==================== remote_node_buffered
Fig. 1: remote_node_buffered, cell density map
Scale: 3 px per um. 11 x 11 tiles, from white (low) to dark blue (high), 0 to 100% covered.
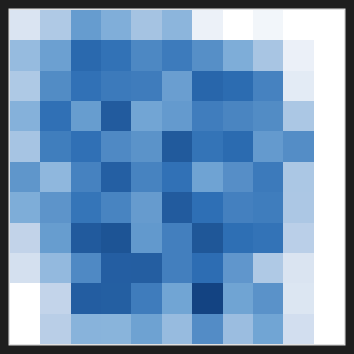

`src/rtl/remote_node_buffered.sv`:
```
// Buffered far-end test node: accepts requests after LFSR-drawn take delays, holds up to els_p, returns each after its own delay.
// Define REMOTE_NODE_BUFFERED_OOO_EN for out-of-order return (lowest-index ready slot first); default is strict in-order.
module remote_node_buffered #(
  parameter int width_p     = 8,
  parameter int els_p       = 4,
  parameter int max_delay_p = 8,
  parameter int id_p        = 0
) (
  input  logic                       clk_i,
  input  logic                       reset_n_i,
  input  logic                       v_i,
  input  logic [width_p-1:0]         data_i,
  output logic                       yumi_o,
  output logic                       v_o,
  output logic [width_p-1:0]         data_o,
  input  logic                       yumi_i,
  output logic [$clog2(els_p+1)-1:0] outstanding_o
);

  localparam int          CntW     = $clog2(els_p + 1);
  localparam int          PtrW     = (els_p > 1) ? $clog2(els_p) : 1;
  localparam logic [8:0]  MaxDelay = 9'(max_delay_p);
  localparam logic [15:0] SeedRaw  = 16'hACE1 ^ 16'(id_p);
  localparam logic [15:0] Seed     = (SeedRaw == 16'h0000) ? 16'h0001 : SeedRaw;

  logic [15:0]        r_lfsr;
  logic [8:0]         r_takeCnt;
  logic [CntW-1:0]    r_count;
  logic [els_p-1:0]   r_valid;
  logic [width_p-1:0] r_data   [els_p];
  logic [8:0]         r_retCnt [els_p];

  logic [8:0]         w_takeDraw;
  logic [8:0]         w_retDraw;
  logic               w_full;
  logic               w_deq;
  logic [PtrW-1:0]    w_allocIdx;
  logic [PtrW-1:0]    w_selIdx;

  // Draws are 9 bits wide so max_delay_p=256 fits without a special case.
  assign w_takeDraw = {1'b0, r_lfsr[7:0]} % MaxDelay;
  assign w_retDraw  = {1'b0, r_lfsr[15:8]} % MaxDelay;

  assign w_full        = (r_count == CntW'(els_p));
  assign yumi_o        = reset_n_i & v_i & (r_takeCnt == '0) & ~w_full;
  assign w_deq         = yumi_i & v_o;
  assign data_o        = r_data[w_selIdx];
  assign outstanding_o = r_count;

`ifdef REMOTE_NODE_BUFFERED_OOO_EN
  logic            r_selHeld;
  logic [PtrW-1:0] r_selIdx;
  logic            w_anyReady;
  logic [PtrW-1:0] w_lowReady;

  always_comb begin
    w_allocIdx = '0;
    w_anyReady = 1'b0;
    w_lowReady = '0;
    for (int i = els_p - 1; i >= 0; i--) begin
      if (!r_valid[i]) w_allocIdx = PtrW'(i);
      if (r_valid[i] && (r_retCnt[i] == '0)) begin
        w_anyReady = 1'b1;
        w_lowReady = PtrW'(i);
      end
    end
  end

  // Once offered, a slot stays selected until consumed even if a lower slot becomes ready.
  assign w_selIdx = r_selHeld ? r_selIdx : w_lowReady;
  assign v_o      = r_selHeld | w_anyReady;

  always_ff @(posedge clk_i or negedge reset_n_i) begin
    if (!reset_n_i) begin
      r_selHeld <= 1'b0;
      r_selIdx  <= '0;
    end else if (w_deq) begin
      r_selHeld <= 1'b0;
    end else if (v_o) begin
      r_selHeld <= 1'b1;
      r_selIdx  <= w_selIdx;
    end
  end
`else
  logic [PtrW-1:0] r_wptr;
  logic [PtrW-1:0] r_rptr;

  assign w_allocIdx = r_wptr;
  assign w_selIdx   = r_rptr;
  assign v_o        = r_valid[r_rptr] & (r_retCnt[r_rptr] == '0);

  always_ff @(posedge clk_i or negedge reset_n_i) begin
    if (!reset_n_i) begin
      r_wptr <= '0;
      r_rptr <= '0;
    end else begin
      if (yumi_o) r_wptr <= (r_wptr == PtrW'(els_p - 1)) ? '0 : r_wptr + PtrW'(1);
      if (w_deq)  r_rptr <= (r_rptr == PtrW'(els_p - 1)) ? '0 : r_rptr + PtrW'(1);
    end
  end
`endif

  always_ff @(posedge clk_i or negedge reset_n_i) begin
    if (!reset_n_i) begin
      r_lfsr    <= Seed;
      r_takeCnt <= '0;
      r_count   <= '0;
      r_valid   <= '0;
      for (int i = 0; i < els_p; i++) begin
        r_data[i]   <= '0;
        r_retCnt[i] <= '0;
      end
    end else begin
      r_lfsr <= {1'b0, r_lfsr[15:1]} ^ (r_lfsr[0] ? 16'hB400 : 16'h0000);

      if (yumi_o) r_takeCnt <= w_takeDraw;
      else if (v_i && (r_takeCnt != '0) && !w_full) r_takeCnt <= r_takeCnt - 9'd1;

      // Every held entry ages, not just the head, so delays overlap.
      for (int i = 0; i < els_p; i++) begin
        if (r_valid[i] && (r_retCnt[i] != '0)) r_retCnt[i] <= r_retCnt[i] - 9'd1;
      end

      if (w_deq) r_valid[w_selIdx] <= 1'b0;
      if (yumi_o) begin
        r_valid[w_allocIdx]  <= 1'b1;
        r_data[w_allocIdx]   <= data_i;
        r_retCnt[w_allocIdx] <= w_retDraw;
      end

      case ({yumi_o, w_deq})
        2'b10:   r_count <= r_count + CntW'(1);
        2'b01:   r_count <= r_count - CntW'(1);
        default: r_count <= r_count;
      endcase
    end
  end

  if (max_delay_p < 1 || max_delay_p > 256) begin : g_badDelay
    $error("remote_node_buffered: max_delay_p must be within 1..256");
  end
  if (els_p < 1) begin : g_badEls
    $error("remote_node_buffered: els_p must be at least 1");
  end

`ifndef SYNTHESIS
  a_yumiLegal: assert property (@(posedge clk_i) disable iff (!reset_n_i) yumi_i |-> v_o)
    else $error("remote_node_buffered: yumi_i asserted while v_o is low");
`endif

endmodule

```
`config.mk`:
```
export PLATFORM = sky130hd
export DESIGN_NAME = remote_node_buffered
export DESIGN_NICKNAME = d
export VERILOG_FILES = /design/src/rtl/remote_node_buffered.sv
export SDC_FILE = /design/constraint.sdc
export NUM_CORES = 1
export LEC_CHECK = 0
export ABC_AREA = 1
export CORE_MARGIN = 2
export CORE_UTILIZATION = 45
export DETAILED_ROUTE_END_ITERATION = 6
export PLACE_DENSITY = 0.66
export SLEW_MARGIN = 20
export SYNTH_ARGS = -nofsm -noshare
export SYNTH_HDL_FRONTEND = slang
export SYNTH_SLANG_ARGS = --single-unit
```
`constraint.sdc`:
```
create_clock -name clk_i -period 2.2 [get_ports clk_i]
set_input_delay 0.44 -clock clk_i [delete_from_list [all_inputs] [get_ports clk_i]]
set_output_delay 0.44 -clock clk_i [all_outputs]
set_load 0.01 [all_outputs]
```
==================== link_seq_ctrl
$ cat src/rtl/link_seq_ctrl.sv
// Frame sequencer: table init, settle, preamble/payload frames with gaps.
// Optional BER counter on payload symbols when LINK_BER_EN is defined.
module link_seq_ctrl #(
    parameter int INIT_CYCLES   = 16,
    parameter int SETTLE_SYMS   = 8,
    parameter int PREAMBLE_SYMS = 16,
    parameter int PAYLOAD_SYMS  = 128,
    parameter int GAP_SYMS      = 4,
    parameter int CNT_W         = 8
) (
    input  logic             sys_clk,
    input  logic             reset,
    input  logic             start,
    input  logic             abort,
    input  logic [CNT_W-1:0] num_frames,
    input  logic             sym_tick,
`ifdef LINK_BER_EN
    input  logic [1:0]       demod_in,
    input  logic [1:0]       ref_in,
    output logic [15:0]      err_cnt,
`endif
    output logic             init_tab,
    output logic             src_en,
    output logic             tx_en,
    output logic             sel_preamble,
    output logic             busy,
    output logic [CNT_W-1:0] frame_cnt,
    output logic             done
);

    typedef enum logic [2:0] {
        S_IDLE,
        S_INIT,
        S_SETTLE,
        S_PREAMBLE,
        S_PAYLOAD,
        S_GAP
    } state_t;

    localparam logic [CNT_W-1:0] INIT_LAST = CNT_W'(INIT_CYCLES - 1);
    localparam logic [CNT_W-1:0] SETL_LAST = CNT_W'(SETTLE_SYMS - 1);
    localparam logic [CNT_W-1:0] PRE_LAST  = CNT_W'(PREAMBLE_SYMS - 1);
    localparam logic [CNT_W-1:0] PAY_LAST  = CNT_W'(PAYLOAD_SYMS - 1);
    localparam logic [CNT_W-1:0] GAP_LAST  = CNT_W'(GAP_SYMS - 1);

    state_t           state;
    state_t           state_n;
    logic [CNT_W-1:0] sym_cnt;
    logic [CNT_W-1:0] nframes_q;
    logic             abort_q;
    logic             accept;
    logic             frame_inc;
    logic             stop;
    logic             run_end;

    // abort_q remembers an abort seen between symbol boundaries
    assign stop    = abort | abort_q;
    assign run_end = (nframes_q != '0) && (frame_cnt == nframes_q);

    always_comb begin
        state_n   = state;
        accept    = 1'b0;
        frame_inc = 1'b0;
        unique case (state)
            S_IDLE: begin
                if (start) begin
                    state_n = S_INIT;
                    accept  = 1'b1;
                end
            end
            S_INIT: begin
                if (abort)
                    state_n = S_IDLE;
                else if (sym_cnt == INIT_LAST)
                    state_n = S_SETTLE;
            end
            S_SETTLE: begin
                if (abort)
                    state_n = S_IDLE;
                else if (sym_tick && sym_cnt == SETL_LAST)
                    state_n = S_PREAMBLE;
            end
            S_PREAMBLE: begin
                if (sym_tick) begin
                    if (stop)
                        state_n = S_GAP;
                    else if (sym_cnt == PRE_LAST)
                        state_n = S_PAYLOAD;
                end
            end
            S_PAYLOAD: begin
                if (sym_tick) begin
                    if (stop) begin
                        state_n = S_GAP;
                    end else if (sym_cnt == PAY_LAST) begin
                        state_n   = S_GAP;
                        frame_inc = 1'b1;
                    end
                end
            end
            S_GAP: begin
                if (sym_tick && sym_cnt == GAP_LAST) begin
                    if (stop || run_end)
                        state_n = S_IDLE;
                    else
                        state_n = S_PREAMBLE;
                end
            end
            default: state_n = S_IDLE;
        endcase
    end

    always_ff @(posedge sys_clk) begin
        if (!reset) begin
            state        <= S_IDLE;
            sym_cnt      <= '0;
            nframes_q    <= '0;
            frame_cnt    <= '0;
            abort_q      <= 1'b0;
            init_tab     <= 1'b0;
            src_en       <= 1'b0;
            tx_en        <= 1'b0;
            sel_preamble <= 1'b0;
            busy         <= 1'b0;
            done         <= 1'b0;
        end else begin
            state <= state_n;
            if (state_n != state)
                sym_cnt <= '0;
            else if (state == S_INIT || (sym_tick && state != S_IDLE))
                sym_cnt <= sym_cnt + 1'b1;

            if (accept) begin
                nframes_q <= num_frames;
                frame_cnt <= '0;
            end else if (frame_inc) begin
                frame_cnt <= frame_cnt + 1'b1;
            end

            if (state_n == S_IDLE)
                abort_q <= 1'b0;
            else if (abort && state != S_IDLE)
                abort_q <= 1'b1;

            // outputs decoded from the next state so they track it exactly
            init_tab     <= (state_n == S_INIT);
            src_en       <= (state_n == S_PAYLOAD);
            tx_en        <= (state_n == S_PREAMBLE) || (state_n == S_PAYLOAD);
            sel_preamble <= (state_n == S_PREAMBLE);
            busy         <= (state_n != S_IDLE);
            done         <= (state != S_IDLE) && (state_n == S_IDLE);
        end
    end

`ifdef LINK_BER_EN
    logic [1:0]  diff;
    logic [16:0] err_sum;

    assign diff    = demod_in ^ ref_in;
    assign err_sum = {1'b0, err_cnt} + 17'(diff[0]) + 17'(diff[1]);

    always_ff @(posedge sys_clk) begin
        if (!reset)
            err_cnt <= '0;
        else if (accept)
            err_cnt <= '0;
        else if (state == S_PAYLOAD && sym_tick)
            err_cnt <= err_sum[16] ? 16'hFFFF : err_sum[15:0];
    end
`endif

endmodule

$ cat config.mk
export PLATFORM = sky130hd
export DESIGN_NAME = link_seq_ctrl
export DESIGN_NICKNAME = d
export VERILOG_FILES = /design/src/rtl/link_seq_ctrl.sv
export SDC_FILE = /design/constraint.sdc
export NUM_CORES = 1
export LEC_CHECK = 0
export CORE_MARGIN = 2
export CORE_UTILIZATION = 31
export DETAILED_ROUTE_END_ITERATION = 8
export PLACE_DENSITY = 0.49
export SYNTH_ARGS = -nofsm -noshare
export SYNTH_HDL_FRONTEND = slang
export SYNTH_SLANG_ARGS = --single-unit
$ cat constraint.sdc
create_clock -name sys_clk -period 2.2 [get_ports sys_clk]
set_input_delay 0.33 -clock sys_clk [delete_from_list [all_inputs] [get_ports sys_clk]]
set_output_delay 0.33 -clock sys_clk [all_outputs]
set_load 0.01 [all_outputs]

==> screenshots <==
Metal layers overlaid.
image #1
Scale: 4 px per um.
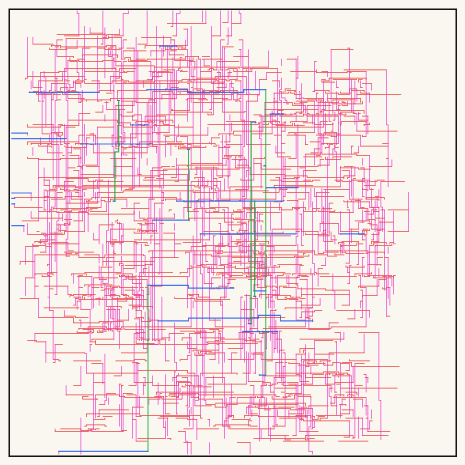
image #2
Scale: 6 px per um.
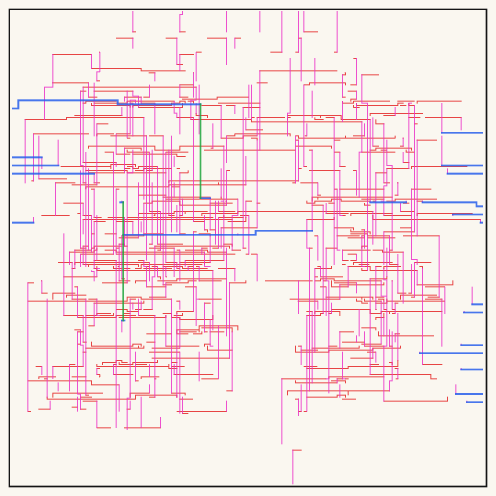
- link_seq_ctrl = image #2
- remote_node_buffered = image #1

Key to image #2:
met2 -> magenta  # wire length 1920 um
met3 -> blue  # wire length 167 um
met1 -> red  # wire length 1920 um
met4 -> green  # wire length 35.4 um

Fig. 2: remote_node_buffered, clock nets
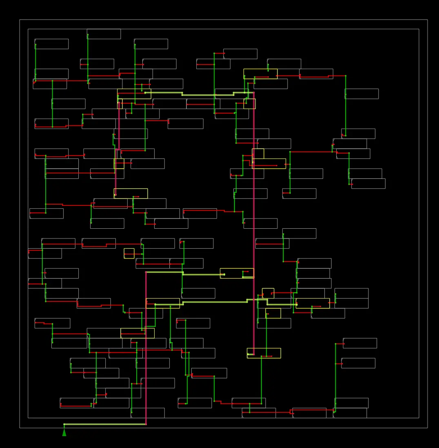
clock group power: 1.52 mW
Clock Skews: 14.0 ps

Fig. 3: remote_node_buffered, metal 4
Scale: 4 px per um. Supply wires on this layer in gray.
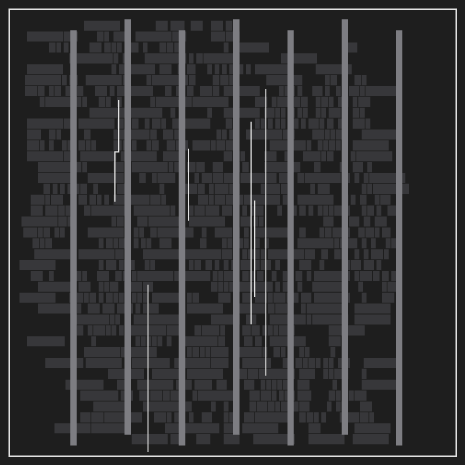
share of all routed wire = 2.2%
main direction = vertical
longest straight run = 71.4 um
wire length on this layer = 231 um

## Picture notes: Fig. 1
tiles over 75% full = 14%
nearly empty tiles = 12%
fullest tile = 92%

==> metrics.cfg, remote_node_buffered <==
[run_status]
outcome=complete, no violations

[worst_setup_path]
arrival_ps=1650
critPathTopFamily=buffers and inverters

[final_timing]
fin_setup_tns_ps=0

[clock_tree]
cts_made_buffers=9
postCtsSetupBuffers=3
clock_sinks=104

[place]
portBuffers=24
placed_area_um2=5960

[power_and_ir_drop]
pwr-share-comb_pct=21.8
net-switching-power_mw=1.51
swShare_pct=30.6
top_power_group=registers

[synthesis]
synth.distinct_cells=33
ys_sh_adder_pct=4.00
synth_area_um2=5190
yosysWarnings=0
xor_share_pct=5.91

[detailed_routing]
vias_per_cell=4.96
first_pass_iters=5

[cells_and_area]
instances_no_fill=839
buffers_excl_clock=76
final_layout_size_suffix_gt1_share_pct=15.2
logic_area_um2=2270
regArea_um2=2610

[remote_node_buffered: worst max path at each step]
| stage | start | end | slack (ps) | depth (start not counted) |
|---|---|---|---|---|
| finish | r_rptr[0]$_DFFE_PN0N_ | data_o[7] | 110 | 5 |
| global route | r_rptr[0]$_DFFE_PN0N_ | outstanding_o[2]$_DFFE_PN0P_ | -30 | 13 |
| CTS | r_rptr[0]$_DFFE_PN0N_ | v_o | 8 | 9 |
| detailed placement | yumi_i | outstanding_o[2]$_DFFE_PN0P_ | -110 | 9 |
| global placement | yumi_i | outstanding_o[2]$_DFFE_PN0P_ | -90 | 9 |
| floorplan | r_rptr[0]$_DFFE_PN0N_ | outstanding_o[2]$_DFFE_PN0P_ | 30 | 13 |
[remote_node_buffered: state kept, by name (all words and copies together) (netlist names)]
register / flops
outstanding_o: 3
r_data: 32
r_lfsr: 16
r_retCnt: 36
r_rptr: 2
r_takeCnt: 9
r_valid: 4
r_wptr: 2
[remote_node_buffered: per-layer routing]
layer / vias up / GRT usage (%) / wire length, um
met1: 1980 / 24.1 / 4950
met5: - / 0 / 0
met2: 46 / 30.3 / 5010
li1: 2124 / - / -
met3: 15 / 3.21 / 280
met4: 0 / 6.75 / 230
Fig. 4: link_seq_ctrl, floorplan with the power grid
Scale: 4 px per um. Pins as bars on the die edge. Tap cells in gray.
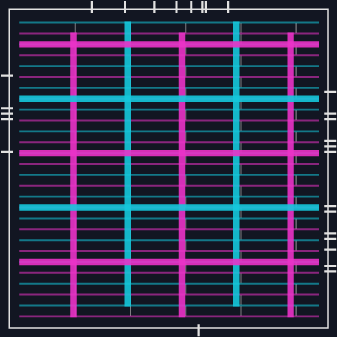
VDD -> cyan
VSS -> magenta
signal pins = 27
rows = 27
met5 straps = 5
met4 straps = 5

==> metrics.cfg, link_seq_ctrl <==
[run_status]
outcome=complete, no violations

[detailed_routing]
dr.max_layer_used=met4
wirelength_mm=4.04
dr_wl_met2_mm=1.92

[cells_and_area]
nonClockInverterCount=4
antenna_cells=0
buffers_excl_clock=54
regArea_um2=687

[worst_setup_path]
path_max_fanout=8
cp-start-kind=register
critPathCaptureType=register

[synthesis]
dominantRegCellSynth=dfxtp_1
syn_inst=196
fp_nets=212
ys_sh_adder_pct=2.14
area_leaders=dfxtp_1 (39%), xor2_1 (7.5%), nand2_1 (6.0%), nor2_1 (4.9%), a21boi_0 (4.3%)
async_flop_share_pct=0
common_cells=dfxtp_1 (34), nand2_1 (28), nor2_1 (23), xor2_1 (15), a21boi_0 (10)
top_logic_kind=simple AND/OR/NAND/NOR gates
ys.flops=34

[power_and_ir_drop]
p_seq_mw=0.644
net-switching-power_mw=0.317
comb_cell_power_mw=0.163
ir_worst_vdd_uv=338

[clock_tree]
hold_buffers=0
clk_latency_ps=280
cts_tree=yes
cts.clk_slew.worst_paths_ps=70
clockBufferDepth=2

[floorplanning]
io_pins=27
core_area_um2=5510

[flow_run]
tool_warnings=28

[place]
place_ws_ps=-264

[global_routing]
gr-usage-met3_pct=3.64

## link_seq_ctrl: metrics by stage
| stage | hold WS (ps) | instances | cell area [um2] |
|---|---|---|---|
| final | 498 | 326 | 2450 |
| after global routing | 530 | 326 | 2450 |
| after CTS | 505 | 326 | 2420 |
| after detailed placement | 495 | 318 | 2310 |
| after global placement | 486 | 318 | 2310 |
| after floorplan | 454 | 196 | 1760 |
## link_seq_ctrl: critical path, stage by stage, from the launching register on
cell      delay (ps)
dfxtp_2          330
ha_1             130
or3b_4           410
or4_4            440
a21oi_4          180
nor4_4            90
o211ai_4         330
nor2_1            80
## link_seq_ctrl: worst paths after layout
path | slack, ps | endpoint | startpoint | cells after the start
setup reg to reg | 100 | sym_cnt[1]$_SDFFE_PP0P_ | sym_cnt[0]$_SDFFE_PP0P_ | 7
setup / recovery | 100 | sym_cnt[1]$_SDFFE_PP0P_ | sym_cnt[0]$_SDFFE_PP0P_ | 7
hold / removal | 500 | nframes_q[4]$_SDFFE_PN0P_ | nframes_q[4]$_SDFFE_PN0P_ | 2
hold reg to reg | 500 | nframes_q[4]$_SDFFE_PN0P_ | nframes_q[4]$_SDFFE_PN0P_ | 2

==================== mem_access_ctrl_flat
Fig. 5: mem_access_ctrl_flat, clock nets
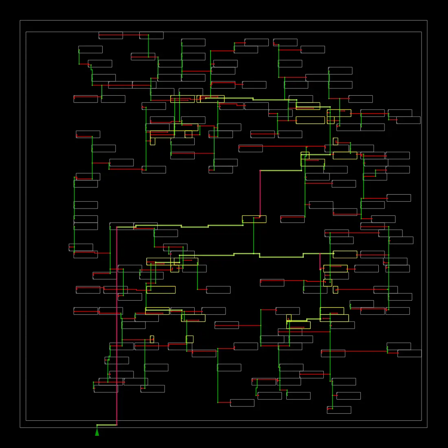

File: src/rtl/mem_access_ctrl_pkg.sv
// Shared encodings for the M-stage memory access controller and the W-stage load-extension logic.
package mem_access_ctrl_pkg;

    localparam logic [2:0] LD_NONE = 3'b000;
    localparam logic [2:0] LD_LBU  = 3'b001;
    localparam logic [2:0] LD_LB   = 3'b010;
    localparam logic [2:0] LD_LHU  = 3'b011;
    localparam logic [2:0] LD_LH   = 3'b100;
    localparam logic [2:0] LD_LW   = 3'b111;

    localparam logic [1:0] ST_NONE = 2'b00;
    localparam logic [1:0] ST_SB   = 2'b01;
    localparam logic [1:0] ST_SH   = 2'b10;
    localparam logic [1:0] ST_SW   = 2'b11;

    typedef enum logic [1:0] {
        S_IDLE = 2'b00,
        S_WAIT = 2'b01,
        S_DONE = 2'b10
    } mac_state_t;

    function automatic logic is_half_ld(input logic [2:0] op);
        return (op == LD_LH) || (op == LD_LHU);
    endfunction

endpackage

File: src/rtl/mem_access_ctrl_if.sv
// Data-memory bus between the access controller (master) and the memory system (slave).
interface mem_access_ctrl_if;
    // bus_req rises with the other bus_* fields already stable and holds them unchanged
    // until the slave returns a one-cycle bus_ack; bus_rdata is valid in the ack cycle only.
    logic        bus_req;
    logic        bus_we;
    logic [31:0] bus_addr;
    logic [3:0]  bus_be;
    logic [31:0] bus_wdata;
    logic        bus_ack;
    logic [31:0] bus_rdata;

    modport master (
        output bus_req, bus_we, bus_addr, bus_be, bus_wdata,
        input  bus_ack, bus_rdata
    );

    modport slave (
        input  bus_req, bus_we, bus_addr, bus_be, bus_wdata,
        output bus_ack, bus_rdata
    );
endinterface

File: src/rtl/mem_store_align.sv
// Byte-lane formatting for stores and alignment checks for loads/stores.
module mem_store_align
    import mem_access_ctrl_pkg::*;
(
    input  logic [1:0]  i_ad,
    input  logic [1:0]  i_st_op,
    input  logic [2:0]  i_ld_op,
    input  logic [31:0] i_wdata,
    output logic [3:0]  o_be,
    output logic [31:0] o_wdata_rep,
    output logic        o_adel,
    output logic        o_ades
);

    always_comb begin
        o_be        = 4'b0000;
        o_wdata_rep = 32'h0;
        case (i_st_op)
            ST_SB: begin
                o_be        = 4'b0001 << i_ad;
                o_wdata_rep = {4{i_wdata[7:0]}};
            end
            ST_SH: begin
                o_be        = i_ad[1] ? 4'b1100 : 4'b0011;
                o_wdata_rep = {2{i_wdata[15:0]}};
            end
            ST_SW: begin
                o_be        = 4'b1111;
                o_wdata_rep = i_wdata;
            end
            default: ;
        endcase
    end

    assign o_adel = ((i_ld_op == LD_LW) && (i_ad != 2'b00)) || (is_half_ld(i_ld_op) && i_ad[0]);
    assign o_ades = ((i_st_op == ST_SW) && (i_ad != 2'b00)) || ((i_st_op == ST_SH) && i_ad[0]);

endmodule

File: src/rtl/mem_access_ctrl.sv
// M-stage data-memory access controller: issues one bus transaction per load/store,
// stalls the pipeline until it completes, and hands the raw read word to the W stage.
module mem_access_ctrl
    import mem_access_ctrl_pkg::*;
#(
    parameter int unsigned TIMEOUT = 255
)
(
    input  logic        clk,
    input  logic        rst_n,
    input  logic        m_valid,
    input  logic [31:0] m_addr,
    input  logic [31:0] m_wdata,
    input  logic [2:0]  m_ld_op,
    input  logic [1:0]  m_st_op,
    input  logic        flush,
    mem_access_ctrl_if.master bus,
    output logic        stall,
    output logic        exc_adel,
    output logic        exc_ades,
    output logic        exc_buserr,
    output logic [31:0] w_rdata,
    output logic [1:0]  w_ad,
    output logic [2:0]  w_ld_op,
    output mac_state_t  dbg_state
);

    localparam logic [7:0] TMO    = TIMEOUT[7:0];
    localparam bit         TMO_EN = (TIMEOUT != 0);

    mac_state_t  r_state;
    logic [7:0]  r_timer;
    logic        r_flush_pend;
    logic [31:0] r_rdata_q;
    logic        r_req;
    logic        r_we;
    logic [31:0] r_addr;
    logic [3:0]  r_be;
    logic [31:0] r_wdata;
    logic        r_buserr;
    logic [31:0] r_w_rdata;
    logic [1:0]  r_w_ad;
    logic [2:0]  r_w_ld_op;

    logic [3:0]  w_sa_be;
    logic [31:0] w_sa_wdata;
    logic        w_sa_adel;
    logic        w_sa_ades;
    logic        w_is_ld;
    logic        w_is_st;
    logic        w_start;
    logic        w_timeout;

    mem_store_align u_store_align (
        .i_ad        (m_addr[1:0]),
        .i_st_op     (m_st_op),
        .i_ld_op     (m_ld_op),
        .i_wdata     (m_wdata),
        .o_be        (w_sa_be),
        .o_wdata_rep (w_sa_wdata),
        .o_adel      (w_sa_adel),
        .o_ades      (w_sa_ades)
    );

    assign w_is_ld   = (m_ld_op != LD_NONE);
    assign w_is_st   = (m_st_op != ST_NONE);
    assign exc_adel  = m_valid & w_sa_adel;
    assign exc_ades  = m_valid & w_sa_ades;
    assign w_start   = m_valid & (w_is_ld | w_is_st) & ~exc_adel & ~exc_ades & ~flush;
    assign w_timeout = TMO_EN && (r_timer == TMO);
    assign stall     = ((r_state == S_IDLE) & w_start) | (r_state == S_WAIT);

    always_ff @(posedge clk or negedge rst_n) begin
        if (!rst_n) begin
            r_state      <= S_IDLE;
            r_timer      <= 8'd0;
            r_flush_pend <= 1'b0;
            r_rdata_q    <= 32'h0;
            r_req        <= 1'b0;
            r_we         <= 1'b0;
            r_addr       <= 32'h0;
            r_be         <= 4'b0000;
            r_wdata      <= 32'h0;
            r_buserr     <= 1'b0;
        end else begin
            r_buserr <= 1'b0;
            case (r_state)
                S_IDLE: begin
                    if (w_start) begin
                        r_req   <= 1'b1;
                        r_we    <= w_is_st;
                        r_addr  <= {m_addr[31:2], 2'b00};
                        r_be    <= w_sa_be;
                        r_wdata <= w_sa_wdata;
                        r_timer <= 8'd0;
                        r_state <= S_WAIT;
                    end
                end
                S_WAIT: begin
                    // A flush cannot retract a request already on the bus; remember it instead.
                    if (flush) r_flush_pend <= 1'b1;
                    if (r_timer != 8'hFF) r_timer <= r_timer + 8'd1;
                    if (bus.bus_ack) begin
                        r_rdata_q <= bus.bus_rdata;
                        r_req     <= 1'b0;
                        r_state   <= S_DONE;
                    end else if (w_timeout) begin
                        r_req    <= 1'b0;
                        r_buserr <= 1'b1;
                        r_state  <= S_DONE;
                    end
                end
                S_DONE: begin
                    r_flush_pend <= 1'b0;
                    r_state      <= S_IDLE;
                end
                default: r_state <= S_IDLE;
            endcase
        end
    end

    // The M-stage instruction is still present during DONE, so that is when its load reaches W.
    always_ff @(posedge clk or negedge rst_n) begin
        if (!rst_n) begin
            r_w_rdata <= 32'h0;
            r_w_ad    <= 2'b00;
            r_w_ld_op <= LD_NONE;
        end else if (!stall) begin
            r_w_rdata <= r_rdata_q;
            r_w_ad    <= m_addr[1:0];
            r_w_ld_op <= (m_valid & w_is_ld & ~flush & ~r_flush_pend & ~exc_adel & ~r_buserr)
                         ? m_ld_op : LD_NONE;
        end
    end

    assign bus.bus_req   = r_req;
    assign bus.bus_we    = r_we;
    assign bus.bus_addr  = r_addr;
    assign bus.bus_be    = r_be;
    assign bus.bus_wdata = r_wdata;
    assign exc_buserr    = r_buserr;
    assign w_rdata       = r_w_rdata;
    assign w_ad          = r_w_ad;
    assign w_ld_op       = r_w_ld_op;
    assign dbg_state     = r_state;

endmodule
File: src/flat_wrapper.sv
// flat-port wrapper written by rule: the top's interface ports become plain ports
module mem_access_ctrl_flat import mem_access_ctrl_pkg::*;
#(
    parameter int unsigned TIMEOUT = 255
)
  (clk, rst_n, m_valid, m_addr, m_wdata, m_ld_op, m_st_op, flush, stall, exc_adel, exc_ades, exc_buserr, w_rdata, w_ad, w_ld_op, dbg_state, bus_bus_req, bus_bus_we, bus_bus_addr, bus_bus_be, bus_bus_wdata, bus_bus_ack, bus_bus_rdata);
  mem_access_ctrl_if bus_i ();
  input  logic clk;
  input  logic rst_n;
  input  logic m_valid;
  input  logic [31:0] m_addr;
  input  logic [31:0] m_wdata;
  input  logic [2:0] m_ld_op;
  input  logic [1:0] m_st_op;
  input  logic flush;
  output logic stall;
  output logic exc_adel;
  output logic exc_ades;
  output logic exc_buserr;
  output logic [31:0] w_rdata;
  output logic [1:0] w_ad;
  output logic [2:0] w_ld_op;
  output mac_state_t dbg_state;
  output wire logic [$bits(bus_i.bus_req)-1:0] bus_bus_req;
  output wire logic [$bits(bus_i.bus_we)-1:0] bus_bus_we;
  output wire logic [$bits(bus_i.bus_addr)-1:0] bus_bus_addr;
  output wire logic [$bits(bus_i.bus_be)-1:0] bus_bus_be;
  output wire logic [$bits(bus_i.bus_wdata)-1:0] bus_bus_wdata;
  input wire logic [$bits(bus_i.bus_ack)-1:0] bus_bus_ack;
  input wire logic [$bits(bus_i.bus_rdata)-1:0] bus_bus_rdata;
  assign bus_bus_req = bus_i.bus_req;
  assign bus_bus_we = bus_i.bus_we;
  assign bus_bus_addr = bus_i.bus_addr;
  assign bus_bus_be = bus_i.bus_be;
  assign bus_bus_wdata = bus_i.bus_wdata;
  assign bus_i.bus_ack = bus_bus_ack;
  assign bus_i.bus_rdata = bus_bus_rdata;
  mem_access_ctrl #(.TIMEOUT(TIMEOUT)) u_core (.clk(clk), .rst_n(rst_n), .m_valid(m_valid), .m_addr(m_addr), .m_wdata(m_wdata), .m_ld_op(m_ld_op), .m_st_op(m_st_op), .flush(flush), .bus(bus_i), .stall(stall), .exc_adel(exc_adel), .exc_ades(exc_ades), .exc_buserr(exc_buserr), .w_rdata(w_rdata), .w_ad(w_ad), .w_ld_op(w_ld_op), .dbg_state(dbg_state));
endmodule
File: config.mk
export PLATFORM = sky130hd
export DESIGN_NAME = mem_access_ctrl_flat
export DESIGN_NICKNAME = d
export VERILOG_FILES = /design/src/rtl/mem_access_ctrl_pkg.sv /design/src/rtl/mem_access_ctrl_if.sv /design/src/rtl/mem_store_align.sv /design/src/rtl/mem_access_ctrl.sv /design/src/flat_wrapper.sv
export SDC_FILE = /design/constraint.sdc
export NUM_CORES = 1
export LEC_CHECK = 0
export ABC_AREA = 0
export CAP_MARGIN = 10
export CORE_MARGIN = 2
export CORE_UTILIZATION = 28
export CTS_CLUSTER_DIAMETER = 150
export DETAILED_ROUTE_END_ITERATION = 10
export PLACE_DENSITY = 0.64
export SKIP_CTS_REPAIR_TIMING = 1
export SYNTH_ARGS = -nofsm -noshare
export SYNTH_HDL_FRONTEND = slang
export SYNTH_SLANG_ARGS = --single-unit
File: constraint.sdc
create_clock -name clk -period 1.8 [get_ports clk]
set_input_delay 0.36 -clock clk [delete_from_list [all_inputs] [get_ports clk]]
set_output_delay 0.36 -clock clk [all_outputs]
set_load 0.02 [all_outputs]
==================== uart_rx_fifo
**config.mk**
```make
export PLATFORM = sky130hd
export DESIGN_NAME = uart_rx_fifo
export DESIGN_NICKNAME = d
export VERILOG_FILES = /design/src/rtl/uart_rx_fifo.sv
export SDC_FILE = /design/constraint.sdc
export NUM_CORES = 1
export LEC_CHECK = 0
export CORE_AREA = 2 2 126 91
export CTS_CLUSTER_DIAMETER = 120
export DETAILED_ROUTE_END_ITERATION = 8
export DIE_AREA = 0 0 128 93
export HOLD_SLACK_MARGIN = 0.08
export PLACE_DENSITY = 0.69
export SLEW_MARGIN = 15
export SYNTH_ARGS = -nofsm -noshare
export SYNTH_HDL_FRONTEND = slang
export SYNTH_SLANG_ARGS = --single-unit
```
**constraint.sdc**
```tcl
create_clock -name clk -period 3.33 [get_ports clk]
set_input_delay 0.666 -clock clk [delete_from_list [all_inputs] [get_ports clk]]
set_output_delay 0.666 -clock clk [all_outputs]
set_load 0.01 [all_outputs]
```
**src/rtl/uart_rx_fifo.sv**
```systemverilog
`default_nettype none
// ============================================================================
// Module      : uart_rx_fifo
// Description : UART receiver (8N1 style, configurable parity/stop bits)
//               feeding a first-word-fall-through receive FIFO with sticky
//               overflow and error-indication flags.
// Revision    : 1.0 - initial release
// ============================================================================
module uart_rx_fifo #(
    parameter int CLKS_PER_BIT = 434,
    parameter int DATA_BITS    = 8,
    parameter int PARITY_MODE  = 0,
    parameter int STOP_BITS    = 1,
    parameter int FIFO_DEPTH   = 8
) (
    input  logic                          clk,
    input  logic                          reset,
    input  logic                          io_rx,
    output logic [DATA_BITS-1:0]          rx_data,
    output logic                          rx_valid,
    input  logic                          rx_ready,
    output logic [$clog2(FIFO_DEPTH):0]   fifo_count,
    output logic                          parity_err,
    output logic                          frame_err,
    output logic                          overflow,
    input  logic                          clr_err,
    output logic                          indication
);

    localparam int c_CNT_W = $clog2(CLKS_PER_BIT);
    localparam int c_AW    = $clog2(FIFO_DEPTH);

    localparam logic [c_CNT_W-1:0] c_HALF      = c_CNT_W'(CLKS_PER_BIT / 2 - 1);
    localparam logic [c_CNT_W-1:0] c_FULL      = c_CNT_W'(CLKS_PER_BIT - 1);
    localparam logic [3:0]         c_LAST_BIT  = 4'(DATA_BITS - 1);
    localparam logic               c_STOP_LAST = (STOP_BITS == 2);
    localparam logic [c_AW:0]      c_DEPTH     = (c_AW + 1)'(FIFO_DEPTH);

    typedef enum logic [2:0] {
        S_IDLE   = 3'd0,
        S_START  = 3'd1,
        S_DATA   = 3'd2,
        S_PARITY = 3'd3,
        S_STOP   = 3'd4
    } state_t;

    state_t                 r_state;
    logic [1:0]             r_sync;
    logic [c_CNT_W-1:0]     r_cnt;
    logic [3:0]             r_bit_idx;
    logic                   r_stop_idx;
    logic [DATA_BITS-1:0]   r_shift;
    logic                   r_par_bad;
    logic                   r_stop_bad;
    logic                   r_push;

    logic [DATA_BITS-1:0]   r_mem [FIFO_DEPTH];
    logic [c_AW-1:0]        r_wr_ptr;
    logic [c_AW-1:0]        r_rd_ptr;
    logic [c_AW:0]          r_count;

    logic                   w_rx;
    logic                   w_par_exp;
    logic                   w_pop;
    logic                   w_push_ok;
    logic                   w_ovf_evt;

    assign w_rx      = r_sync[1];
    assign w_par_exp = (PARITY_MODE == 2) ? ~^r_shift : ^r_shift;

    always_ff @(posedge clk or posedge reset) begin
        if (reset) begin
            r_sync <= 2'b11;
        end else begin
            r_sync <= {r_sync[0], io_rx};
        end
    end

    // Receiver: every sample is taken at the bit mid-point located by START.
    always_ff @(posedge clk or posedge reset) begin
        if (reset) begin
            r_state    <= S_IDLE;
            r_cnt      <= '0;
            r_bit_idx  <= '0;
            r_stop_idx <= 1'b0;
            r_shift    <= '0;
            r_par_bad  <= 1'b0;
            r_stop_bad <= 1'b0;
            r_push     <= 1'b0;
            parity_err <= 1'b0;
            frame_err  <= 1'b0;
        end else begin
            r_push     <= 1'b0;
            parity_err <= 1'b0;
            frame_err  <= 1'b0;
            case (r_state)
                S_IDLE: begin
                    r_cnt <= '0;
                    if (!w_rx) begin
                        r_state <= S_START;
                    end
                end
                S_START: begin
                    if (r_cnt == c_HALF) begin
                        r_cnt <= '0;
                        if (w_rx) begin
                            r_state <= S_IDLE;
                        end else begin
                            r_state    <= S_DATA;
                            r_bit_idx  <= '0;
                            r_stop_idx <= 1'b0;
                            r_par_bad  <= 1'b0;
                            r_stop_bad <= 1'b0;
                        end
                    end else begin
                        r_cnt <= r_cnt + 1'b1;
                    end
                end
                S_DATA: begin
                    if (r_cnt == c_FULL) begin
                        r_cnt     <= '0;
                        r_shift   <= {w_rx, r_shift[DATA_BITS-1:1]};
                        r_bit_idx <= r_bit_idx + 1'b1;
                        if (r_bit_idx == c_LAST_BIT) begin
                            r_state <= (PARITY_MODE != 0) ? S_PARITY : S_STOP;
                        end
                    end else begin
                        r_cnt <= r_cnt + 1'b1;
                    end
                end
                S_PARITY: begin
                    if (r_cnt == c_FULL) begin
                        r_cnt   <= '0;
                        r_state <= S_STOP;
                        if (w_rx != w_par_exp) begin
                            parity_err <= 1'b1;
                            r_par_bad  <= 1'b1;
                        end
                    end else begin
                        r_cnt <= r_cnt + 1'b1;
                    end
                end
                S_STOP: begin
                    if (r_cnt == c_FULL) begin
                        r_cnt <= '0;
                        // Only the first bad stop bit of a frame is reported.
                        if (!w_rx && !r_stop_bad) begin
                            frame_err  <= 1'b1;
                            r_stop_bad <= 1'b1;
                        end
                        if (r_stop_idx == c_STOP_LAST) begin
                            r_state <= S_IDLE;
                            r_push  <= !r_par_bad && !r_stop_bad && w_rx;
                        end else begin
                            r_stop_idx <= r_stop_idx + 1'b1;
                        end
                    end else begin
                        r_cnt <= r_cnt + 1'b1;
                    end
                end
                default: begin
                    r_state <= S_IDLE;
                end
            endcase
        end
    end

    // A push into a full FIFO still succeeds when a pop frees the slot.
    assign rx_valid   = (r_count != '0);
    assign w_pop      = rx_valid && rx_ready;
    assign w_push_ok  = r_push && ((r_count != c_DEPTH) || w_pop);
    assign w_ovf_evt  = r_push && !w_push_ok;
    assign rx_data    = rx_valid ? r_mem[r_rd_ptr] : '0;
    assign fifo_count = r_count;

    always_ff @(posedge clk) begin
        if (w_push_ok) begin
            r_mem[r_wr_ptr] <= r_shift;
        end
    end

    always_ff @(posedge clk or posedge reset) begin
        if (reset) begin
            r_wr_ptr <= '0;
            r_rd_ptr <= '0;
            r_count  <= '0;
        end else begin
            if (w_push_ok) begin
                r_wr_ptr <= r_wr_ptr + 1'b1;
            end
            if (w_pop) begin
                r_rd_ptr <= r_rd_ptr + 1'b1;
            end
            case ({w_push_ok, w_pop})
                2'b10:   r_count <= r_count + 1'b1;
                2'b01:   r_count <= r_count - 1'b1;
                default: r_count <= r_count;
            endcase
        end
    end

    // Error events win over a coincident clear.
    always_ff @(posedge clk or posedge reset) begin
        if (reset) begin
            overflow   <= 1'b0;
            indication <= 1'b0;
        end else begin
            if (w_ovf_evt) begin
                overflow <= 1'b1;
            end else if (clr_err) begin
                overflow <= 1'b0;
            end
            if (parity_err || frame_err || w_ovf_evt) begin
                indication <= 1'b1;
            end else if (clr_err) begin
                indication <= 1'b0;
            end
        end
    end

endmodule
`default_nettype wire

```
Fig. 6: uart_rx_fifo, cell density map
Scale: 3 px per um. 13 x 9 tiles, from white (low) to dark blue (high), 0 to 100% covered.
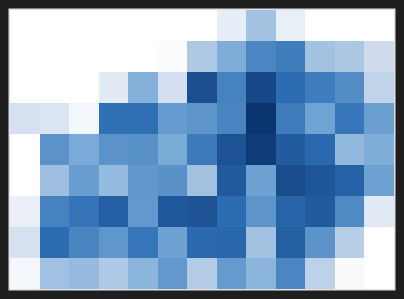
emptiest ninth of the die = north-west
nearly empty tiles = 20%
fullest tile = 98%
mean over tiles = 44%
tiles over 75% full = 19%

Fig. 7: uart_rx_fifo, where the registers sit
Scale: 4 px per um. Other sequential cells in the stronger gray, the rest of the logic in the fainter gray.
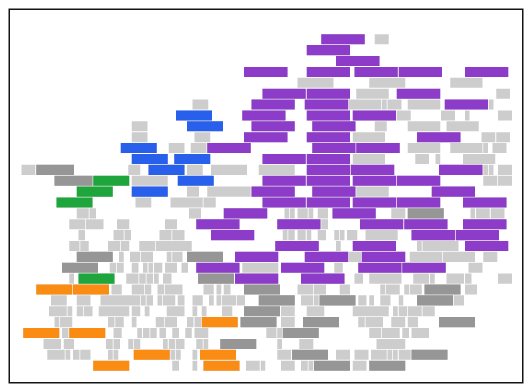
r_cnt -> orange  # placed flops 9, where south-west
r_mem -> purple  # placed flops 64
r_shift -> blue  # placed flops 8
r_bit_idx -> green  # placed flops 4, where west
not colored = 22

==> metrics.cfg, uart_rx_fifo <==
[global_routing]
overflow=0
grt_util_met1_pct=26.0
gr-usage-met3_pct=4.92

[synthesis]
edf_count=64
ys_sh_simple_pct=11.2
top_area_cell=edfxtp_1
synth.area.mux_share_pct=13.3

[floorplanning]
die_y_um=93
fp-utilization_pct=43.8
io_pins=22

[detailed_routing]
wirelength_met1_mm=4.37

[worst_setup_path]
cp-start-kind=register
arrival_ps=2290
crit_end=rx_data[2]

[final_timing]
hold_viol_final=0
fin_worst_skew_ps=10.9
fin_setup_tns_ps=0
worstMarginPinSlew_ps=917
finalSetupViolCount=0

[clock_tree]
clockBufferDepth=2
hold_buffers=0
postCtsSetupBuffers=0
cts_tree=yes
clock_sinks=107

[power_and_ir_drop]
pwr-share-seq_pct=44.8
comb_cell_power_mw=0.865
p_int_mw=2.56

[cells_and_area]
layout.nets=362
final_cell_mix=edfxtp_1 (64), dfrtp_1 (41), nor2_1 (24)

[place]
portBuffers=21
hpwlAfterDp_mm=6.09

[run_status]
outcome=complete, no violations

uart_rx_fifo: area by class of cell:
class | instances | area (um2)
repair buffers | 29 | 270
inverters | 12 | 45.0
multi-input cells | 189 | 1610
flip-flops and latches | 107 | 3000
well taps | 136 | 170
clock inverters | 7 | 73.8
fillers | 884 | 5340
clock buffers | 9 | 225
uart_rx_fifo: state kept, by name, indices dropped and copies added, names as in the netlist:
name / flops
fifo_count: 4
frame_err: 1
indication: 1
overflow: 1
parity_err: 1
r_bit_idx: 4
r_cnt: 9
r_mem: 64
r_par_bad: 1
r_push: 1
r_rd_ptr: 3
r_shift: 8
r_state: 3
r_stop_bad: 1
r_sync: 2
r_wr_ptr: 3
uart_rx_fifo: per-stage QoR:
stage	std cells	power, mW	utilization (%)	hold slack, ps	setup slack [ps]
after CTS	489	3.52	50.3	358	345
after detailed placement	473	2.47	47.5	348	658
final	489	3.48	50.3	357	377
after global routing	489	3.66	50.3	364	222
after floorplan	318	2.14	-	345	897
after global placement	473	2.45	47.5	347	712
Fig. 8: mem_access_ctrl_flat, cell density map
Scale: 2 px per um. 16 x 16 tiles, from white (low) to dark blue (high), 0 to 100% covered.
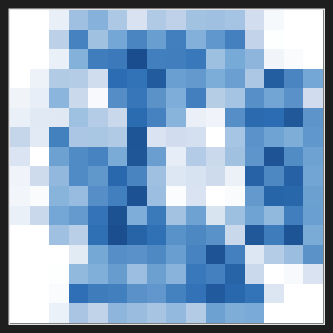
tiles over 75% full = 10%
mean over tiles = 41%
nearly empty tiles = 14%
fullest tile = 88%

## Picture notes: Fig. 5
Skew-Pair Late Insertion Delay: 410 ps
Clock Skews: 8.97 ps
clk sinks: 149
Flops: 149

==> metrics.cfg, mem_access_ctrl_flat <==
[synthesis]
top_cell_area_share_pct=57.1
common_cells=dfrtp_1 (149), mux2_1 (82), mux2_4 (40), a21oi_1 (25), mux2i_1 (25)
synth.area.mux_share_pct=28.2
ys_sh_adder_pct=0.192
area_leaders=dfrtp_1 (57%), mux2_1 (14%), mux2_4 (9.2%), mux2i_1 (3.8%), a21oi_1 (1.9%)
ys_cells=470
yosysWarnings=0

[floorplanning]
die_y_um=157
taps=313
rows=55
fp-utilization_pct=28.7

[worst_setup_path]
critical_path.slowest_cell=or4_4
critical_path.max_stage_delay_ps=520

[cells_and_area]
final-nonclk-buf-share_pct=28.1
comb_cells=277
final_layout_size_suffix_gt1_share_pct=21.7
clkCellAreaFrac_pct=5.71

[power_and_ir_drop]
p_int_mw=9.81
top_power_group=combinational logic
p_seq_mw=5.26
power_mw=14.3
comb_cell_power_mw=5.44

[final_timing]
finalSetupViolCount=20
max_freq_mhz=507
worst_slack_ps=-174

[run_status]
outcome=finished, violations left
violations=negative setup slack

[min_path]
hold_class=input pin to register

[detailed_routing]
vias_per_cell=4.35

[global_routing]
overflow=0
grt_pass1_wl_mm=27.1

[place]
gp_congestion=0.850

[clock_tree]
cts_tree=yes

[mem_access_ctrl_flat: placed cells by master (no fill, tap or decap), drive strengths merged, types with 4 or more instances in the layout]
master         count
clkinv             7
clkbuf            29
inv               17
a22o               8
dlymetal6s2s      41
clkdlybuf4s50    166
nand4              5
mux2i             25
mux2             128
buf               52
nor2               5
dfrtp            149
nand2             23
nor2b              4
o21ai             17
a21oi             25
[mem_access_ctrl_flat: worst max-delay path by stage]
stage | from | end | slack (ps) | cells after the start
floorplan | m_addr[1] | u_core.bus.bus_addr[10]$_DFFE_PN0P_ | -70 | 7
global placement | m_ld_op[0] | stall | -920 | 6
detailed placement | m_ld_op[0] | stall | -920 | 6
CTS | m_ld_op[0] | stall | -930 | 6
global route | u_core.dbg_state[1]$_DFFE_PN0P_ | stall | -230 | 4
finish | m_ld_op[0] | stall | -170 | 6
[mem_access_ctrl_flat: routing by layer]
metal | part of all wire [%] | wire length (um)
met1 | 45 | 8130
met2 | 47 | 8560
met3 | 5.9 | 1070
met4 | 1.9 | 336
met5 | 0 | 0

==> layout pictures side by side <==
Metal layers overlaid.
panel A
Scale: 4 px per um.
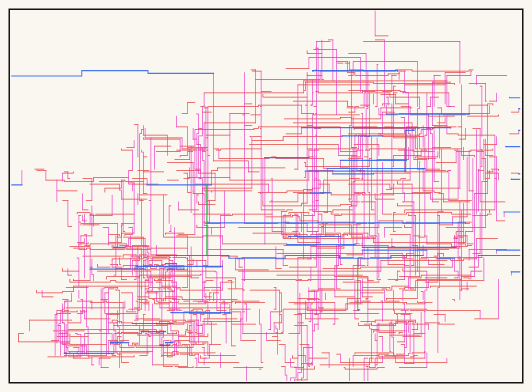
panel B
Scale: 3 px per um.
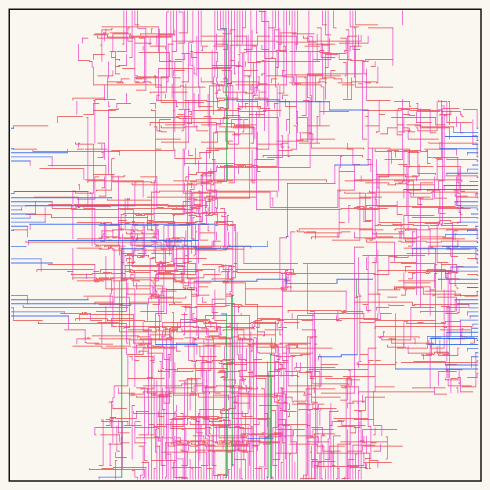
Panel A is uart_rx_fifo.
Panel B is mem_access_ctrl_flat.
Of these, largest die: panel B
Of these, most wire: panel B


==================== traffic_light_controller
Fig. 9: traffic_light_controller, cell density map
Scale: 8 px per um. 10 x 10 tiles, from white (low) to dark blue (high), 0 to 100% covered.
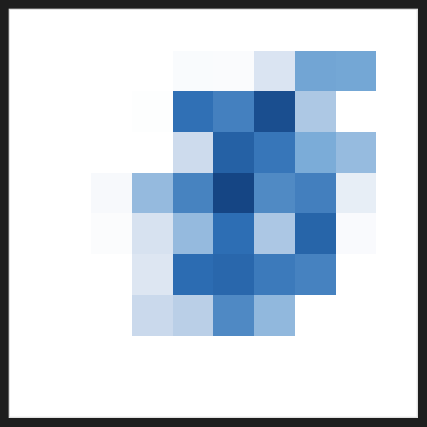

### src/rtl/traffic_light_controller.sv
// Free-running single-head traffic light sequencer (RED -> GREEN -> YELLOW -> RED).
// Define TLC_RED_YELLOW_EN to insert a RED+YELLOW aspect between RED and GREEN.
module traffic_light_controller #(
    parameter int unsigned RED_TICKS    = 16,
    parameter int unsigned GREEN_TICKS  = 16,
    parameter int unsigned YELLOW_TICKS = 4,
    parameter int unsigned RY_TICKS     = 2
) (
    input  logic       clk,
    input  logic       rst,
    output logic [2:0] lights
);

    // A tick count of zero still holds the aspect for one cycle.
    localparam int unsigned R_DWELL  = (RED_TICKS    == 0) ? 1 : RED_TICKS;
    localparam int unsigned G_DWELL  = (GREEN_TICKS  == 0) ? 1 : GREEN_TICKS;
    localparam int unsigned Y_DWELL  = (YELLOW_TICKS == 0) ? 1 : YELLOW_TICKS;
    localparam int unsigned RY_DWELL = (RY_TICKS     == 0) ? 1 : RY_TICKS;

    localparam int unsigned MAX_RG   = (R_DWELL > G_DWELL) ? R_DWELL : G_DWELL;
    localparam int unsigned MAX_YRY  = (Y_DWELL > RY_DWELL) ? Y_DWELL : RY_DWELL;
    localparam int unsigned MAX_DW   = (MAX_RG > MAX_YRY) ? MAX_RG : MAX_YRY;
    localparam int unsigned CNT_W    = (MAX_DW > 1) ? $clog2(MAX_DW) : 1;

    localparam logic [2:0] L_RED    = 3'b100;
    localparam logic [2:0] L_GREEN  = 3'b001;
    localparam logic [2:0] L_YELLOW = 3'b010;
`ifdef TLC_RED_YELLOW_EN
    localparam logic [2:0] L_RY     = 3'b110;
`endif

    typedef enum logic [1:0] {
        S_RED        = 2'd0,
        S_GREEN      = 2'd1,
`ifdef TLC_RED_YELLOW_EN
        S_YELLOW     = 2'd2,
        S_RED_YELLOW = 2'd3
`else
        S_YELLOW     = 2'd2
`endif
    } state_e;

    state_e             state_q, state_d;
    logic [CNT_W-1:0]   cnt_q, cnt_d;
    logic [2:0]         lights_q, lights_d;

    always_ff @(posedge clk) begin
        if (rst) begin
            state_q  <= S_RED;
            cnt_q    <= '0;
            lights_q <= L_RED;
        end else begin
            state_q  <= state_d;
            cnt_q    <= cnt_d;
            lights_q <= lights_d;
        end
    end

    // Next state, dwell counter, and lamp decode of the upcoming state.
    always_comb begin
        state_d  = state_q;
        cnt_d    = cnt_q + CNT_W'(1);
        lights_d = L_RED;

        case (state_q)
            S_RED: begin
                if (cnt_q == CNT_W'(R_DWELL - 1)) begin
`ifdef TLC_RED_YELLOW_EN
                    state_d = S_RED_YELLOW;
`else
                    state_d = S_GREEN;
`endif
                    cnt_d   = '0;
                end
            end
`ifdef TLC_RED_YELLOW_EN
            S_RED_YELLOW: begin
                if (cnt_q == CNT_W'(RY_DWELL - 1)) begin
                    state_d = S_GREEN;
                    cnt_d   = '0;
                end
            end
`endif
            S_GREEN: begin
                if (cnt_q == CNT_W'(G_DWELL - 1)) begin
                    state_d = S_YELLOW;
                    cnt_d   = '0;
                end
            end
            S_YELLOW: begin
                if (cnt_q == CNT_W'(Y_DWELL - 1)) begin
                    state_d = S_RED;
                    cnt_d   = '0;
                end
            end
            default: begin
                state_d = S_RED;
                cnt_d   = '0;
            end
        endcase

        case (state_d)
            S_GREEN:      lights_d = L_GREEN;
            S_YELLOW:     lights_d = L_YELLOW;
`ifdef TLC_RED_YELLOW_EN
            S_RED_YELLOW: lights_d = L_RY;
`endif
            default:      lights_d = L_RED;
        endcase
    end

    assign lights = lights_q;

endmodule

### config.mk
export PLATFORM = sky130hd
export DESIGN_NAME = traffic_light_controller
export DESIGN_NICKNAME = d
export VERILOG_FILES = /design/src/rtl/traffic_light_controller.sv
export SDC_FILE = /design/constraint.sdc
export NUM_CORES = 1
export LEC_CHECK = 0
export CORE_MARGIN = 5
export CORE_UTILIZATION = 25
export DETAILED_ROUTE_END_ITERATION = 16
export DONT_BUFFER_PORTS = 1
export PLACE_DENSITY_LB_ADDON = 0.3
export SYNTH_ARGS = -nofsm -noshare
export SYNTH_HDL_FRONTEND = slang
export SYNTH_SLANG_ARGS = --single-unit
### constraint.sdc
create_clock -name clk -period 3.2 [get_ports clk]
set_input_delay 0.64 -clock clk [delete_from_list [all_inputs] [get_ports clk]]
set_output_delay 0.64 -clock clk [all_outputs]
set_load 0.05 [all_outputs]
==================== icache
$ cat src/rtl/icache_pkg.sv
// Shared lc3b types plus the instruction-cache constants and state encoding.
package lc3b_types;

   typedef logic [15:0]  lc3b_word;
   typedef logic [127:0] lc3b_data;

   localparam int ICACHE_OFFSET_BITS  = 4;
   localparam int ICACHE_DEFAULT_SETS = 8;

   typedef enum logic {
      ICACHE_IDLE,
      ICACHE_FILL
   } icache_state_t;

endpackage

$ cat src/rtl/icache_array.sv
// Valid/tag/data storage for the direct-mapped icache.
// Async read port; synchronous write; invalidate beats a same-edge valid write.
module icache_array
   import lc3b_types::*;
#(
   parameter int NUM_SETS = ICACHE_DEFAULT_SETS,
   parameter int IDX      = $clog2(NUM_SETS),
   parameter int TAG_W    = 16 - ICACHE_OFFSET_BITS - IDX
) (
   input  logic             clk,
   input  logic             rst,
   input  logic             invalidate,
   input  logic [IDX-1:0]   rd_index,
   output logic             rd_valid,
   output logic [TAG_W-1:0] rd_tag,
   output logic [127:0]     rd_data,
   input  logic [IDX-1:0]   wr_index,
   input  logic             wr_valid,
   input  logic             wr_data_en,
   input  logic [TAG_W-1:0] wr_tag,
   input  logic [127:0]     wr_data
);

   logic [NUM_SETS-1:0] valid_q;
   logic [TAG_W-1:0]    tag_q  [NUM_SETS];
   lc3b_data            data_q [NUM_SETS];

   always_ff @(posedge clk or posedge rst) begin
      if (rst) begin
         valid_q <= '0;
      end else if (invalidate) begin
         valid_q <= '0;
      end else if (wr_valid) begin
         valid_q[wr_index] <= 1'b1;
      end
   end

   // Tag and data carry no reset; valid alone qualifies them.
   always_ff @(posedge clk) begin
      if (wr_data_en) begin
         tag_q[wr_index]  <= wr_tag;
         data_q[wr_index] <= wr_data;
      end
   end

   assign rd_valid = valid_q[rd_index];
   assign rd_tag   = tag_q[rd_index];
   assign rd_data  = data_q[rd_index];

endmodule

$ cat src/rtl/icache.sv
// Direct-mapped read-only instruction cache, one outstanding line fill.
// ICACHE_PERF_EN builds the hit/miss counters; otherwise they read 0.
module icache
   import lc3b_types::*;
#(
   parameter int NUM_SETS = ICACHE_DEFAULT_SETS
) (
   input  logic         clk,
   input  logic         rst,
   input  logic [15:0]  imem_address,
   input  logic         imem_action_stb,
   input  logic         imem_action_cyc,
   output logic [127:0] imem_rdata,
   output logic         imem_resp,
   input  logic         invalidate,
   output logic [15:0]  pmem_address,
   output logic         pmem_read,
   input  logic [127:0] pmem_rdata,
   input  logic         pmem_resp,
   output logic [31:0]  hit_count,
   output logic [31:0]  miss_count
);

   localparam int IDX   = $clog2(NUM_SETS);
   localparam int OFS   = ICACHE_OFFSET_BITS;
   localparam int TAG_W = 16 - OFS - IDX;

   icache_state_t    state, state_next;
   lc3b_word         miss_addr;
   logic             req, hit, miss_go, fill_we;
   logic             rd_valid;
   logic [TAG_W-1:0] rd_tag;
   logic [IDX-1:0]   req_index;
   logic [TAG_W-1:0] req_tag;
   logic [7:0]       unused_bits;

   assign req       = imem_action_stb & imem_action_cyc;
   assign req_index = imem_address[OFS+IDX-1:OFS];
   assign req_tag   = imem_address[15:OFS+IDX];
   assign unused_bits = {imem_address[3:0], miss_addr[3:0]};

   icache_array #(
      .NUM_SETS (NUM_SETS),
      .IDX      (IDX),
      .TAG_W    (TAG_W)
   ) u_array (
      .clk        (clk),
      .rst        (rst),
      .invalidate (invalidate),
      .rd_index   (req_index),
      .rd_valid   (rd_valid),
      .rd_tag     (rd_tag),
      .rd_data    (imem_rdata),
      .wr_index   (miss_addr[OFS+IDX-1:OFS]),
      .wr_valid   (fill_we),
      .wr_data_en (fill_we),
      .wr_tag     (miss_addr[15:OFS+IDX]),
      .wr_data    (pmem_rdata)
   );

   always_ff @(posedge clk or posedge rst) begin
      if (rst) begin
         state     <= ICACHE_IDLE;
         miss_addr <= '0;
      end else begin
         state <= state_next;
         if (miss_go) miss_addr <= imem_address;
      end
   end

   always_comb begin
      state_next   = state;
      hit          = 1'b0;
      miss_go      = 1'b0;
      fill_we      = 1'b0;
      imem_resp    = 1'b0;
      pmem_read    = 1'b0;
      pmem_address = '0;
      unique case (state)
         ICACHE_IDLE: begin
            hit       = req && rd_valid && (rd_tag == req_tag);
            imem_resp = hit;
            if (req && !hit) begin
               miss_go    = 1'b1;
               state_next = ICACHE_FILL;
            end
         end
         ICACHE_FILL: begin
            pmem_read    = 1'b1;
            pmem_address = {miss_addr[15:4], 4'h0};
            if (pmem_resp) begin
               fill_we    = 1'b1;
               state_next = ICACHE_IDLE;
            end
         end
         default: state_next = ICACHE_IDLE;
      endcase
   end

`ifdef ICACHE_PERF_EN
   logic [31:0] hit_q, miss_q;

   always_ff @(posedge clk or posedge rst) begin
      if (rst) begin
         hit_q  <= '0;
         miss_q <= '0;
      end else begin
         if (hit)     hit_q  <= hit_q + 32'd1;
         if (miss_go) miss_q <= miss_q + 32'd1;
      end
   end

   assign hit_count  = hit_q;
   assign miss_count = miss_q;
`else
   assign hit_count  = '0;
   assign miss_count = '0;
`endif

endmodule
$ cat config.mk
export PLATFORM = sky130hd
export DESIGN_NAME = icache
export DESIGN_NICKNAME = d
export VERILOG_FILES = /design/src/rtl/icache_pkg.sv /design/src/rtl/icache_array.sv /design/src/rtl/icache.sv
export SDC_FILE = /design/constraint.sdc
export NUM_CORES = 1
export LEC_CHECK = 0
export ABC_AREA = 1
export CAP_MARGIN = 40
export CELL_PAD_IN_SITES_DETAIL_PLACEMENT = 0
export CELL_PAD_IN_SITES_GLOBAL_PLACEMENT = 1
export CORE_MARGIN = 3
export CORE_UTILIZATION = 40
export CTS_BUF_LIST = sky130_fd_sc_hd__clkbuf_16
export CTS_CLUSTER_SIZE = 40
export DETAILED_ROUTE_END_ITERATION = 12
export GPL_ROUTABILITY_DRIVEN = 0
export GPL_TIMING_DRIVEN = 0
export PLACE_DENSITY_LB_ADDON = 0.15
export SETUP_SLACK_MARGIN = 0.5
export SYNTH_ARGS = -nofsm -noshare
export SYNTH_HDL_FRONTEND = slang
export SYNTH_HIERARCHICAL = 1
export SYNTH_SLANG_ARGS = --single-unit
$ cat constraint.sdc
create_clock -name clk -period 15.5 [get_ports clk]
set_input_delay 2.325 -clock clk [delete_from_list [all_inputs] [get_ports clk]]
set_output_delay 2.325 -clock clk [all_outputs]
set_load 0.02 [all_outputs]
Fig. 10: icache, clock nets
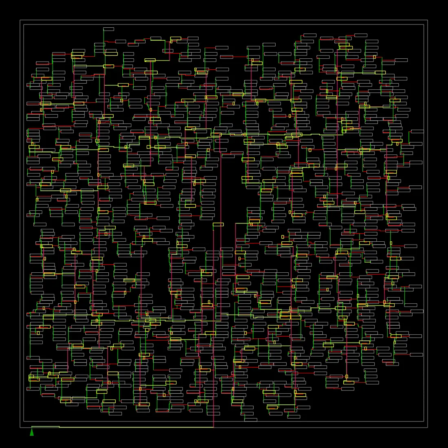
CLK BUF: 122
Skew-Pair Late Insertion Delay: 700 ps
Clock Skews: 20.2 ps
clock group power: 2.81 mW

Fig. 11: icache, metal 4
Scale: 1.5 px per um. Supply wires on this layer in gray.
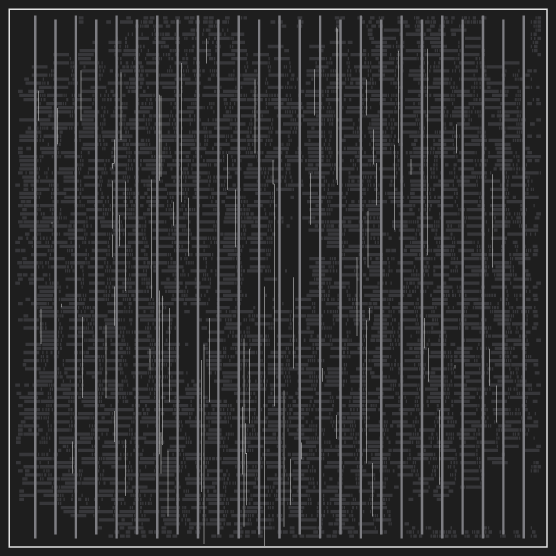
wire length on this layer = 3500 um
nets with wire on the layer = 34
main direction = vertical

==> metrics.cfg, icache <==
[synthesis]
xor_share_pct=0.0354
ys_cells=5013
ys.flops=1117
yosysWarnings=6

[detailed_routing]
dr_wl_met2_mm=66.9
first_pass_iters=7
wirelength_mm=140
via_count=33800
vias_per_cell=4.52
avgRoutedWirePerCell_um=18.7
met3_wirelength_mm=7.47
ant_nets=0

[final_timing]
hold_ws_ps=512
worstMarginPinSlew_ps=908

[global_routing]
antenna_found_initial=26
grt_util_met1_pct=29.5
grt_max_degree=17
grt_pass1_wl_mm=205

[power_and_ir_drop]
power_leakage_nw=28.1
swShare_pct=23.7
p_int_mw=5.26
ir_worst_vdd_uv=100
power_mw=6.90

[floorplanning]
io_pins=360
rows=128

[cells_and_area]
final_cell_mix=nand2_1 (1852), inv_1 (1172), edfxtp_1 (1096)
antenna_cells=14
nonClockInverterCount=1141
comb_share_pct=17.2
layout.nets=5867
dominant_cells=flip-flops and latches
fin_area_um2=60200

[run_status]
outcome=complete, no violations

[min_path]
min_from=miss_addr[5]$_DFFE_PP0P_

[worst_setup_path]
crit_type=input pin to output pin
arrival_ps=6010
crit_top_cell=nand2_1
crit_start=imem_address[5]
r2r-end=u_array/data_q[4][89]$_DFFE_PP_
r2r_slack_ps=11410
crit_end=imem_resp

[place]
place_ws_ps=7150

[clock_tree]
postCtsSetupBuffers=0
clock_sinks=1117

==> icache: logic make-up after synthesis <==
| logic type | Yosys count |
|---|---|
| and+or+nand+nor | 2451 |
| buffers and inverters | 1433 |
| DFF | 1117 |
| AOI/OAI and AO/OA | 9 |
| xor gates and xnor gates | 2 |
| other | 1 |
==> icache: cell usage after synthesis, types with 2 or more instances <==
cell type / number / area (um2)
buf_1: 6 / 22.5
dfrtp_1: 21 / 526
xnor2_1: 2 / 17.5
clkbuf_1: 49 / 184
nor2_1: 6 / 22.5
buf_6: 7 / 78.8
buf_2: 137 / 686
buf_4: 93 / 698
nor4_1: 8 / 50.1
a21oi_1: 8 / 40.0
inv_1: 1139 / 4280
nand4_1: 11 / 68.8
nand3_1: 567 / 2840
edfxtp_1: 1096 / 32900
nand2_2: 2 / 12.5
nand2_1: 1852 / 6950
or2_1: 2 / 12.5
inv_2: 2 / 7.51
==> icache: state kept, by name (all words and copies together) (netlist names) <==
| name | cells |
|---|---|
| u_array/valid_q | 8 |
| miss_addr | 12 |
| state | 1 |
| u_array/data_q | 1024 |
| u_array/tag_q | 72 |
Fig. 12: traffic_light_controller, floorplan with the power grid
Scale: 8 px per um. Pins as bars on the die edge. Tap cells in gray.
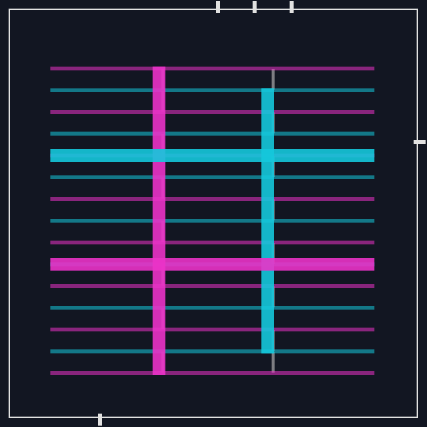
VDD -> cyan
VSS -> magenta
met4 straps = 2
signal pins = 5
met1 rails = 15
tap cells = 16
rows = 14

Notes on Fig. 9 above:
nearly empty tiles = 64%
tiles over 75% full = 6.0%
emptiest ninth of the die = north-west
densest ninth of the die = center
mean over tiles = 17%
fullest tile = 92%

==> metrics.cfg, traffic_light_controller <==
[clock_tree]
clockBufferDepth=2
hold_buffers=0
clk_latency_ps=260
cts_tree=yes
postCtsSetupBuffers=0
cts_made_buffers=3

[final_timing]
period_minus_slack_ps=1800
finalSetupViolCount=0
period_used_pct=56.3
fin_setup_tns_ps=0
max_freq_mhz=556
fin_worst_skew_ps=2.08

[power_and_ir_drop]
power_leakage_nw=0.185

[detailed_routing]
wirelength_um=677
avgRoutedWirePerCell_um=10.4
vias_per_cell=4.78
ant_nets=0
drc=0
via_count=311

[place]
gp_congestion=0.725
hpwlAfterDp_um=513

[worst_setup_path]
worstPathBufferInverterCount=0
arrival_ps=1950
crit_end=lights[2]$_SDFF_PP1_

[synthesis]
ys_sh_simple_pct=24.9
compound_area_share_pct=17.1
synth.distinct_cells=21
yosysWarnings=0

[min_path]
hold_end=lights[1]$_SDFF_PP0_

[cells_and_area]
largest-register=cnt_q
antenna_cells=0
layout.nets=55
largest_register_ffs=4
syn_to_final_growth_pct=11.1

[global_routing]
grt_max_degree=10
grt_pass1_vias=301

[flow_run]
tool_warnings=27
max-cap-violations=0

[floorplanning]
die-area_um2=2580
core_area_um2=1540

[run_status]
outcome=complete, no violations

-- traffic_light_controller: where the power goes --
| part | switching [mW] | total (mW) | internal [mW] |
|---|---|---|---|
| sequential | 0.00438 | 0.120 | 0.116 |
| combinational | 0.00499 | 0.00933 | 0.00433 |
| clock | 0.0392 | 0.0872 | 0.0480 |
-- traffic_light_controller: layout make-up --
cell class,count,area (um2)
Clock buffer,4,26.3
Fill cell,168,1080
Inverter,4,15.0
Multi-Input combinational cell,32,221
Sequential cell,9,180
Tap cell,16,20.0
-- traffic_light_controller: metrics by stage --
step / worst slack [ps] / utilization (%) / instance area (um2) / hold slack, ps / std cells
floorplan: 1500 / - / 417 / 443 / 45
global placement: 1430 / 28.3 / 437 / 459 / 61
detailed placement: 1410 / 28.3 / 437 / 473 / 61
CTS: 1390 / 30.0 / 463 / 433 / 65
global route: 1270 / 30.0 / 463 / 429 / 65
finish: 1400 / 30.0 / 463 / 442 / 65
-- traffic_light_controller: routing by layer --
layer  GRT usage [%]  part of all wire [%]  vias up
met2            8.26                    44        5
met5               0                     0        -
met1            7.41                    48      139
li1                -                     -      165
met4            8.94                   4.0        0
met3            2.62                   4.3        2

==> notes/layouts.md <==
Pictures saved along the way, in no particular order.

Where the registers sit.
(a)
Scale: 10 px per um. Other cells in gray.
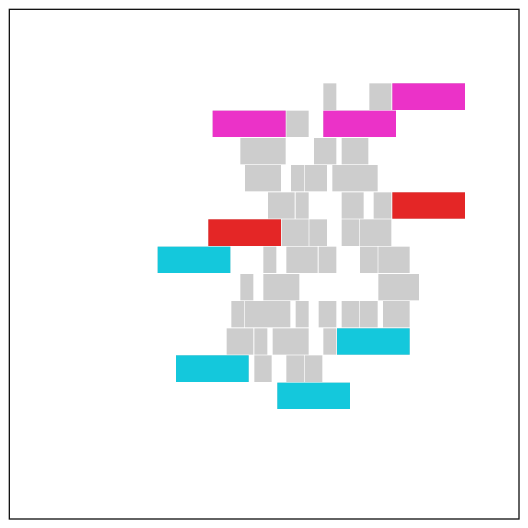
(b)
Scale: 1.5 px per um. Other sequential cells in the stronger gray, the rest of the logic in the fainter gray.
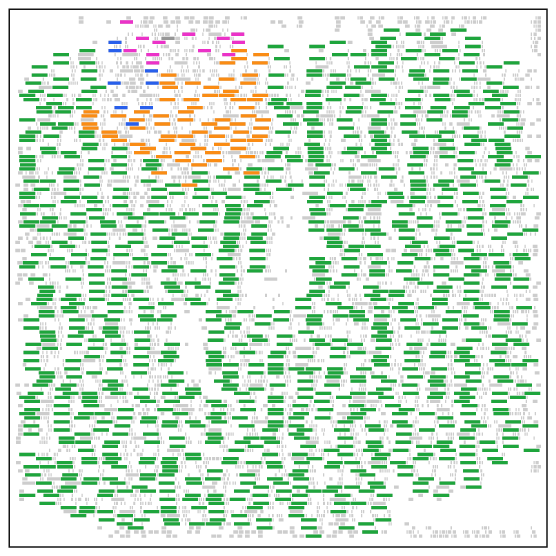
Of these, most sequential cells: (b)
Of these, most cells: (b)
icache -> (b)
traffic_light_controller -> (a)

Key to (b):
miss_addr -> magenta  # placed flops 12
u_array/tag_q -> orange  # placed flops 72
u_array/valid_q -> blue  # placed flops 8, where north-west
u_array/data_q -> green  # placed flops 1024, where all over the die


==================== peripheral_arbiter
Fig. 13: peripheral_arbiter, clock nets
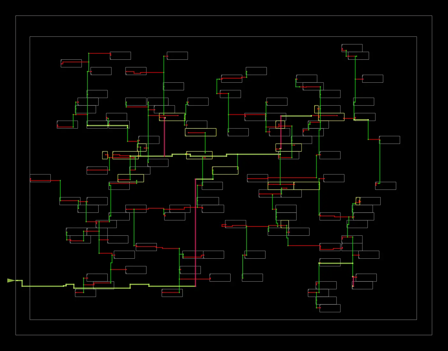

## src/rtl/peripheral_pkg.sv

```systemverilog
// Shared types for the peripheral register block arbiter: FSM states, port indices, window base.
// Pure declarations; no timing or flow-control behaviour of its own.
package peripheral_pkg;

  typedef enum logic [1:0] {
    IDLE,
    ACCESS,
    RESP
  } state_t;

  localparam logic PORT_CPU = 1'b0;
  localparam logic PORT_DBG = 1'b1;

  // Base of the peripheral window as seen by the memory decoder upstream.
  localparam logic [31:0] PERIPH_BASE = 32'h0000_1000;

  typedef struct packed {
    logic        write;
    logic [31:0] address;
    logic [31:0] data;
  } req_t;

endpackage

```

## src/rtl/rr_pick2.sv

```systemverilog
// Two-way round-robin pick: on a tie the port that did not win last time is chosen.
// Purely combinational, zero latency; no backpressure of its own.
module rr_pick2
  import peripheral_pkg::*;
(
  input  logic [1:0] valid,
  input  logic       last_grant,
  output logic       grant_valid,
  output logic       grant_idx
);

  always_comb begin
    grant_valid = |valid;
    if (&valid) begin
      grant_idx = ~last_grant;
    end else begin
      grant_idx = valid[PORT_DBG] ? PORT_DBG : PORT_CPU;
    end
  end

endmodule

```

## src/rtl/peripheral_arbiter.sv

```systemverilog
// Round-robin arbiter sharing the peripheral register bus between the CPU and debug ports.
// Ack ACCESS_CYCLES+1 cycles after capture; requesters hold valid until ack, one access in flight.
module peripheral_arbiter
  import peripheral_pkg::*;
#(
  parameter int ACCESS_CYCLES = 1
) (
  input  logic        clock,
  input  logic        reset,
  input  logic        req0_valid,
  input  logic        req0_write,
  input  logic [31:0] req0_address,
  input  logic [31:0] req0_data,
  output logic        req0_ack,
  output logic [31:0] req0_rdata,
  input  logic        req1_valid,
  input  logic        req1_write,
  input  logic [31:0] req1_address,
  input  logic [31:0] req1_data,
  output logic        req1_ack,
  output logic [31:0] req1_rdata,
  output logic [31:0] address,
  output logic [31:0] input_data,
  output logic        should_write,
  input  logic [31:0] output_data
);

  localparam int CW = $clog2(ACCESS_CYCLES + 1);
  localparam logic [CW-1:0] CNT_LAST = CW'(ACCESS_CYCLES - 1);

  state_t        state_q;
  state_t        state_d;
  logic [CW-1:0] cnt_q;
  logic          cnt_done;
  logic          last_grant_q;
  logic          win_q;
  req_t          req_q;
  logic [31:0]   rdata_q;
  logic          grant_valid;
  logic          grant_idx;

  rr_pick2 u_pick (
    .valid       ({req1_valid, req0_valid}),
    .last_grant  (last_grant_q),
    .grant_valid (grant_valid),
    .grant_idx   (grant_idx)
  );

  assign cnt_done = (cnt_q == CNT_LAST);

  always_ff @(posedge clock) begin
    if (reset) begin
      state_q <= IDLE;
    end else begin
      state_q <= state_d;
    end
  end

  always_comb begin
    state_d = state_q;
    case (state_q)
      IDLE:    if (grant_valid) state_d = ACCESS;
      ACCESS:  if (cnt_done) state_d = RESP;
      RESP:    state_d = IDLE;
      default: state_d = IDLE;
    endcase
  end

  // Capture and read-data registers; last_grant resets to DBG so CPU wins the first tie.
  always_ff @(posedge clock) begin
    if (reset) begin
      cnt_q        <= '0;
      last_grant_q <= PORT_DBG;
      win_q        <= PORT_CPU;
      req_q        <= '0;
      rdata_q      <= '0;
    end else begin
      if (state_q == IDLE && grant_valid) begin
        win_q        <= grant_idx;
        last_grant_q <= grant_idx;
        cnt_q        <= '0;
        if (grant_idx == PORT_DBG) begin
          req_q <= '{write: req1_write, address: req1_address, data: req1_data};
        end else begin
          req_q <= '{write: req0_write, address: req0_address, data: req0_data};
        end
      end
      if (state_q == ACCESS) begin
        if (cnt_done) begin
          rdata_q <= output_data;
          cnt_q   <= '0;
        end else begin
          cnt_q <= cnt_q + CW'(1);
        end
      end
    end
  end

  always_comb begin
    address      = '0;
    input_data   = '0;
    should_write = 1'b0;
    req0_ack     = 1'b0;
    req1_ack     = 1'b0;
    req0_rdata   = '0;
    req1_rdata   = '0;
    case (state_q)
      ACCESS: begin
        address      = req_q.address;
        input_data   = req_q.data;
        // Strobe only in the first access cycle so a write lands exactly once.
        should_write = req_q.write && (cnt_q == '0);
      end
      RESP: begin
        if (win_q == PORT_DBG) begin
          req1_ack   = 1'b1;
          req1_rdata = rdata_q;
        end else begin
          req0_ack   = 1'b1;
          req0_rdata = rdata_q;
        end
      end
      default: ;
    endcase
  end

endmodule

```

## config.mk

```make
export PLATFORM = sky130hd
export DESIGN_NAME = peripheral_arbiter
export DESIGN_NICKNAME = d
export VERILOG_FILES = /design/src/rtl/peripheral_pkg.sv /design/src/rtl/rr_pick2.sv /design/src/rtl/peripheral_arbiter.sv
export SDC_FILE = /design/constraint.sdc
export NUM_CORES = 1
export LEC_CHECK = 0
export ABC_AREA = 1
export CAP_MARGIN = 20
export CORE_ASPECT_RATIO = 0.75
export CORE_MARGIN = 5
export CORE_UTILIZATION = 40
export CTS_CLUSTER_SIZE = 40
export DETAILED_ROUTE_END_ITERATION = 8
export PLACE_DENSITY = 0.91
export SYNTH_ARGS = -nofsm -noshare
export SYNTH_HDL_FRONTEND = slang
export SYNTH_SLANG_ARGS = --single-unit
```

## constraint.sdc

```tcl
create_clock -name clock -period 1.4 [get_ports clock]
set_clock_uncertainty 0.05 [all_clocks]
set_input_delay 0.35 -clock clock [delete_from_list [all_inputs] [get_ports clock]]
set_output_delay 0.35 -clock clock [all_outputs]
set_load 0.1 [all_outputs]
```

==================== serial_deser_flat
**src/rtl/serial_deser_pkg.sv**
```systemverilog
// Shared types and constants for the serial_deser receive stage.
// Optional even-parity support is selected with the PARITY_EN macro.
package serial_deser_pkg;

  typedef enum logic [2:0] {
    ST_IDLE,
    ST_DATA,
    ST_PARITY,
    ST_STOP,
    ST_BREAK
  } state_t;

  localparam int   SYNC_STAGES = 2;
  localparam logic LINE_IDLE   = 1'b1;

endpackage

```
**src/rtl/serial_deser_if.sv**
```systemverilog
// Word-delivery channel of serial_deser: valid/ready handshake plus status flags.
// parity_err is only live when PARITY_EN is defined.
interface serial_deser_if
  import serial_deser_pkg::*;
#(
  parameter int DATA_W = 8
);
  logic [DATA_W-1:0] data;
  logic              valid;
  logic              ready;
  logic              frame_err;
  logic              overrun;
  logic              parity_err;

  modport master (output data, valid, frame_err, overrun, parity_err, input ready);
  modport slave  (input data, valid, frame_err, overrun, parity_err, output ready);
endinterface

```
**src/rtl/serial_deser_sync_2ff.sv**
```systemverilog
// Two-flop synchronizer for the serial line; resets to the idle line level.
module sync_2ff
  import serial_deser_pkg::*;
(
  input  logic clk,
  input  logic reset,
  input  logic d,
  output logic q
);
  logic [SYNC_STAGES-1:0] chain;

  always_ff @(posedge clk) begin
    if (!reset) chain <= {SYNC_STAGES{LINE_IDLE}};
    else        chain <= {chain[SYNC_STAGES-2:0], d};
  end

  assign q = chain[SYNC_STAGES-1];
endmodule

```
**src/rtl/serial_deser.sv**
```systemverilog
// Framed NRZ receiver: start detect, LSB-first shift, stop check, valid/ready output.
// Define PARITY_EN to add an even-parity bit between the data bits and the stop bit.
module serial_deser
  import serial_deser_pkg::*;
#(
  parameter int DATA_W = 8
)
(
  input  logic           clk,
  input  logic           reset,
  input  logic           d,
  serial_deser_if.master rx
);
  localparam int CNT_W = $clog2(DATA_W + 1);

  logic              s;
  state_t            state, state_n;
  logic [DATA_W-1:0] sr;
  logic [CNT_W-1:0]  bit_cnt;
  logic              shift, load, drop, par_bad;

  sync_2ff u_sync (
    .clk   (clk),
    .reset (reset),
    .d     (d),
    .q     (s)
  );

`ifdef PARITY_EN
  logic par_bit;
  assign par_bad = ^{sr, par_bit};
`else
  assign par_bad = 1'b0;
`endif

  always_comb begin
    state_n = state;
    shift   = 1'b0;
    load    = 1'b0;
    drop    = 1'b0;
    case (state)
      ST_IDLE: if (!s) state_n = ST_DATA;
      ST_DATA: begin
        shift = 1'b1;
        if (bit_cnt == CNT_W'(DATA_W - 1)) begin
`ifdef PARITY_EN
          state_n = ST_PARITY;
`else
          state_n = ST_STOP;
`endif
        end
      end
`ifdef PARITY_EN
      ST_PARITY: state_n = ST_STOP;
`endif
      ST_STOP: begin
        if (s) begin
          state_n = ST_IDLE;
          if (!par_bad) begin
            // A transfer on this same edge frees the holding register for the new word.
            if (rx.valid && !rx.ready) drop = 1'b1;
            else                       load = 1'b1;
          end
        end else begin
          state_n = ST_BREAK;
        end
      end
      ST_BREAK: if (s) state_n = ST_IDLE;
      default:  state_n = ST_IDLE;
    endcase
  end

  always_ff @(posedge clk) begin
    if (!reset) begin
      state        <= ST_IDLE;
      sr           <= '0;
      bit_cnt      <= '0;
      rx.data      <= '0;
      rx.valid     <= 1'b0;
      rx.frame_err <= 1'b0;
      rx.overrun   <= 1'b0;
    end else begin
      state        <= state_n;
      rx.frame_err <= (state == ST_STOP) && !s;
      if (state == ST_IDLE) bit_cnt <= '0;
      if (shift) begin
        sr      <= {s, sr[DATA_W-1:1]};
        bit_cnt <= bit_cnt + 1'b1;
      end
      if (load) begin
        rx.data  <= sr;
        rx.valid <= 1'b1;
      end else if (rx.valid && rx.ready) begin
        rx.valid <= 1'b0;
      end
      if (drop) rx.overrun <= 1'b1;
    end
  end

`ifdef PARITY_EN
  always_ff @(posedge clk) begin
    if (!reset) begin
      par_bit       <= 1'b0;
      rx.parity_err <= 1'b0;
    end else begin
      if (state == ST_PARITY) par_bit <= s;
      rx.parity_err <= (state == ST_STOP) && s && par_bad;
    end
  end
`else
  assign rx.parity_err = 1'b0;
`endif

endmodule

```
**src/flat_wrapper.sv**
```systemverilog
// flat-port wrapper written by rule: the top's interface ports become plain ports
module serial_deser_flat import serial_deser_pkg::*;
#(
  parameter int DATA_W = 8
)
  (clk, reset, d, rx_data, rx_valid, rx_frame_err, rx_overrun, rx_parity_err, rx_ready);
  serial_deser_if #(.DATA_W(DATA_W)) rx_i ();
  input  logic clk;
  input  logic reset;
  input  logic d;
  output wire logic [$bits(rx_i.data)-1:0] rx_data;
  output wire logic [$bits(rx_i.valid)-1:0] rx_valid;
  output wire logic [$bits(rx_i.frame_err)-1:0] rx_frame_err;
  output wire logic [$bits(rx_i.overrun)-1:0] rx_overrun;
  output wire logic [$bits(rx_i.parity_err)-1:0] rx_parity_err;
  input wire logic [$bits(rx_i.ready)-1:0] rx_ready;
  assign rx_data = rx_i.data;
  assign rx_valid = rx_i.valid;
  assign rx_frame_err = rx_i.frame_err;
  assign rx_overrun = rx_i.overrun;
  assign rx_parity_err = rx_i.parity_err;
  assign rx_i.ready = rx_ready;
  serial_deser #(.DATA_W(DATA_W)) u_core (.clk(clk), .reset(reset), .d(d), .rx(rx_i));
endmodule
```
**config.mk**
```make
export PLATFORM = sky130hd
export DESIGN_NAME = serial_deser_flat
export DESIGN_NICKNAME = d
export VERILOG_FILES = /design/src/rtl/serial_deser_pkg.sv /design/src/rtl/serial_deser_if.sv /design/src/rtl/serial_deser_sync_2ff.sv /design/src/rtl/serial_deser.sv /design/src/flat_wrapper.sv
export SDC_FILE = /design/constraint.sdc
export NUM_CORES = 1
export LEC_CHECK = 0
export ABC_AREA = 1
export CORE_UTILIZATION = 33
export DETAILED_ROUTE_END_ITERATION = 6
export DONT_BUFFER_PORTS = 1
export MAX_ROUTING_LAYER = met4
export SETUP_SLACK_MARGIN = 0.02
export SYNTH_ARGS = -nofsm -noshare
export SYNTH_HDL_FRONTEND = slang
export SYNTH_SLANG_ARGS = --single-unit
```
**constraint.sdc**
```tcl
create_clock -name clk -period 2.55 [get_ports clk]
set_input_delay 0.3825 -clock clk [delete_from_list [all_inputs] [get_ports clk]]
set_output_delay 0.3825 -clock clk [all_outputs]
set_load 0.05 [all_outputs]
```
Fig. 14: peripheral_arbiter, cell density map
Scale: 2 px per um. 15 x 11 tiles, from white (low) to dark blue (high), 0 to 100% covered.
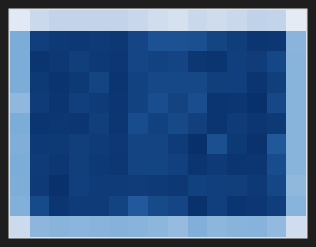
densest ninth of the die = center
mean over tiles = 78%
fullest tile = 100%
tiles over 75% full = 71%

Fig. 15: peripheral_arbiter, metal 4
Scale: 4 px per um. Supply wires on this layer in gray.
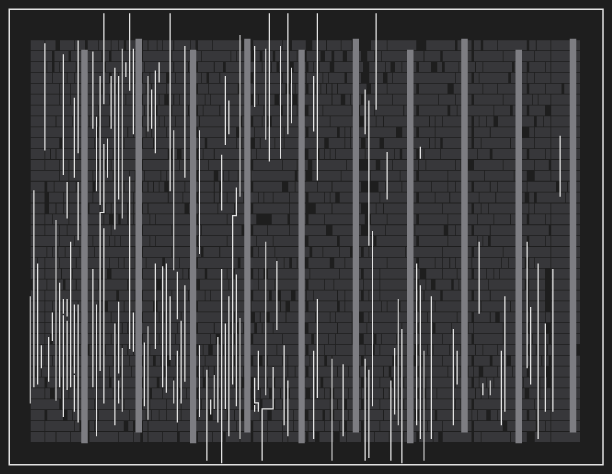
longest straight run = 49.0 um
share of all routed wire = 8.0%

## Picture notes: Fig. 13
CTS buffer count: 9
clock group power: 2.55 mW
Flops: 101
Skew-Pair Late Insertion Delay: 340 ps
CLK BUF: 11

==> metrics.cfg, peripheral_arbiter <==
[synthesis]
avgSynthCellArea_um2=6.07
synth.distinct_cells=16
ys_sh_simple_pct=36.6
compound_area_share_pct=14.4
fp_nets=1108
yosysWarnings=0

[global_routing]
grt.total_usage_pct=35.2
grt_max_degree=63
overflow=0

[run_status]
violations=negative setup slack
outcome=finished, violations left

[place]
place_ws_ps=-503
portBuffers=296
gp_congestion=0.806

[cells_and_area]
final_layout_size_suffix_gt1_share_pct=39.6

[final_timing]
finalSetupViolCount=228
worst_slack_ps=-638
max_freq_mhz=491

[floorplanning]
die_y_um=114

[detailed_routing]
drc=0

[min_path]
hold_end=last_grant_q$_SDFFE_PP1P_

[clock_tree]
cts.clk_slew.worst_paths_ps=70
htreeDepth=3

==> peripheral_arbiter: area by class of cell <==
class	count	area (um2)
diodes	1	2.50
clock buffers	11	233
clock inverters	5	60.1
fillers	292	539
inverters	103	394
multi-input cells	666	4710
flip-flops and latches	101	2030
well taps	175	219
repair buffers	374	5660
==> peripheral_arbiter: report_power, final <==
part | leakage [nW] | total (mW) | switching (mW) | internal [mW]
combinational | 4.27 | 5.44 | 3.31 | 2.13
sequential | 0.838 | 3.34 | 0.149 | 3.19
clock | 0.140 | 2.55 | 1.15 | 1.40
==> peripheral_arbiter: state kept, by name, indices dropped and copies added (netlist names) <==
name / count
state_q: 2
req_q: 65
rdata_q: 32
last_grant_q: 1
win_q: 1
==> peripheral_arbiter: timing repair <==
action,CTS,global route
resized,220,196
endpoints found under the setup margin,226,230
hold endpoints to repair,0,0
setup buffers,16,8
cloned,19,2
hold buffers,0,0
pin swaps,38,97
==> peripheral_arbiter: layer usage <==
layer	vias to the layer above	GRT usage, %	wire length, um
li1	3514	-	-
met1	4021	35.5	12000
met2	731	65.2	17600
met3	259	10.9	3870
met4	0	19.2	2900
met5	-	0	0
Fig. 16: serial_deser_flat, cell density map
Scale: 6 px per um. 6 x 6 tiles, from white (low) to dark blue (high), 0 to 100% covered.
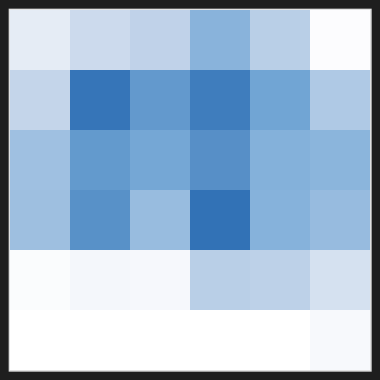
nearly empty tiles = 17%
densest ninth of the die = center
emptiest ninth of the die = south-west
fullest tile = 73%
mean over tiles = 32%

==> metrics.cfg, serial_deser_flat <==
[power_and_ir_drop]
pwr-share-seq_pct=58.0
power_mw=0.788
ir_worst_vdd_uv=433
power_leakage_nw=0.478
p_seq_mw=0.457
top_power_group=registers
p_clk_mw=0.295
swShare_pct=21.2
net-switching-power_mw=0.167

[synthesis]
syn_inst=149
ys_sh_simple_pct=33.2
dominantRegCellSynth=dfxtp_1
yosysWarnings=0
avgSynthCellArea_um2=7.46
synth_seq_share_pct=50.5
async_flop_share_pct=0
synth.distinct_cells=22
ys_sh_adder_pct=1.13

[final_timing]
rsz0062_at_grt=no
worstMarginPinSlew_ps=520
fin_setup_tns_ps=0
period_used_pct=54.8

[detailed_routing]
ant_nets=0
drc=0
via_count=869
vias_per_cell=4.50

[cells_and_area]
fillCellCount=332
sh_seq_area_pct=47.1
lay_top_count=nor2_1
nClkBuffers=3
antenna_cells=0
logic_area_um2=463
buffers_excl_clock=0
layout.nets=155
clkCellAreaFrac_pct=4.41
syn_to_final_growth_pct=7.21
regArea_um2=561

[clock_tree]
ctsResizeCount=0
clockBufferDepth=2
cts_tree=yes
clock_sinks=28
postCtsSetupBuffers=0
hold_buffers=0

[worst_setup_path]
r2r_cells=5
required_ps=2170
critPathCaptureType=output pin
path_max_fanout=2
r2r_slack_ps=1190
r2r-end=u_core.rx.data[0]$_SDFFE_PN0P_

[global_routing]
gr-usage-met3_pct=4.33
grtUsageMet2_pct=20.3
grt_max_degree=22
busiest_layer=met2

[min_path]
min_from=reset
hold_end=u_core.rx.data[5]$_SDFFE_PN0P_

[run_status]
outcome=complete, no violations

[place]
portBuffers=0
hpwlAfterDp_mm=1.38
gp_congestion=0.748

[floorplanning]
fp-utilization_pct=35.5
fp.dieW_um=60.0

[flow_run]
max-cap-violations=0

[serial_deser_flat: how the worst max path moves through the flow]
stage / from / to / cells after the start
detailed placement: u_core.rx.valid$_SDFFE_PN0P_ / u_core.rx.data[0]$_SDFFE_PN0P_ / 5
finish: u_core.rx.valid$_SDFFE_PN0P_ / rx_valid / 0
global route: u_core.rx.valid$_SDFFE_PN0P_ / u_core.rx.data[7]$_SDFFE_PN0P_ / 5
CTS: u_core.rx.overrun$_SDFFE_PN0P_ / rx_overrun / 0
floorplan: u_core.rx.valid$_SDFFE_PN0P_ / u_core.rx.data[0]$_SDFFE_PN0P_ / 5
global placement: u_core.rx.valid$_SDFFE_PN0P_ / u_core.rx.data[3]$_SDFFE_PN0P_ / 5
[serial_deser_flat: layer usage]
metal	wire length, um	vias up
li1	-	469
met3	111	2
met4	6	0
met1	866	379
met5	0	-
met2	861	19
[serial_deser_flat: stage by stage]
stage	cell area, um2	hold WS [ps]	instances	util (%)	worst slack (ps)
floorplan	1110	393	149	-	1300
global placement	1140	398	189	36.4	1230
detailed placement	1140	406	189	36.4	1190
CTS	1190	134	193	38.1	1140
global route	1190	121	193	38.1	1090
finish	1190	142	193	38.1	1150

==> layout pictures side by side <==
Metal layers overlaid.
picture 1
Scale: 8 px per um.
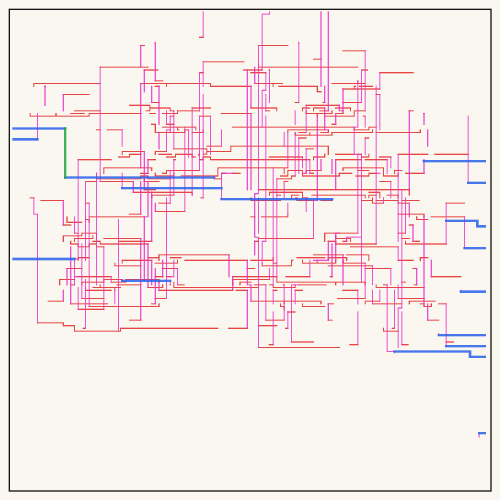
picture 2
Scale: 3 px per um.
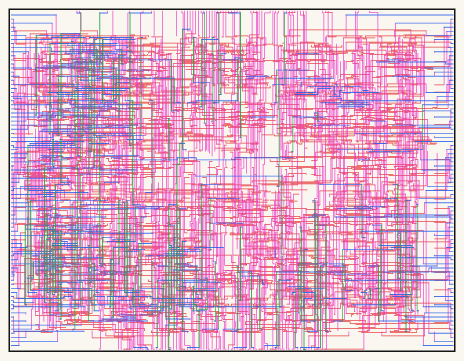
- picture 1 = serial_deser_flat
- picture 2 = peripheral_arbiter
The one with the largest die is picture 2.

Key to picture 1:
met2 -> magenta  # wire length 862 um
met3 -> blue  # wire length 112 um
met1 -> red  # wire length 867 um
met4 -> green  # wire length 6.10 um


==================== timer_counter
Fig. 17: timer_counter, metal 4
Scale: 6 px per um. Supply wires on this layer in gray.
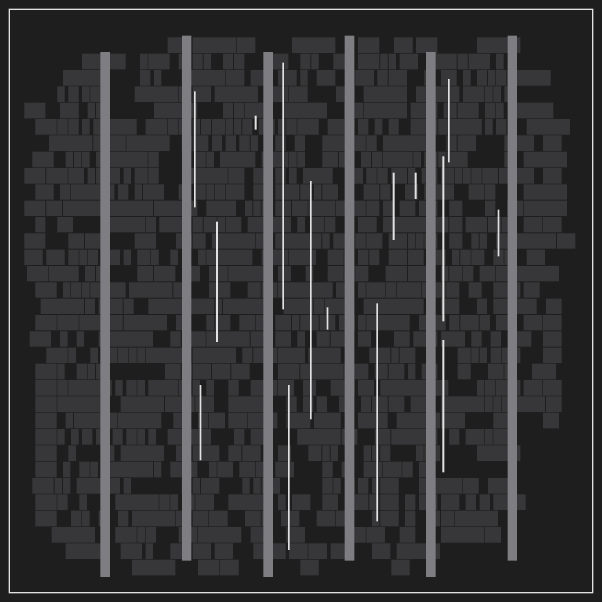

`src/rtl/timer_pkg.sv`:
```
// Shared definitions for the timer/counter: register map, CTRL layout, modes, FSM states.
package timer_pkg;

  localparam int unsigned BUS_W = 32;

  // Word offsets on addr (processor address bits [3:2])
  localparam logic [1:0] ADDR_CTRL   = 2'd0;
  localparam logic [1:0] ADDR_PRESET = 2'd1;
  localparam logic [1:0] ADDR_COUNT  = 2'd2;
  localparam logic [1:0] ADDR_RSVD   = 2'd3;

  // CTRL field positions; bits above CTRL_W-1 are not stored
  localparam int unsigned CTRL_W        = 4;
  localparam int unsigned CTRL_EN_BIT   = 0;
  localparam int unsigned CTRL_MODE_LSB = 1;
  localparam int unsigned CTRL_MODE_W   = 2;
  localparam int unsigned CTRL_IM_BIT   = 3;

  // MODE encodings; 2 and 3 fall back to one-shot behaviour
  localparam logic [1:0] MODE_ONESHOT = 2'd0;
  localparam logic [1:0] MODE_RELOAD  = 2'd1;

  typedef enum logic [1:0] {
    ST_IDLE = 2'd0,
    ST_LOAD = 2'd1,
    ST_CNT  = 2'd2,
    ST_INT  = 2'd3
  } state_e;

endpackage

```
`src/rtl/timer_counter.sv`:
```
// Bus-programmable down-counter with one-shot / auto-reload modes and a maskable interrupt.
module timer_counter
  import timer_pkg::*;
#(
  parameter int unsigned COUNT_W = 32
) (
  input  logic              clk,
  input  logic              reset,
  input  logic [1:0]        addr,
  input  logic              we,
  input  logic [BUS_W-1:0]  din,
  output logic [BUS_W-1:0]  dout,
  output logic              irq
);

  state_e               state_q, state_d;
  logic [CTRL_W-1:0]    ctrl_q, ctrl_d;
  logic [COUNT_W-1:0]   preset_q, preset_d;
  logic [COUNT_W-1:0]   count_q, count_d;
  logic                 irq_pending_q, irq_pending_d;

  logic                 wr_ctrl;
  logic                 wr_preset;
  logic                 set_pending;
  logic                 clr_int;
  logic                 ctrl_en;
  logic [CTRL_MODE_W-1:0] ctrl_mode;

  assign wr_ctrl   = we && (addr == ADDR_CTRL);
  assign wr_preset = we && (addr == ADDR_PRESET);
  assign ctrl_en   = ctrl_q[CTRL_EN_BIT];
  assign ctrl_mode = ctrl_q[CTRL_MODE_LSB +: CTRL_MODE_W];

  // Next-state: FSM sequencing, decrementer, pending flag, then bus writes (bus wins on CTRL)
  always_comb begin
    state_d       = state_q;
    ctrl_d        = ctrl_q;
    preset_d      = preset_q;
    count_d       = count_q;
    irq_pending_d = irq_pending_q;
    set_pending   = 1'b0;
    clr_int       = 1'b0;

    case (state_q)
      ST_IDLE: begin
        if (ctrl_en) state_d = ST_LOAD;
      end
      ST_LOAD: begin
        count_d = preset_q;
        state_d = ST_CNT;
      end
      ST_CNT: begin
        if (!ctrl_en) begin
          state_d = ST_IDLE;
        end else if (count_q > COUNT_W'(1)) begin
          count_d = count_q - COUNT_W'(1);
        end else begin
          count_d     = '0;
          set_pending = 1'b1;
          state_d     = ST_INT;
        end
      end
      ST_INT: begin
        state_d = ST_IDLE;
        if (ctrl_mode == MODE_RELOAD) clr_int = 1'b1;
        else                          ctrl_d[CTRL_EN_BIT] = 1'b0;
      end
      default: state_d = ST_IDLE;
    endcase

    // Setting at terminal count beats any clear on the same edge
    if (set_pending)             irq_pending_d = 1'b1;
    else if (wr_ctrl || clr_int) irq_pending_d = 1'b0;

    if (wr_ctrl)   ctrl_d   = din[CTRL_W-1:0];
    if (wr_preset) preset_d = din[COUNT_W-1:0];
  end

  // State and register file; synchronous active-low reset overrides everything
  always_ff @(posedge clk) begin
    if (!reset) begin
      state_q       <= ST_IDLE;
      ctrl_q        <= '0;
      preset_q      <= '0;
      count_q       <= '0;
      irq_pending_q <= 1'b0;
    end else begin
      state_q       <= state_d;
      ctrl_q        <= ctrl_d;
      preset_q      <= preset_d;
      count_q       <= count_d;
      irq_pending_q <= irq_pending_d;
    end
  end

  // Read mux, zero-extended to the bus width
  always_comb begin
    dout = '0;
    case (addr)
      ADDR_CTRL:   dout = BUS_W'(ctrl_q);
      ADDR_PRESET: dout = BUS_W'(preset_q);
      ADDR_COUNT:  dout = BUS_W'(count_q);
      default:     dout = '0;
    endcase
  end

  // Interrupt is a pure function of flops
  assign irq = ctrl_q[CTRL_IM_BIT] & irq_pending_q;

endmodule

```
`config.mk`:
```
export PLATFORM = sky130hd
export DESIGN_NAME = timer_counter
export DESIGN_NICKNAME = d
export VERILOG_FILES = /design/src/rtl/timer_pkg.sv /design/src/rtl/timer_counter.sv
export SDC_FILE = /design/constraint.sdc
export NUM_CORES = 1
export LEC_CHECK = 0
export CORE_MARGIN = 2
export CORE_UTILIZATION = 48
export DETAILED_ROUTE_END_ITERATION = 12
export PLACE_DENSITY = 0.76
export SLEW_MARGIN = 30
export SYNTH_ARGS = -nofsm -noshare
export SYNTH_HDL_FRONTEND = slang
export SYNTH_SLANG_ARGS = --single-unit
```
`constraint.sdc`:
```
create_clock -name clk -period 2.1 [get_ports clk]
set_input_delay 0.42 -clock clk [delete_from_list [all_inputs] [get_ports clk]]
set_output_delay 0.42 -clock clk [all_outputs]
set_load 0.01 [all_outputs]
```
==================== conv_window_addr_gen
File: config.mk
export PLATFORM = sky130hd
export DESIGN_NAME = conv_window_addr_gen
export DESIGN_NICKNAME = d
export VERILOG_FILES = /design/src/rtl/conv_window_addr_gen.sv
export SDC_FILE = /design/constraint.sdc
export NUM_CORES = 1
export LEC_CHECK = 0
export ABC_CLOCK_PERIOD_IN_PS = 17900
export CAP_MARGIN = 20
export CORE_AREA = 2 2 107 109
export CTS_CLUSTER_SIZE = 28
export DETAILED_ROUTE_END_ITERATION = 10
export DIE_AREA = 0 0 109 111
export PLACE_DENSITY_LB_ADDON = 0.3
export SYNTH_ARGS = -nofsm -noshare
export SYNTH_HDL_FRONTEND = slang
export SYNTH_SLANG_ARGS = --single-unit
File: constraint.sdc
create_clock -name clk -period 17.9 [get_ports clk]
set_input_delay 3.58 -clock clk [delete_from_list [all_inputs] [get_ports clk]]
set_output_delay 3.58 -clock clk [all_outputs]
set_load 0.05 [all_outputs]
File: src/rtl/conv_window_addr_gen.sv
// rtl/conv_window_addr_gen.sv - sliding KxK window read-address generator
// Stride-1, no-padding scan of an IMG_W x IMG_H feature map with a valid/ready address port.
module conv_window_addr_gen #(
  parameter int IMG_W     = 28,
  parameter int IMG_H     = 28,
  parameter int K         = 3,
  parameter int ADDR_BITS = 10
) (
  input  logic                 clk,
  input  logic                 rst,
  input  logic                 start,
  output logic                 busy,
  output logic [ADDR_BITS-1:0] addr,
  output logic                 addr_valid,
  input  logic                 addr_ready,
  output logic                 win_last,
  output logic                 frame_done
);

  localparam int CW = 16;

  typedef enum logic [1:0] {IDLE, RUN, DONE} state_t;

  state_t          state;
  logic [CW-1:0]   row, col, kr, kc;
  logic [CW-1:0]   n_row, n_col, n_kr, n_kc;
  logic            kc_wrap, kr_wrap, col_wrap, row_end, frame_last, xfer;
  logic            n_win_last;
  logic [ADDR_BITS-1:0] n_addr;

  // Next position in kc -> kr -> col -> row order, and its address.
  always_comb begin
    xfer       = addr_valid & addr_ready;
    kc_wrap    = (kc  == CW'(K - 1));
    kr_wrap    = (kr  == CW'(K - 1));
    col_wrap   = (col == CW'(IMG_W - K));
    row_end    = (row == CW'(IMG_H - K));
    frame_last = kc_wrap & kr_wrap & col_wrap & row_end;

    n_kc  = kc_wrap ? '0 : kc + CW'(1);
    n_kr  = kr;
    n_col = col;
    n_row = row;
    if (kc_wrap) begin
      n_kr = kr_wrap ? '0 : kr + CW'(1);
      if (kr_wrap) begin
        n_col = col_wrap ? '0 : col + CW'(1);
        if (col_wrap) begin
          n_row = row + CW'(1);
        end
      end
    end

    n_addr     = ADDR_BITS'(32'(n_row + n_kr) * 32'(IMG_W) + 32'(n_col + n_kc));
    n_win_last = (n_kc == CW'(K - 1)) && (n_kr == CW'(K - 1));
  end

  always_ff @(posedge clk) begin
    if (rst) begin
      state      <= IDLE;
      row        <= '0;
      col        <= '0;
      kr         <= '0;
      kc         <= '0;
      addr       <= '0;
      addr_valid <= 1'b0;
      win_last   <= 1'b0;
      busy       <= 1'b0;
      frame_done <= 1'b0;
    end else begin
      case (state)
        IDLE: begin
          frame_done <= 1'b0;
          if (start) begin
            state      <= RUN;
            row        <= '0;
            col        <= '0;
            kr         <= '0;
            kc         <= '0;
            addr       <= '0;
            addr_valid <= 1'b1;
            busy       <= 1'b1;
            win_last   <= (K == 1);
          end
        end
        RUN: begin
          if (xfer) begin
            if (frame_last) begin
              state      <= DONE;
              addr_valid <= 1'b0;
              busy       <= 1'b0;
              win_last   <= 1'b0;
              frame_done <= 1'b1;
              row        <= '0;
              col        <= '0;
              kr         <= '0;
              kc         <= '0;
            end else begin
              row      <= n_row;
              col      <= n_col;
              kr       <= n_kr;
              kc       <= n_kc;
              addr     <= n_addr;
              win_last <= n_win_last;
            end
          end
        end
        DONE: begin
          frame_done <= 1'b0;
          state      <= IDLE;
        end
        default: begin
          state <= IDLE;
        end
      endcase
    end
  end

endmodule

==================== uart_autobaud
`src/rtl/uart_pkg.sv`:
```
// rtl/uart_pkg.sv - shared UART types and constants
// Autobaud FSM encoding plus the sync-character measurement constants.
package uart_pkg;

    typedef enum logic [2:0] {
        IDLE,
        WAIT_HIGH,
        WAIT_START,
        MEASURE,
        CHECK,
        WAIT_STOP
    } autobaud_fsm_t;

    // Falling edges in a 0x55 frame: start edge plus four data edges, 8 bit times apart
    localparam logic [2:0] AB_NFALL = 3'd5;
    localparam int         AB_SHIFT = 3;

endpackage

```
`src/rtl/uart_sync_edge.sv`:
```
// rtl/uart_sync_edge.sv - 2-flop synchronizer with falling-edge detect
// Flops reset to 1 so an idle (marking) line never produces a spurious edge.
module uart_sync_edge (
    input  logic clk,
    input  logic rst_n,
    input  logic async_in,
    output logic sync,
    output logic fall
);

    logic meta;
    logic prev;

    always_ff @(posedge clk or negedge rst_n) begin
        if (!rst_n) begin
            meta <= 1'b1;
            sync <= 1'b1;
            prev <= 1'b1;
        end else begin
            meta <= async_in;
            sync <= meta;
            prev <= sync;
        end
    end

    assign fall = prev & ~sync;

endmodule

```
`src/rtl/uart_autobaud.sv`:
```
// rtl/uart_autobaud.sv - baud-rate detector timing a 0x55 sync character
// Measures 8 bit times between the 1st and 5th falling edges and derives the receiver divider.
module uart_autobaud
    import uart_pkg::*;
#(
    parameter int          CNT_W   = 20,
    parameter logic [15:0] DEF_DIV = 16'd103,
    parameter logic [15:0] MIN_DIV = 16'd3
) (
    input  logic             clk_i,
    input  logic             rst_n_i,
    input  logic             rx_i,
    input  logic             cfg_en_i,
    input  logic             start_i,
    input  logic             abort_i,
    input  logic [CNT_W-1:0] cfg_timeout_i,
    output logic [15:0]      div_o,
    output logic             rx_en_o,
    output logic             busy_o,
    output logic             done_o,
    output logic             err_o,
    input  logic             err_clr_i
);

    autobaud_fsm_t    state;
    logic [CNT_W-1:0] cnt;
    logic [CNT_W-1:0] iv;
    logic [CNT_W-1:0] ref_iv;
    logic [CNT_W-1:0] tmo;
    logic [2:0]       nfall;
    logic [15:0]      res;

    logic             sync;
    logic             fall;
    logic [CNT_W-1:0] ivl;
    logic [CNT_W-1:0] diff;
    logic [CNT_W:0]   q;
    logic [CNT_W:0]   qm1;
    logic             err_raise;

    uart_sync_edge u_sync (
        .clk      (clk_i),
        .rst_n    (rst_n_i),
        .async_in (rx_i),
        .sync     (sync),
        .fall     (fall)
    );

    // iv restarts the cycle after each edge, so the interval length in clocks is iv+1
    assign ivl  = iv + 1'b1;
    assign diff = (ivl > ref_iv) ? (ivl - ref_iv) : (ref_iv - ivl);
    assign q    = ({1'b0, cnt} + (CNT_W+1)'(4)) >> AB_SHIFT;
    assign qm1  = q - 1'b1;

    always_comb begin
        err_raise = 1'b0;
        if (cfg_en_i && !abort_i) begin
            case (state)
                WAIT_START: err_raise = (tmo >= cfg_timeout_i);
                MEASURE: err_raise = (tmo >= cfg_timeout_i) || (cnt == '1) ||
                                     (fall && (nfall >= 3'd2) && (nfall <= 3'd4) &&
                                      (diff > (ref_iv >> AB_SHIFT)));
                CHECK: err_raise = (qm1 < {{(CNT_W-15){1'b0}}, MIN_DIV}) ||
                                   (qm1 > {{(CNT_W-15){1'b0}}, 16'hFFFF});
                default: err_raise = 1'b0;
            endcase
        end
    end

    always_ff @(posedge clk_i or negedge rst_n_i) begin
        if (!rst_n_i) begin
            state  <= IDLE;
            cnt    <= '0;
            iv     <= '0;
            ref_iv <= '0;
            tmo    <= '0;
            nfall  <= '0;
            res    <= DEF_DIV;
            div_o  <= DEF_DIV;
            done_o <= 1'b0;
            err_o  <= 1'b0;
        end else begin
            done_o <= 1'b0;
            if (err_raise) begin
                err_o <= 1'b1;
            end else if (err_clr_i) begin
                err_o <= 1'b0;
            end

            if (!cfg_en_i) begin
                state  <= IDLE;
                cnt    <= '0;
                iv     <= '0;
                ref_iv <= '0;
                tmo    <= '0;
                nfall  <= '0;
            end else if (abort_i && state != IDLE) begin
                state <= IDLE;
            end else if (err_raise) begin
                state <= IDLE;
            end else begin
                case (state)
                    IDLE: begin
                        if (start_i && !abort_i) state <= WAIT_HIGH;
                    end
                    WAIT_HIGH: begin
                        if (sync) begin
                            state <= WAIT_START;
                            tmo   <= '0;
                        end
                    end
                    WAIT_START: begin
                        tmo <= tmo + 1'b1;
                        if (fall) begin
                            state <= MEASURE;
                            cnt   <= '0;
                            iv    <= '0;
                            tmo   <= '0;
                            nfall <= 3'd1;
                        end
                    end
                    MEASURE: begin
                        cnt <= cnt + 1'b1;
                        iv  <= iv + 1'b1;
                        tmo <= tmo + 1'b1;
                        if (fall) begin
                            nfall <= nfall + 1'b1;
                            iv    <= '0;
                            if (nfall == 3'd1) ref_iv <= ivl;
                            if (nfall == (AB_NFALL - 3'd1)) state <= CHECK;
                        end
                    end
                    CHECK: begin
                        res   <= qm1[15:0];
                        state <= WAIT_STOP;
                    end
                    WAIT_STOP: begin
                        if (sync) begin
                            div_o  <= res;
                            done_o <= 1'b1;
                            state  <= IDLE;
                        end
                    end
                    default: state <= IDLE;
                endcase
            end
        end
    end

    assign busy_o  = (state != IDLE);
    assign rx_en_o = cfg_en_i & ~busy_o;

endmodule
```
`config.mk`:
```
export PLATFORM = sky130hd
export DESIGN_NAME = uart_autobaud
export DESIGN_NICKNAME = d
export VERILOG_FILES = /design/src/rtl/uart_pkg.sv /design/src/rtl/uart_sync_edge.sv /design/src/rtl/uart_autobaud.sv
export SDC_FILE = /design/constraint.sdc
export NUM_CORES = 1
export LEC_CHECK = 0
export CAP_MARGIN = 20
export CORE_MARGIN = 5
export CORE_UTILIZATION = 45
export DETAILED_ROUTE_END_ITERATION = 8
export PLACE_DENSITY = 0.7
export SYNTH_ARGS = -nofsm -noshare
export SYNTH_HDL_FRONTEND = slang
export SYNTH_SLANG_ARGS = --single-unit
```
`constraint.sdc`:
```
create_clock -name clk_i -period 6.95 [get_ports clk_i]
set_input_delay 1.39 -clock clk_i [delete_from_list [all_inputs] [get_ports clk_i]]
set_output_delay 1.39 -clock clk_i [all_outputs]
set_load 0.005 [all_outputs]
```

==> layout pictures side by side <==
Metal layers overlaid.
shot_01.png
Scale: 3 px per um.
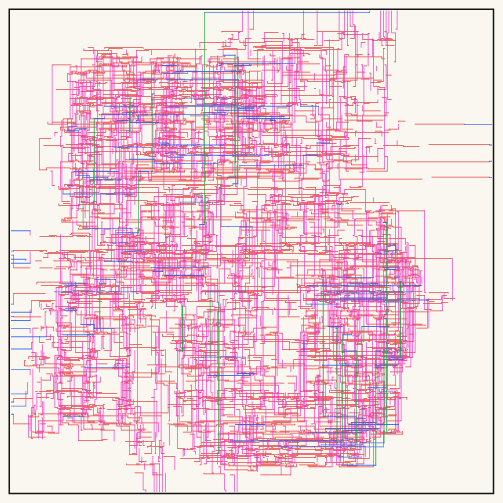
shot_02.png
Scale: 4 px per um.
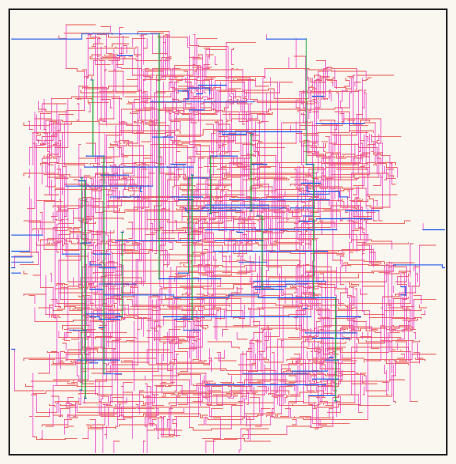
shot_03.png
Scale: 4 px per um.
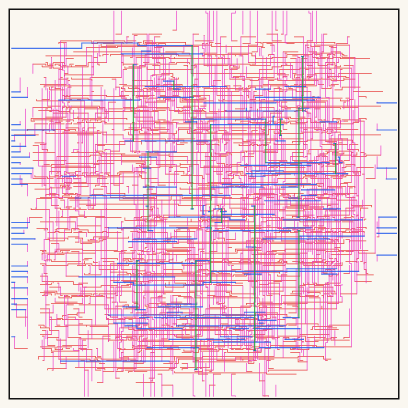
timer_counter -> shot_03.png
conv_window_addr_gen -> shot_02.png
uart_autobaud -> shot_01.png
The one with the smallest die is shot_03.png.
The one with the most wire is shot_01.png.

Key to shot_02.png:
met4 -> green  # wire length 466 um
met3 -> blue  # wire length 873 um
met1 -> red  # wire length 6930 um
met2 -> magenta  # wire length 7190 um

Fig. 18: timer_counter, cell density map
Scale: 4 px per um. 10 x 10 tiles, from white (low) to dark blue (high), 0 to 100% covered.
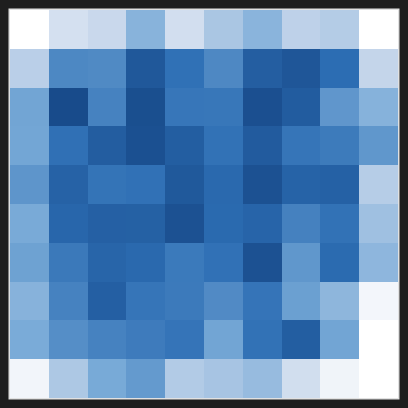
densest ninth of the die = center
emptiest ninth of the die = south-east
nearly empty tiles = 4.0%
tiles over 75% full = 30%

Fig. 19: timer_counter, where the registers sit
Scale: 4 px per um. Other sequential cells in the stronger gray, the rest of the logic in the fainter gray.
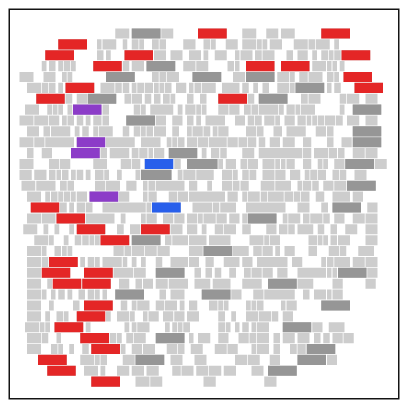
state_q -> blue  # placed flops 2
preset_q -> red  # placed flops 32, where all over the die
ctrl_q -> purple  # placed flops 4
not colored = 33

## Picture notes: Fig. 17
nets with wire on the layer = 15
wire length on this layer = 285 um

==> metrics.cfg, timer_counter <==
[run_status]
outcome=finished, violations left
violations=negative setup slack

[clock_tree]
cts_root_buf=clkbuf_8
htreeDepth=3
cts_made_buffers=9
clk_latency_ps=350
cts_tree=yes

[global_routing]
grt.total_usage_pct=29.4
antenna_found_initial=0
grt_pass1_vias=4610

[worst_setup_path]
critPathTopFamily=simple AND/OR/NAND/NOR gates
r2r_start=count_q[22]$_SDFFE_PN0P_
critical_path.slowest_cell=or4_4
path_depth=6
critical_path.max_stage_delay_ps=600

[final_timing]
fin_setup_tns_ps=-4.50
relSlewSlack_pct=57.4
worstMarginPinSlew_ps=637
hold_viol_final=0
worst_slack_ps=-4.50
rsz0062_at_grt=yes
finalSetupViolCount=1

[synthesis]
synth.most_common_cell=nand2_1
synth.distinct_cells=60
edf_count=0
syn_inst=569
synth_area_um2=4150
synth_seq_share_pct=34.2
yosysWarnings=0

[flow_run]
tool_warnings=28

[detailed_routing]
avgRoutedWirePerCell_um=18.4
vias_per_cell=6.18
via_count=4796
ant_nets=0

[place]
place_ws_ps=-407
placed_area_um2=5280
dp_cells=752

[cells_and_area]
layout.nets=705
fillCellCount=697

[floorplanning]
core_area_um2=8300

[min_path]
hold_end=ctrl_q[3]$_SDFFE_PN0P_

[power_and_ir_drop]
powerDensity_nw_per_um2=603

## timer_counter: logic make-up (layout without fill, tap and decap cells)
family          after synthesis  count (layout)  share of synthesized area, %
buf+inv                      59             161                          5.61
fa+ha+maj                     2               2                         0.603
simple gates                227             227                          26.6
compound gates              202             202                          31.1
flops                        71              71                          34.2
xor+xnor                      4               4                         0.844
mux                           4               4                         0.965
## timer_counter: flip-flops by register name, indices dropped and copies added (netlist names)
signal	count
ctrl_q	4
irq_pending_q	1
state_q	2
preset_q	32
count_q	32
## timer_counter: per-layer routing
| metal | share of wire, % | GRT usage (%) | wire length (um) |
|---|---|---|---|
| met5 | 0 | 0 | 0 |
| met4 | 2.0 | 11.6 | 284 |
| met3 | 8.5 | 5.56 | 1210 |
| met2 | 46 | 47.0 | 6640 |
| met1 | 43 | 39.3 | 6160 |
## timer_counter: power breakdown
part	internal, mW	leakage [nW]	switching (mW)
sequential	1.38	0.576	0.0405
combinational	0.361	1.64	0.412
clock	0.676	0.103	0.553
total	2.42	2.31	1.01
## timer_counter: layout make-up
class	instances	share of cell area, %
multi-input combinational	439	46.2
sequential	71	25.1
timing repair buffer	135	21.8
tap	105	2.32
clock buffer	10	2.25
clock inverter	6	1.63
inverter	10	0.662
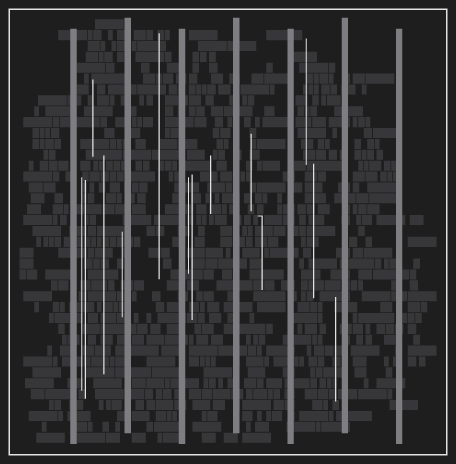
Fig. 20. Metal 4 (conv_window_addr_gen).
Scale: 4 px per um. Supply wires on this layer in gray.
main direction = vertical
wire length on this layer = 466 um
longest straight run = 61.2 um
nets with wire on the layer = 10

==> metrics.cfg, conv_window_addr_gen <==
[synthesis]
yosys-stat-area_um2=5860
synth.most_common_cell=nor2_1
dominantRegCellSynth=dfxtp_1
top_cell_area_share_pct=27.0

[clock_tree]
clock_sinks=79
clockBufferDepth=2

[run_status]
outcome=complete, no violations

[global_routing]
busiest_layer=met2
grt_max_degree=76
grtUsageMet2_pct=41.1
grt_util_met1_pct=37.7

[worst_setup_path]
r2r_slack_ps=11060
critPathCaptureType=register
r2r_cells=27

[detailed_routing]
vias_per_cell=6.13
drc=0

[place]
dp_cells=870

[power_and_ir_drop]
ir_worst_vdd_uv=40.6
powerDensity_nw_per_um2=61.5

[min_path]
hold_end=addr[8]$_SDFFE_PP0P_

[final_timing]
rsz0062_at_grt=no

[floorplanning]
die-area_um2=12100

-- conv_window_addr_gen: kinds of logic after synthesis --
group                    count (synthesis)
AND-OR/OR-AND                          165
AND/OR/NAND/NOR                        324
XOR/XNOR                                58
flip-flops                              79
buffers and inverters                   74
adder cells (fa/ha/maj)                 46
multiplexers                             3
-- conv_window_addr_gen: power by group --
group	switching (mW)	internal [mW]	leakage (nW)
sequential	0.000780	0.176	0.637
clock	0.0780	0.115	0.152
combinational	0.0154	0.00481	1.71
-- conv_window_addr_gen: through the flow --
step / util (%) / worst slack [ps] / cell area [um2]
finish: 57.4 / 11060 / 6350
global placement: 54.6 / 11420 / 6040
CTS: 57.3 / 11110 / 6350
detailed placement: 54.6 / 11170 / 6040
global route: 57.3 / 10610 / 6350
floorplan: - / 11740 / 5860
-- conv_window_addr_gen: area by class of cell --
cell class	count	area share (%)
Clock buffer	11	3.98
Inverter	30	1.77
Antenna cell	1	0.0394
Timing Repair Buffer	22	3.19
Sequential cell	79	24.9
Tap cell	143	2.82
Clock inverter	5	0.886
Multi-Input combinational cell	596	62.4
Fig. 21: uart_autobaud, cell density map
Scale: 2 px per um. 16 x 16 tiles, from white (low) to dark blue (high), 0 to 100% covered.
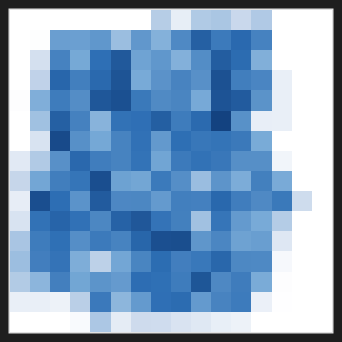
tiles over 75% full = 13%
mean over tiles = 44%
fullest tile = 93%
nearly empty tiles = 22%
densest ninth of the die = center
emptiest ninth of the die = south-east

==> metrics.cfg, uart_autobaud <==
[final_timing]
worst_slack_ps=442
max_freq_mhz=154
relSlewSlack_pct=43.1

[global_routing]
grt_max_degree=45
grtUsageMet2_pct=31.8
gr-usage-met3_pct=3.10
overflow=0
grt_pass1_vias=8817

[synthesis]
fp_nets=1338
area_leaders=dfrtp_1 (27%), ha_1 (10%), o21ai_0 (6.1%), nand2_1 (4.1%), xnor2_1 (3.8%)
common_cells=o21ai_0 (124), nand2_1 (111), dfrtp_1 (110), inv_1 (87), ha_1 (85)

[worst_setup_path]
arrival_ps=6850
r2r-end=ref_iv[9]$_DFFE_PN0P_
cp-start-kind=register

[cells_and_area]
lay_top_count=o21ai_0
layout.nets=1377
final_cell_mix=o21ai_0 (123), nand2_1 (111), dfrtp_1 (109)

[detailed_routing]
ant_nets=0
wirelength_met1_mm=12.6

[run_status]
outcome=complete, no violations

[floorplanning]
core_area_um2=22600
fp-utilization_pct=45.4
die-area_um2=25900

[place]
hpwlAfterDp_mm=20.4

[clock_tree]
cts_made_buffers=17

uart_autobaud: cells by family (layout without fill, tap and decap cells):
| kind of cell | Yosys count | count (layout) | share of synthesized area, % |
|---|---|---|---|
| and+or+nand+nor | 404 | 404 | 20.6 |
| AOI/OAI and AO/OA | 346 | 346 | 21.6 |
| buffers and inverters | 156 | 208 | 6.19 |
| DFF | 123 | 123 | 30.2 |
| adders and majority gates | 87 | 87 | 10.8 |
| xor gates and xnor gates | 66 | 66 | 5.82 |
| muxes | 42 | 42 | 4.80 |
uart_autobaud: registers in the layout, indices dropped and copies added (netlist names), 3 cells and up:
signal / cells
cnt: 20
iv: 20
ref_iv: 20
tmo: 20
div_o: 16
res: 16
nfall: 3
state: 3
uart_autobaud: cell type report:
class / instances / area share, %
Clock buffer: 17 / 3.60
Timing Repair Buffer: 88 / 6.65
Sequential cell: 123 / 26.2
Tap cell: 285 / 3.02
Clock inverter: 15 / 1.59
Multi-Input combinational cell: 945 / 56.1
Inverter: 88 / 2.80
uart_autobaud: worst max-delay path, delay by kind of cell, from the launching register on:
kind	cells	cell delay, ps
xor+xnor	2	320
buf+inv	4	610
simple gates	7	1160
fa+ha+maj	3	870
compound gates	15	3050
flops	1	410


## Gallery

Clock nets.
Plate I
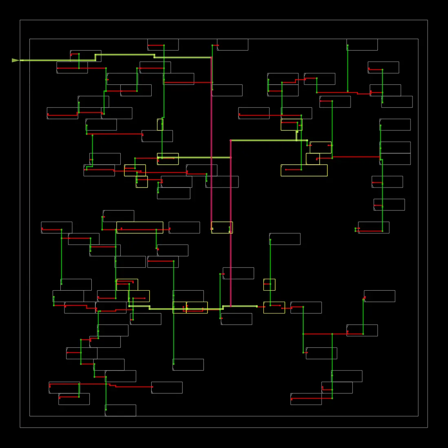
Plate II
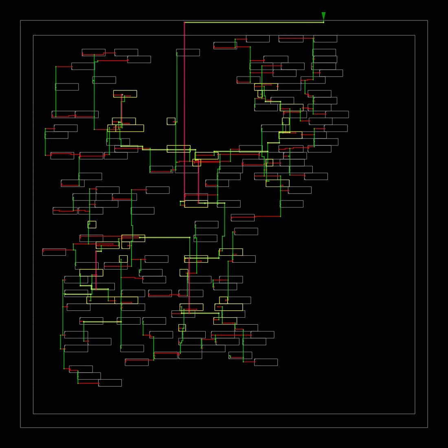
Plate III
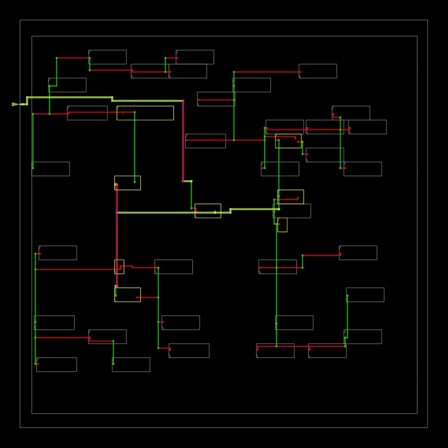
Plate IV
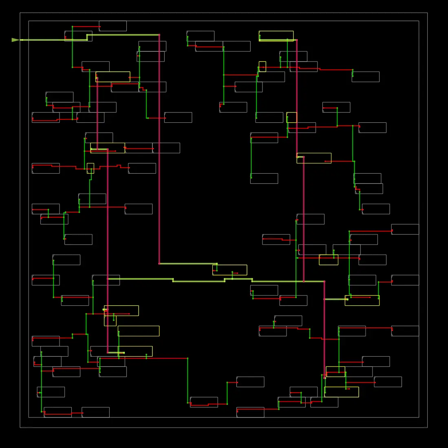
Plate V
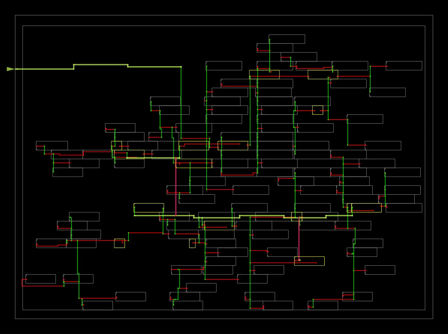
Plate VI
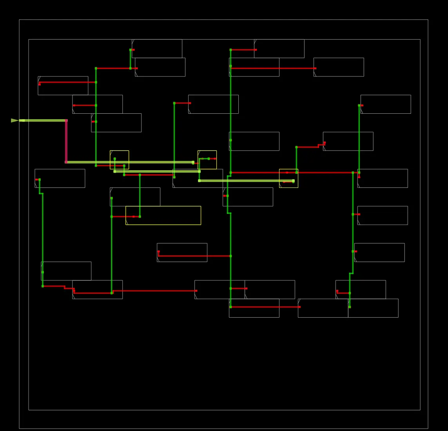
| from | picture |
|---|---|
| conv_window_addr_gen | Plate IV |
| uart_rx_fifo | Plate V |
| timer_counter | Plate I |
| link_seq_ctrl | Plate III |
| serial_deser_flat | Plate VI |
| uart_autobaud | Plate II |


## Gallery

Cell density map.
(a)
Scale: 4 px per um. 8 x 8 tiles, from white (low) to dark blue (high), 0 to 100% covered.
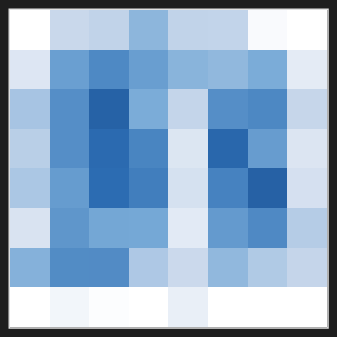
(b)
Scale: 3 px per um. 11 x 11 tiles, from white (low) to dark blue (high), 0 to 100% covered.
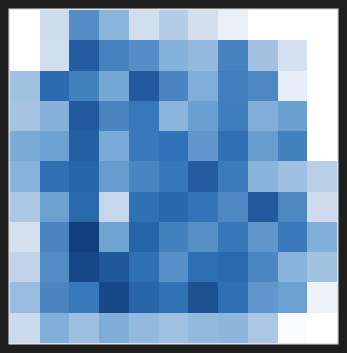
(c)
Scale: 1 px per um. 36 x 36 tiles, from white (low) to dark blue (high), 0 to 100% covered.
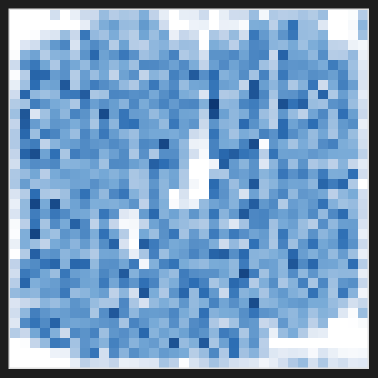
For icache, see (c).
For link_seq_ctrl, see (a).
For conv_window_addr_gen, see (b).
- highest utilization: (b)

Power figures rest on the tool's default switching activity, not on a simulated workload.
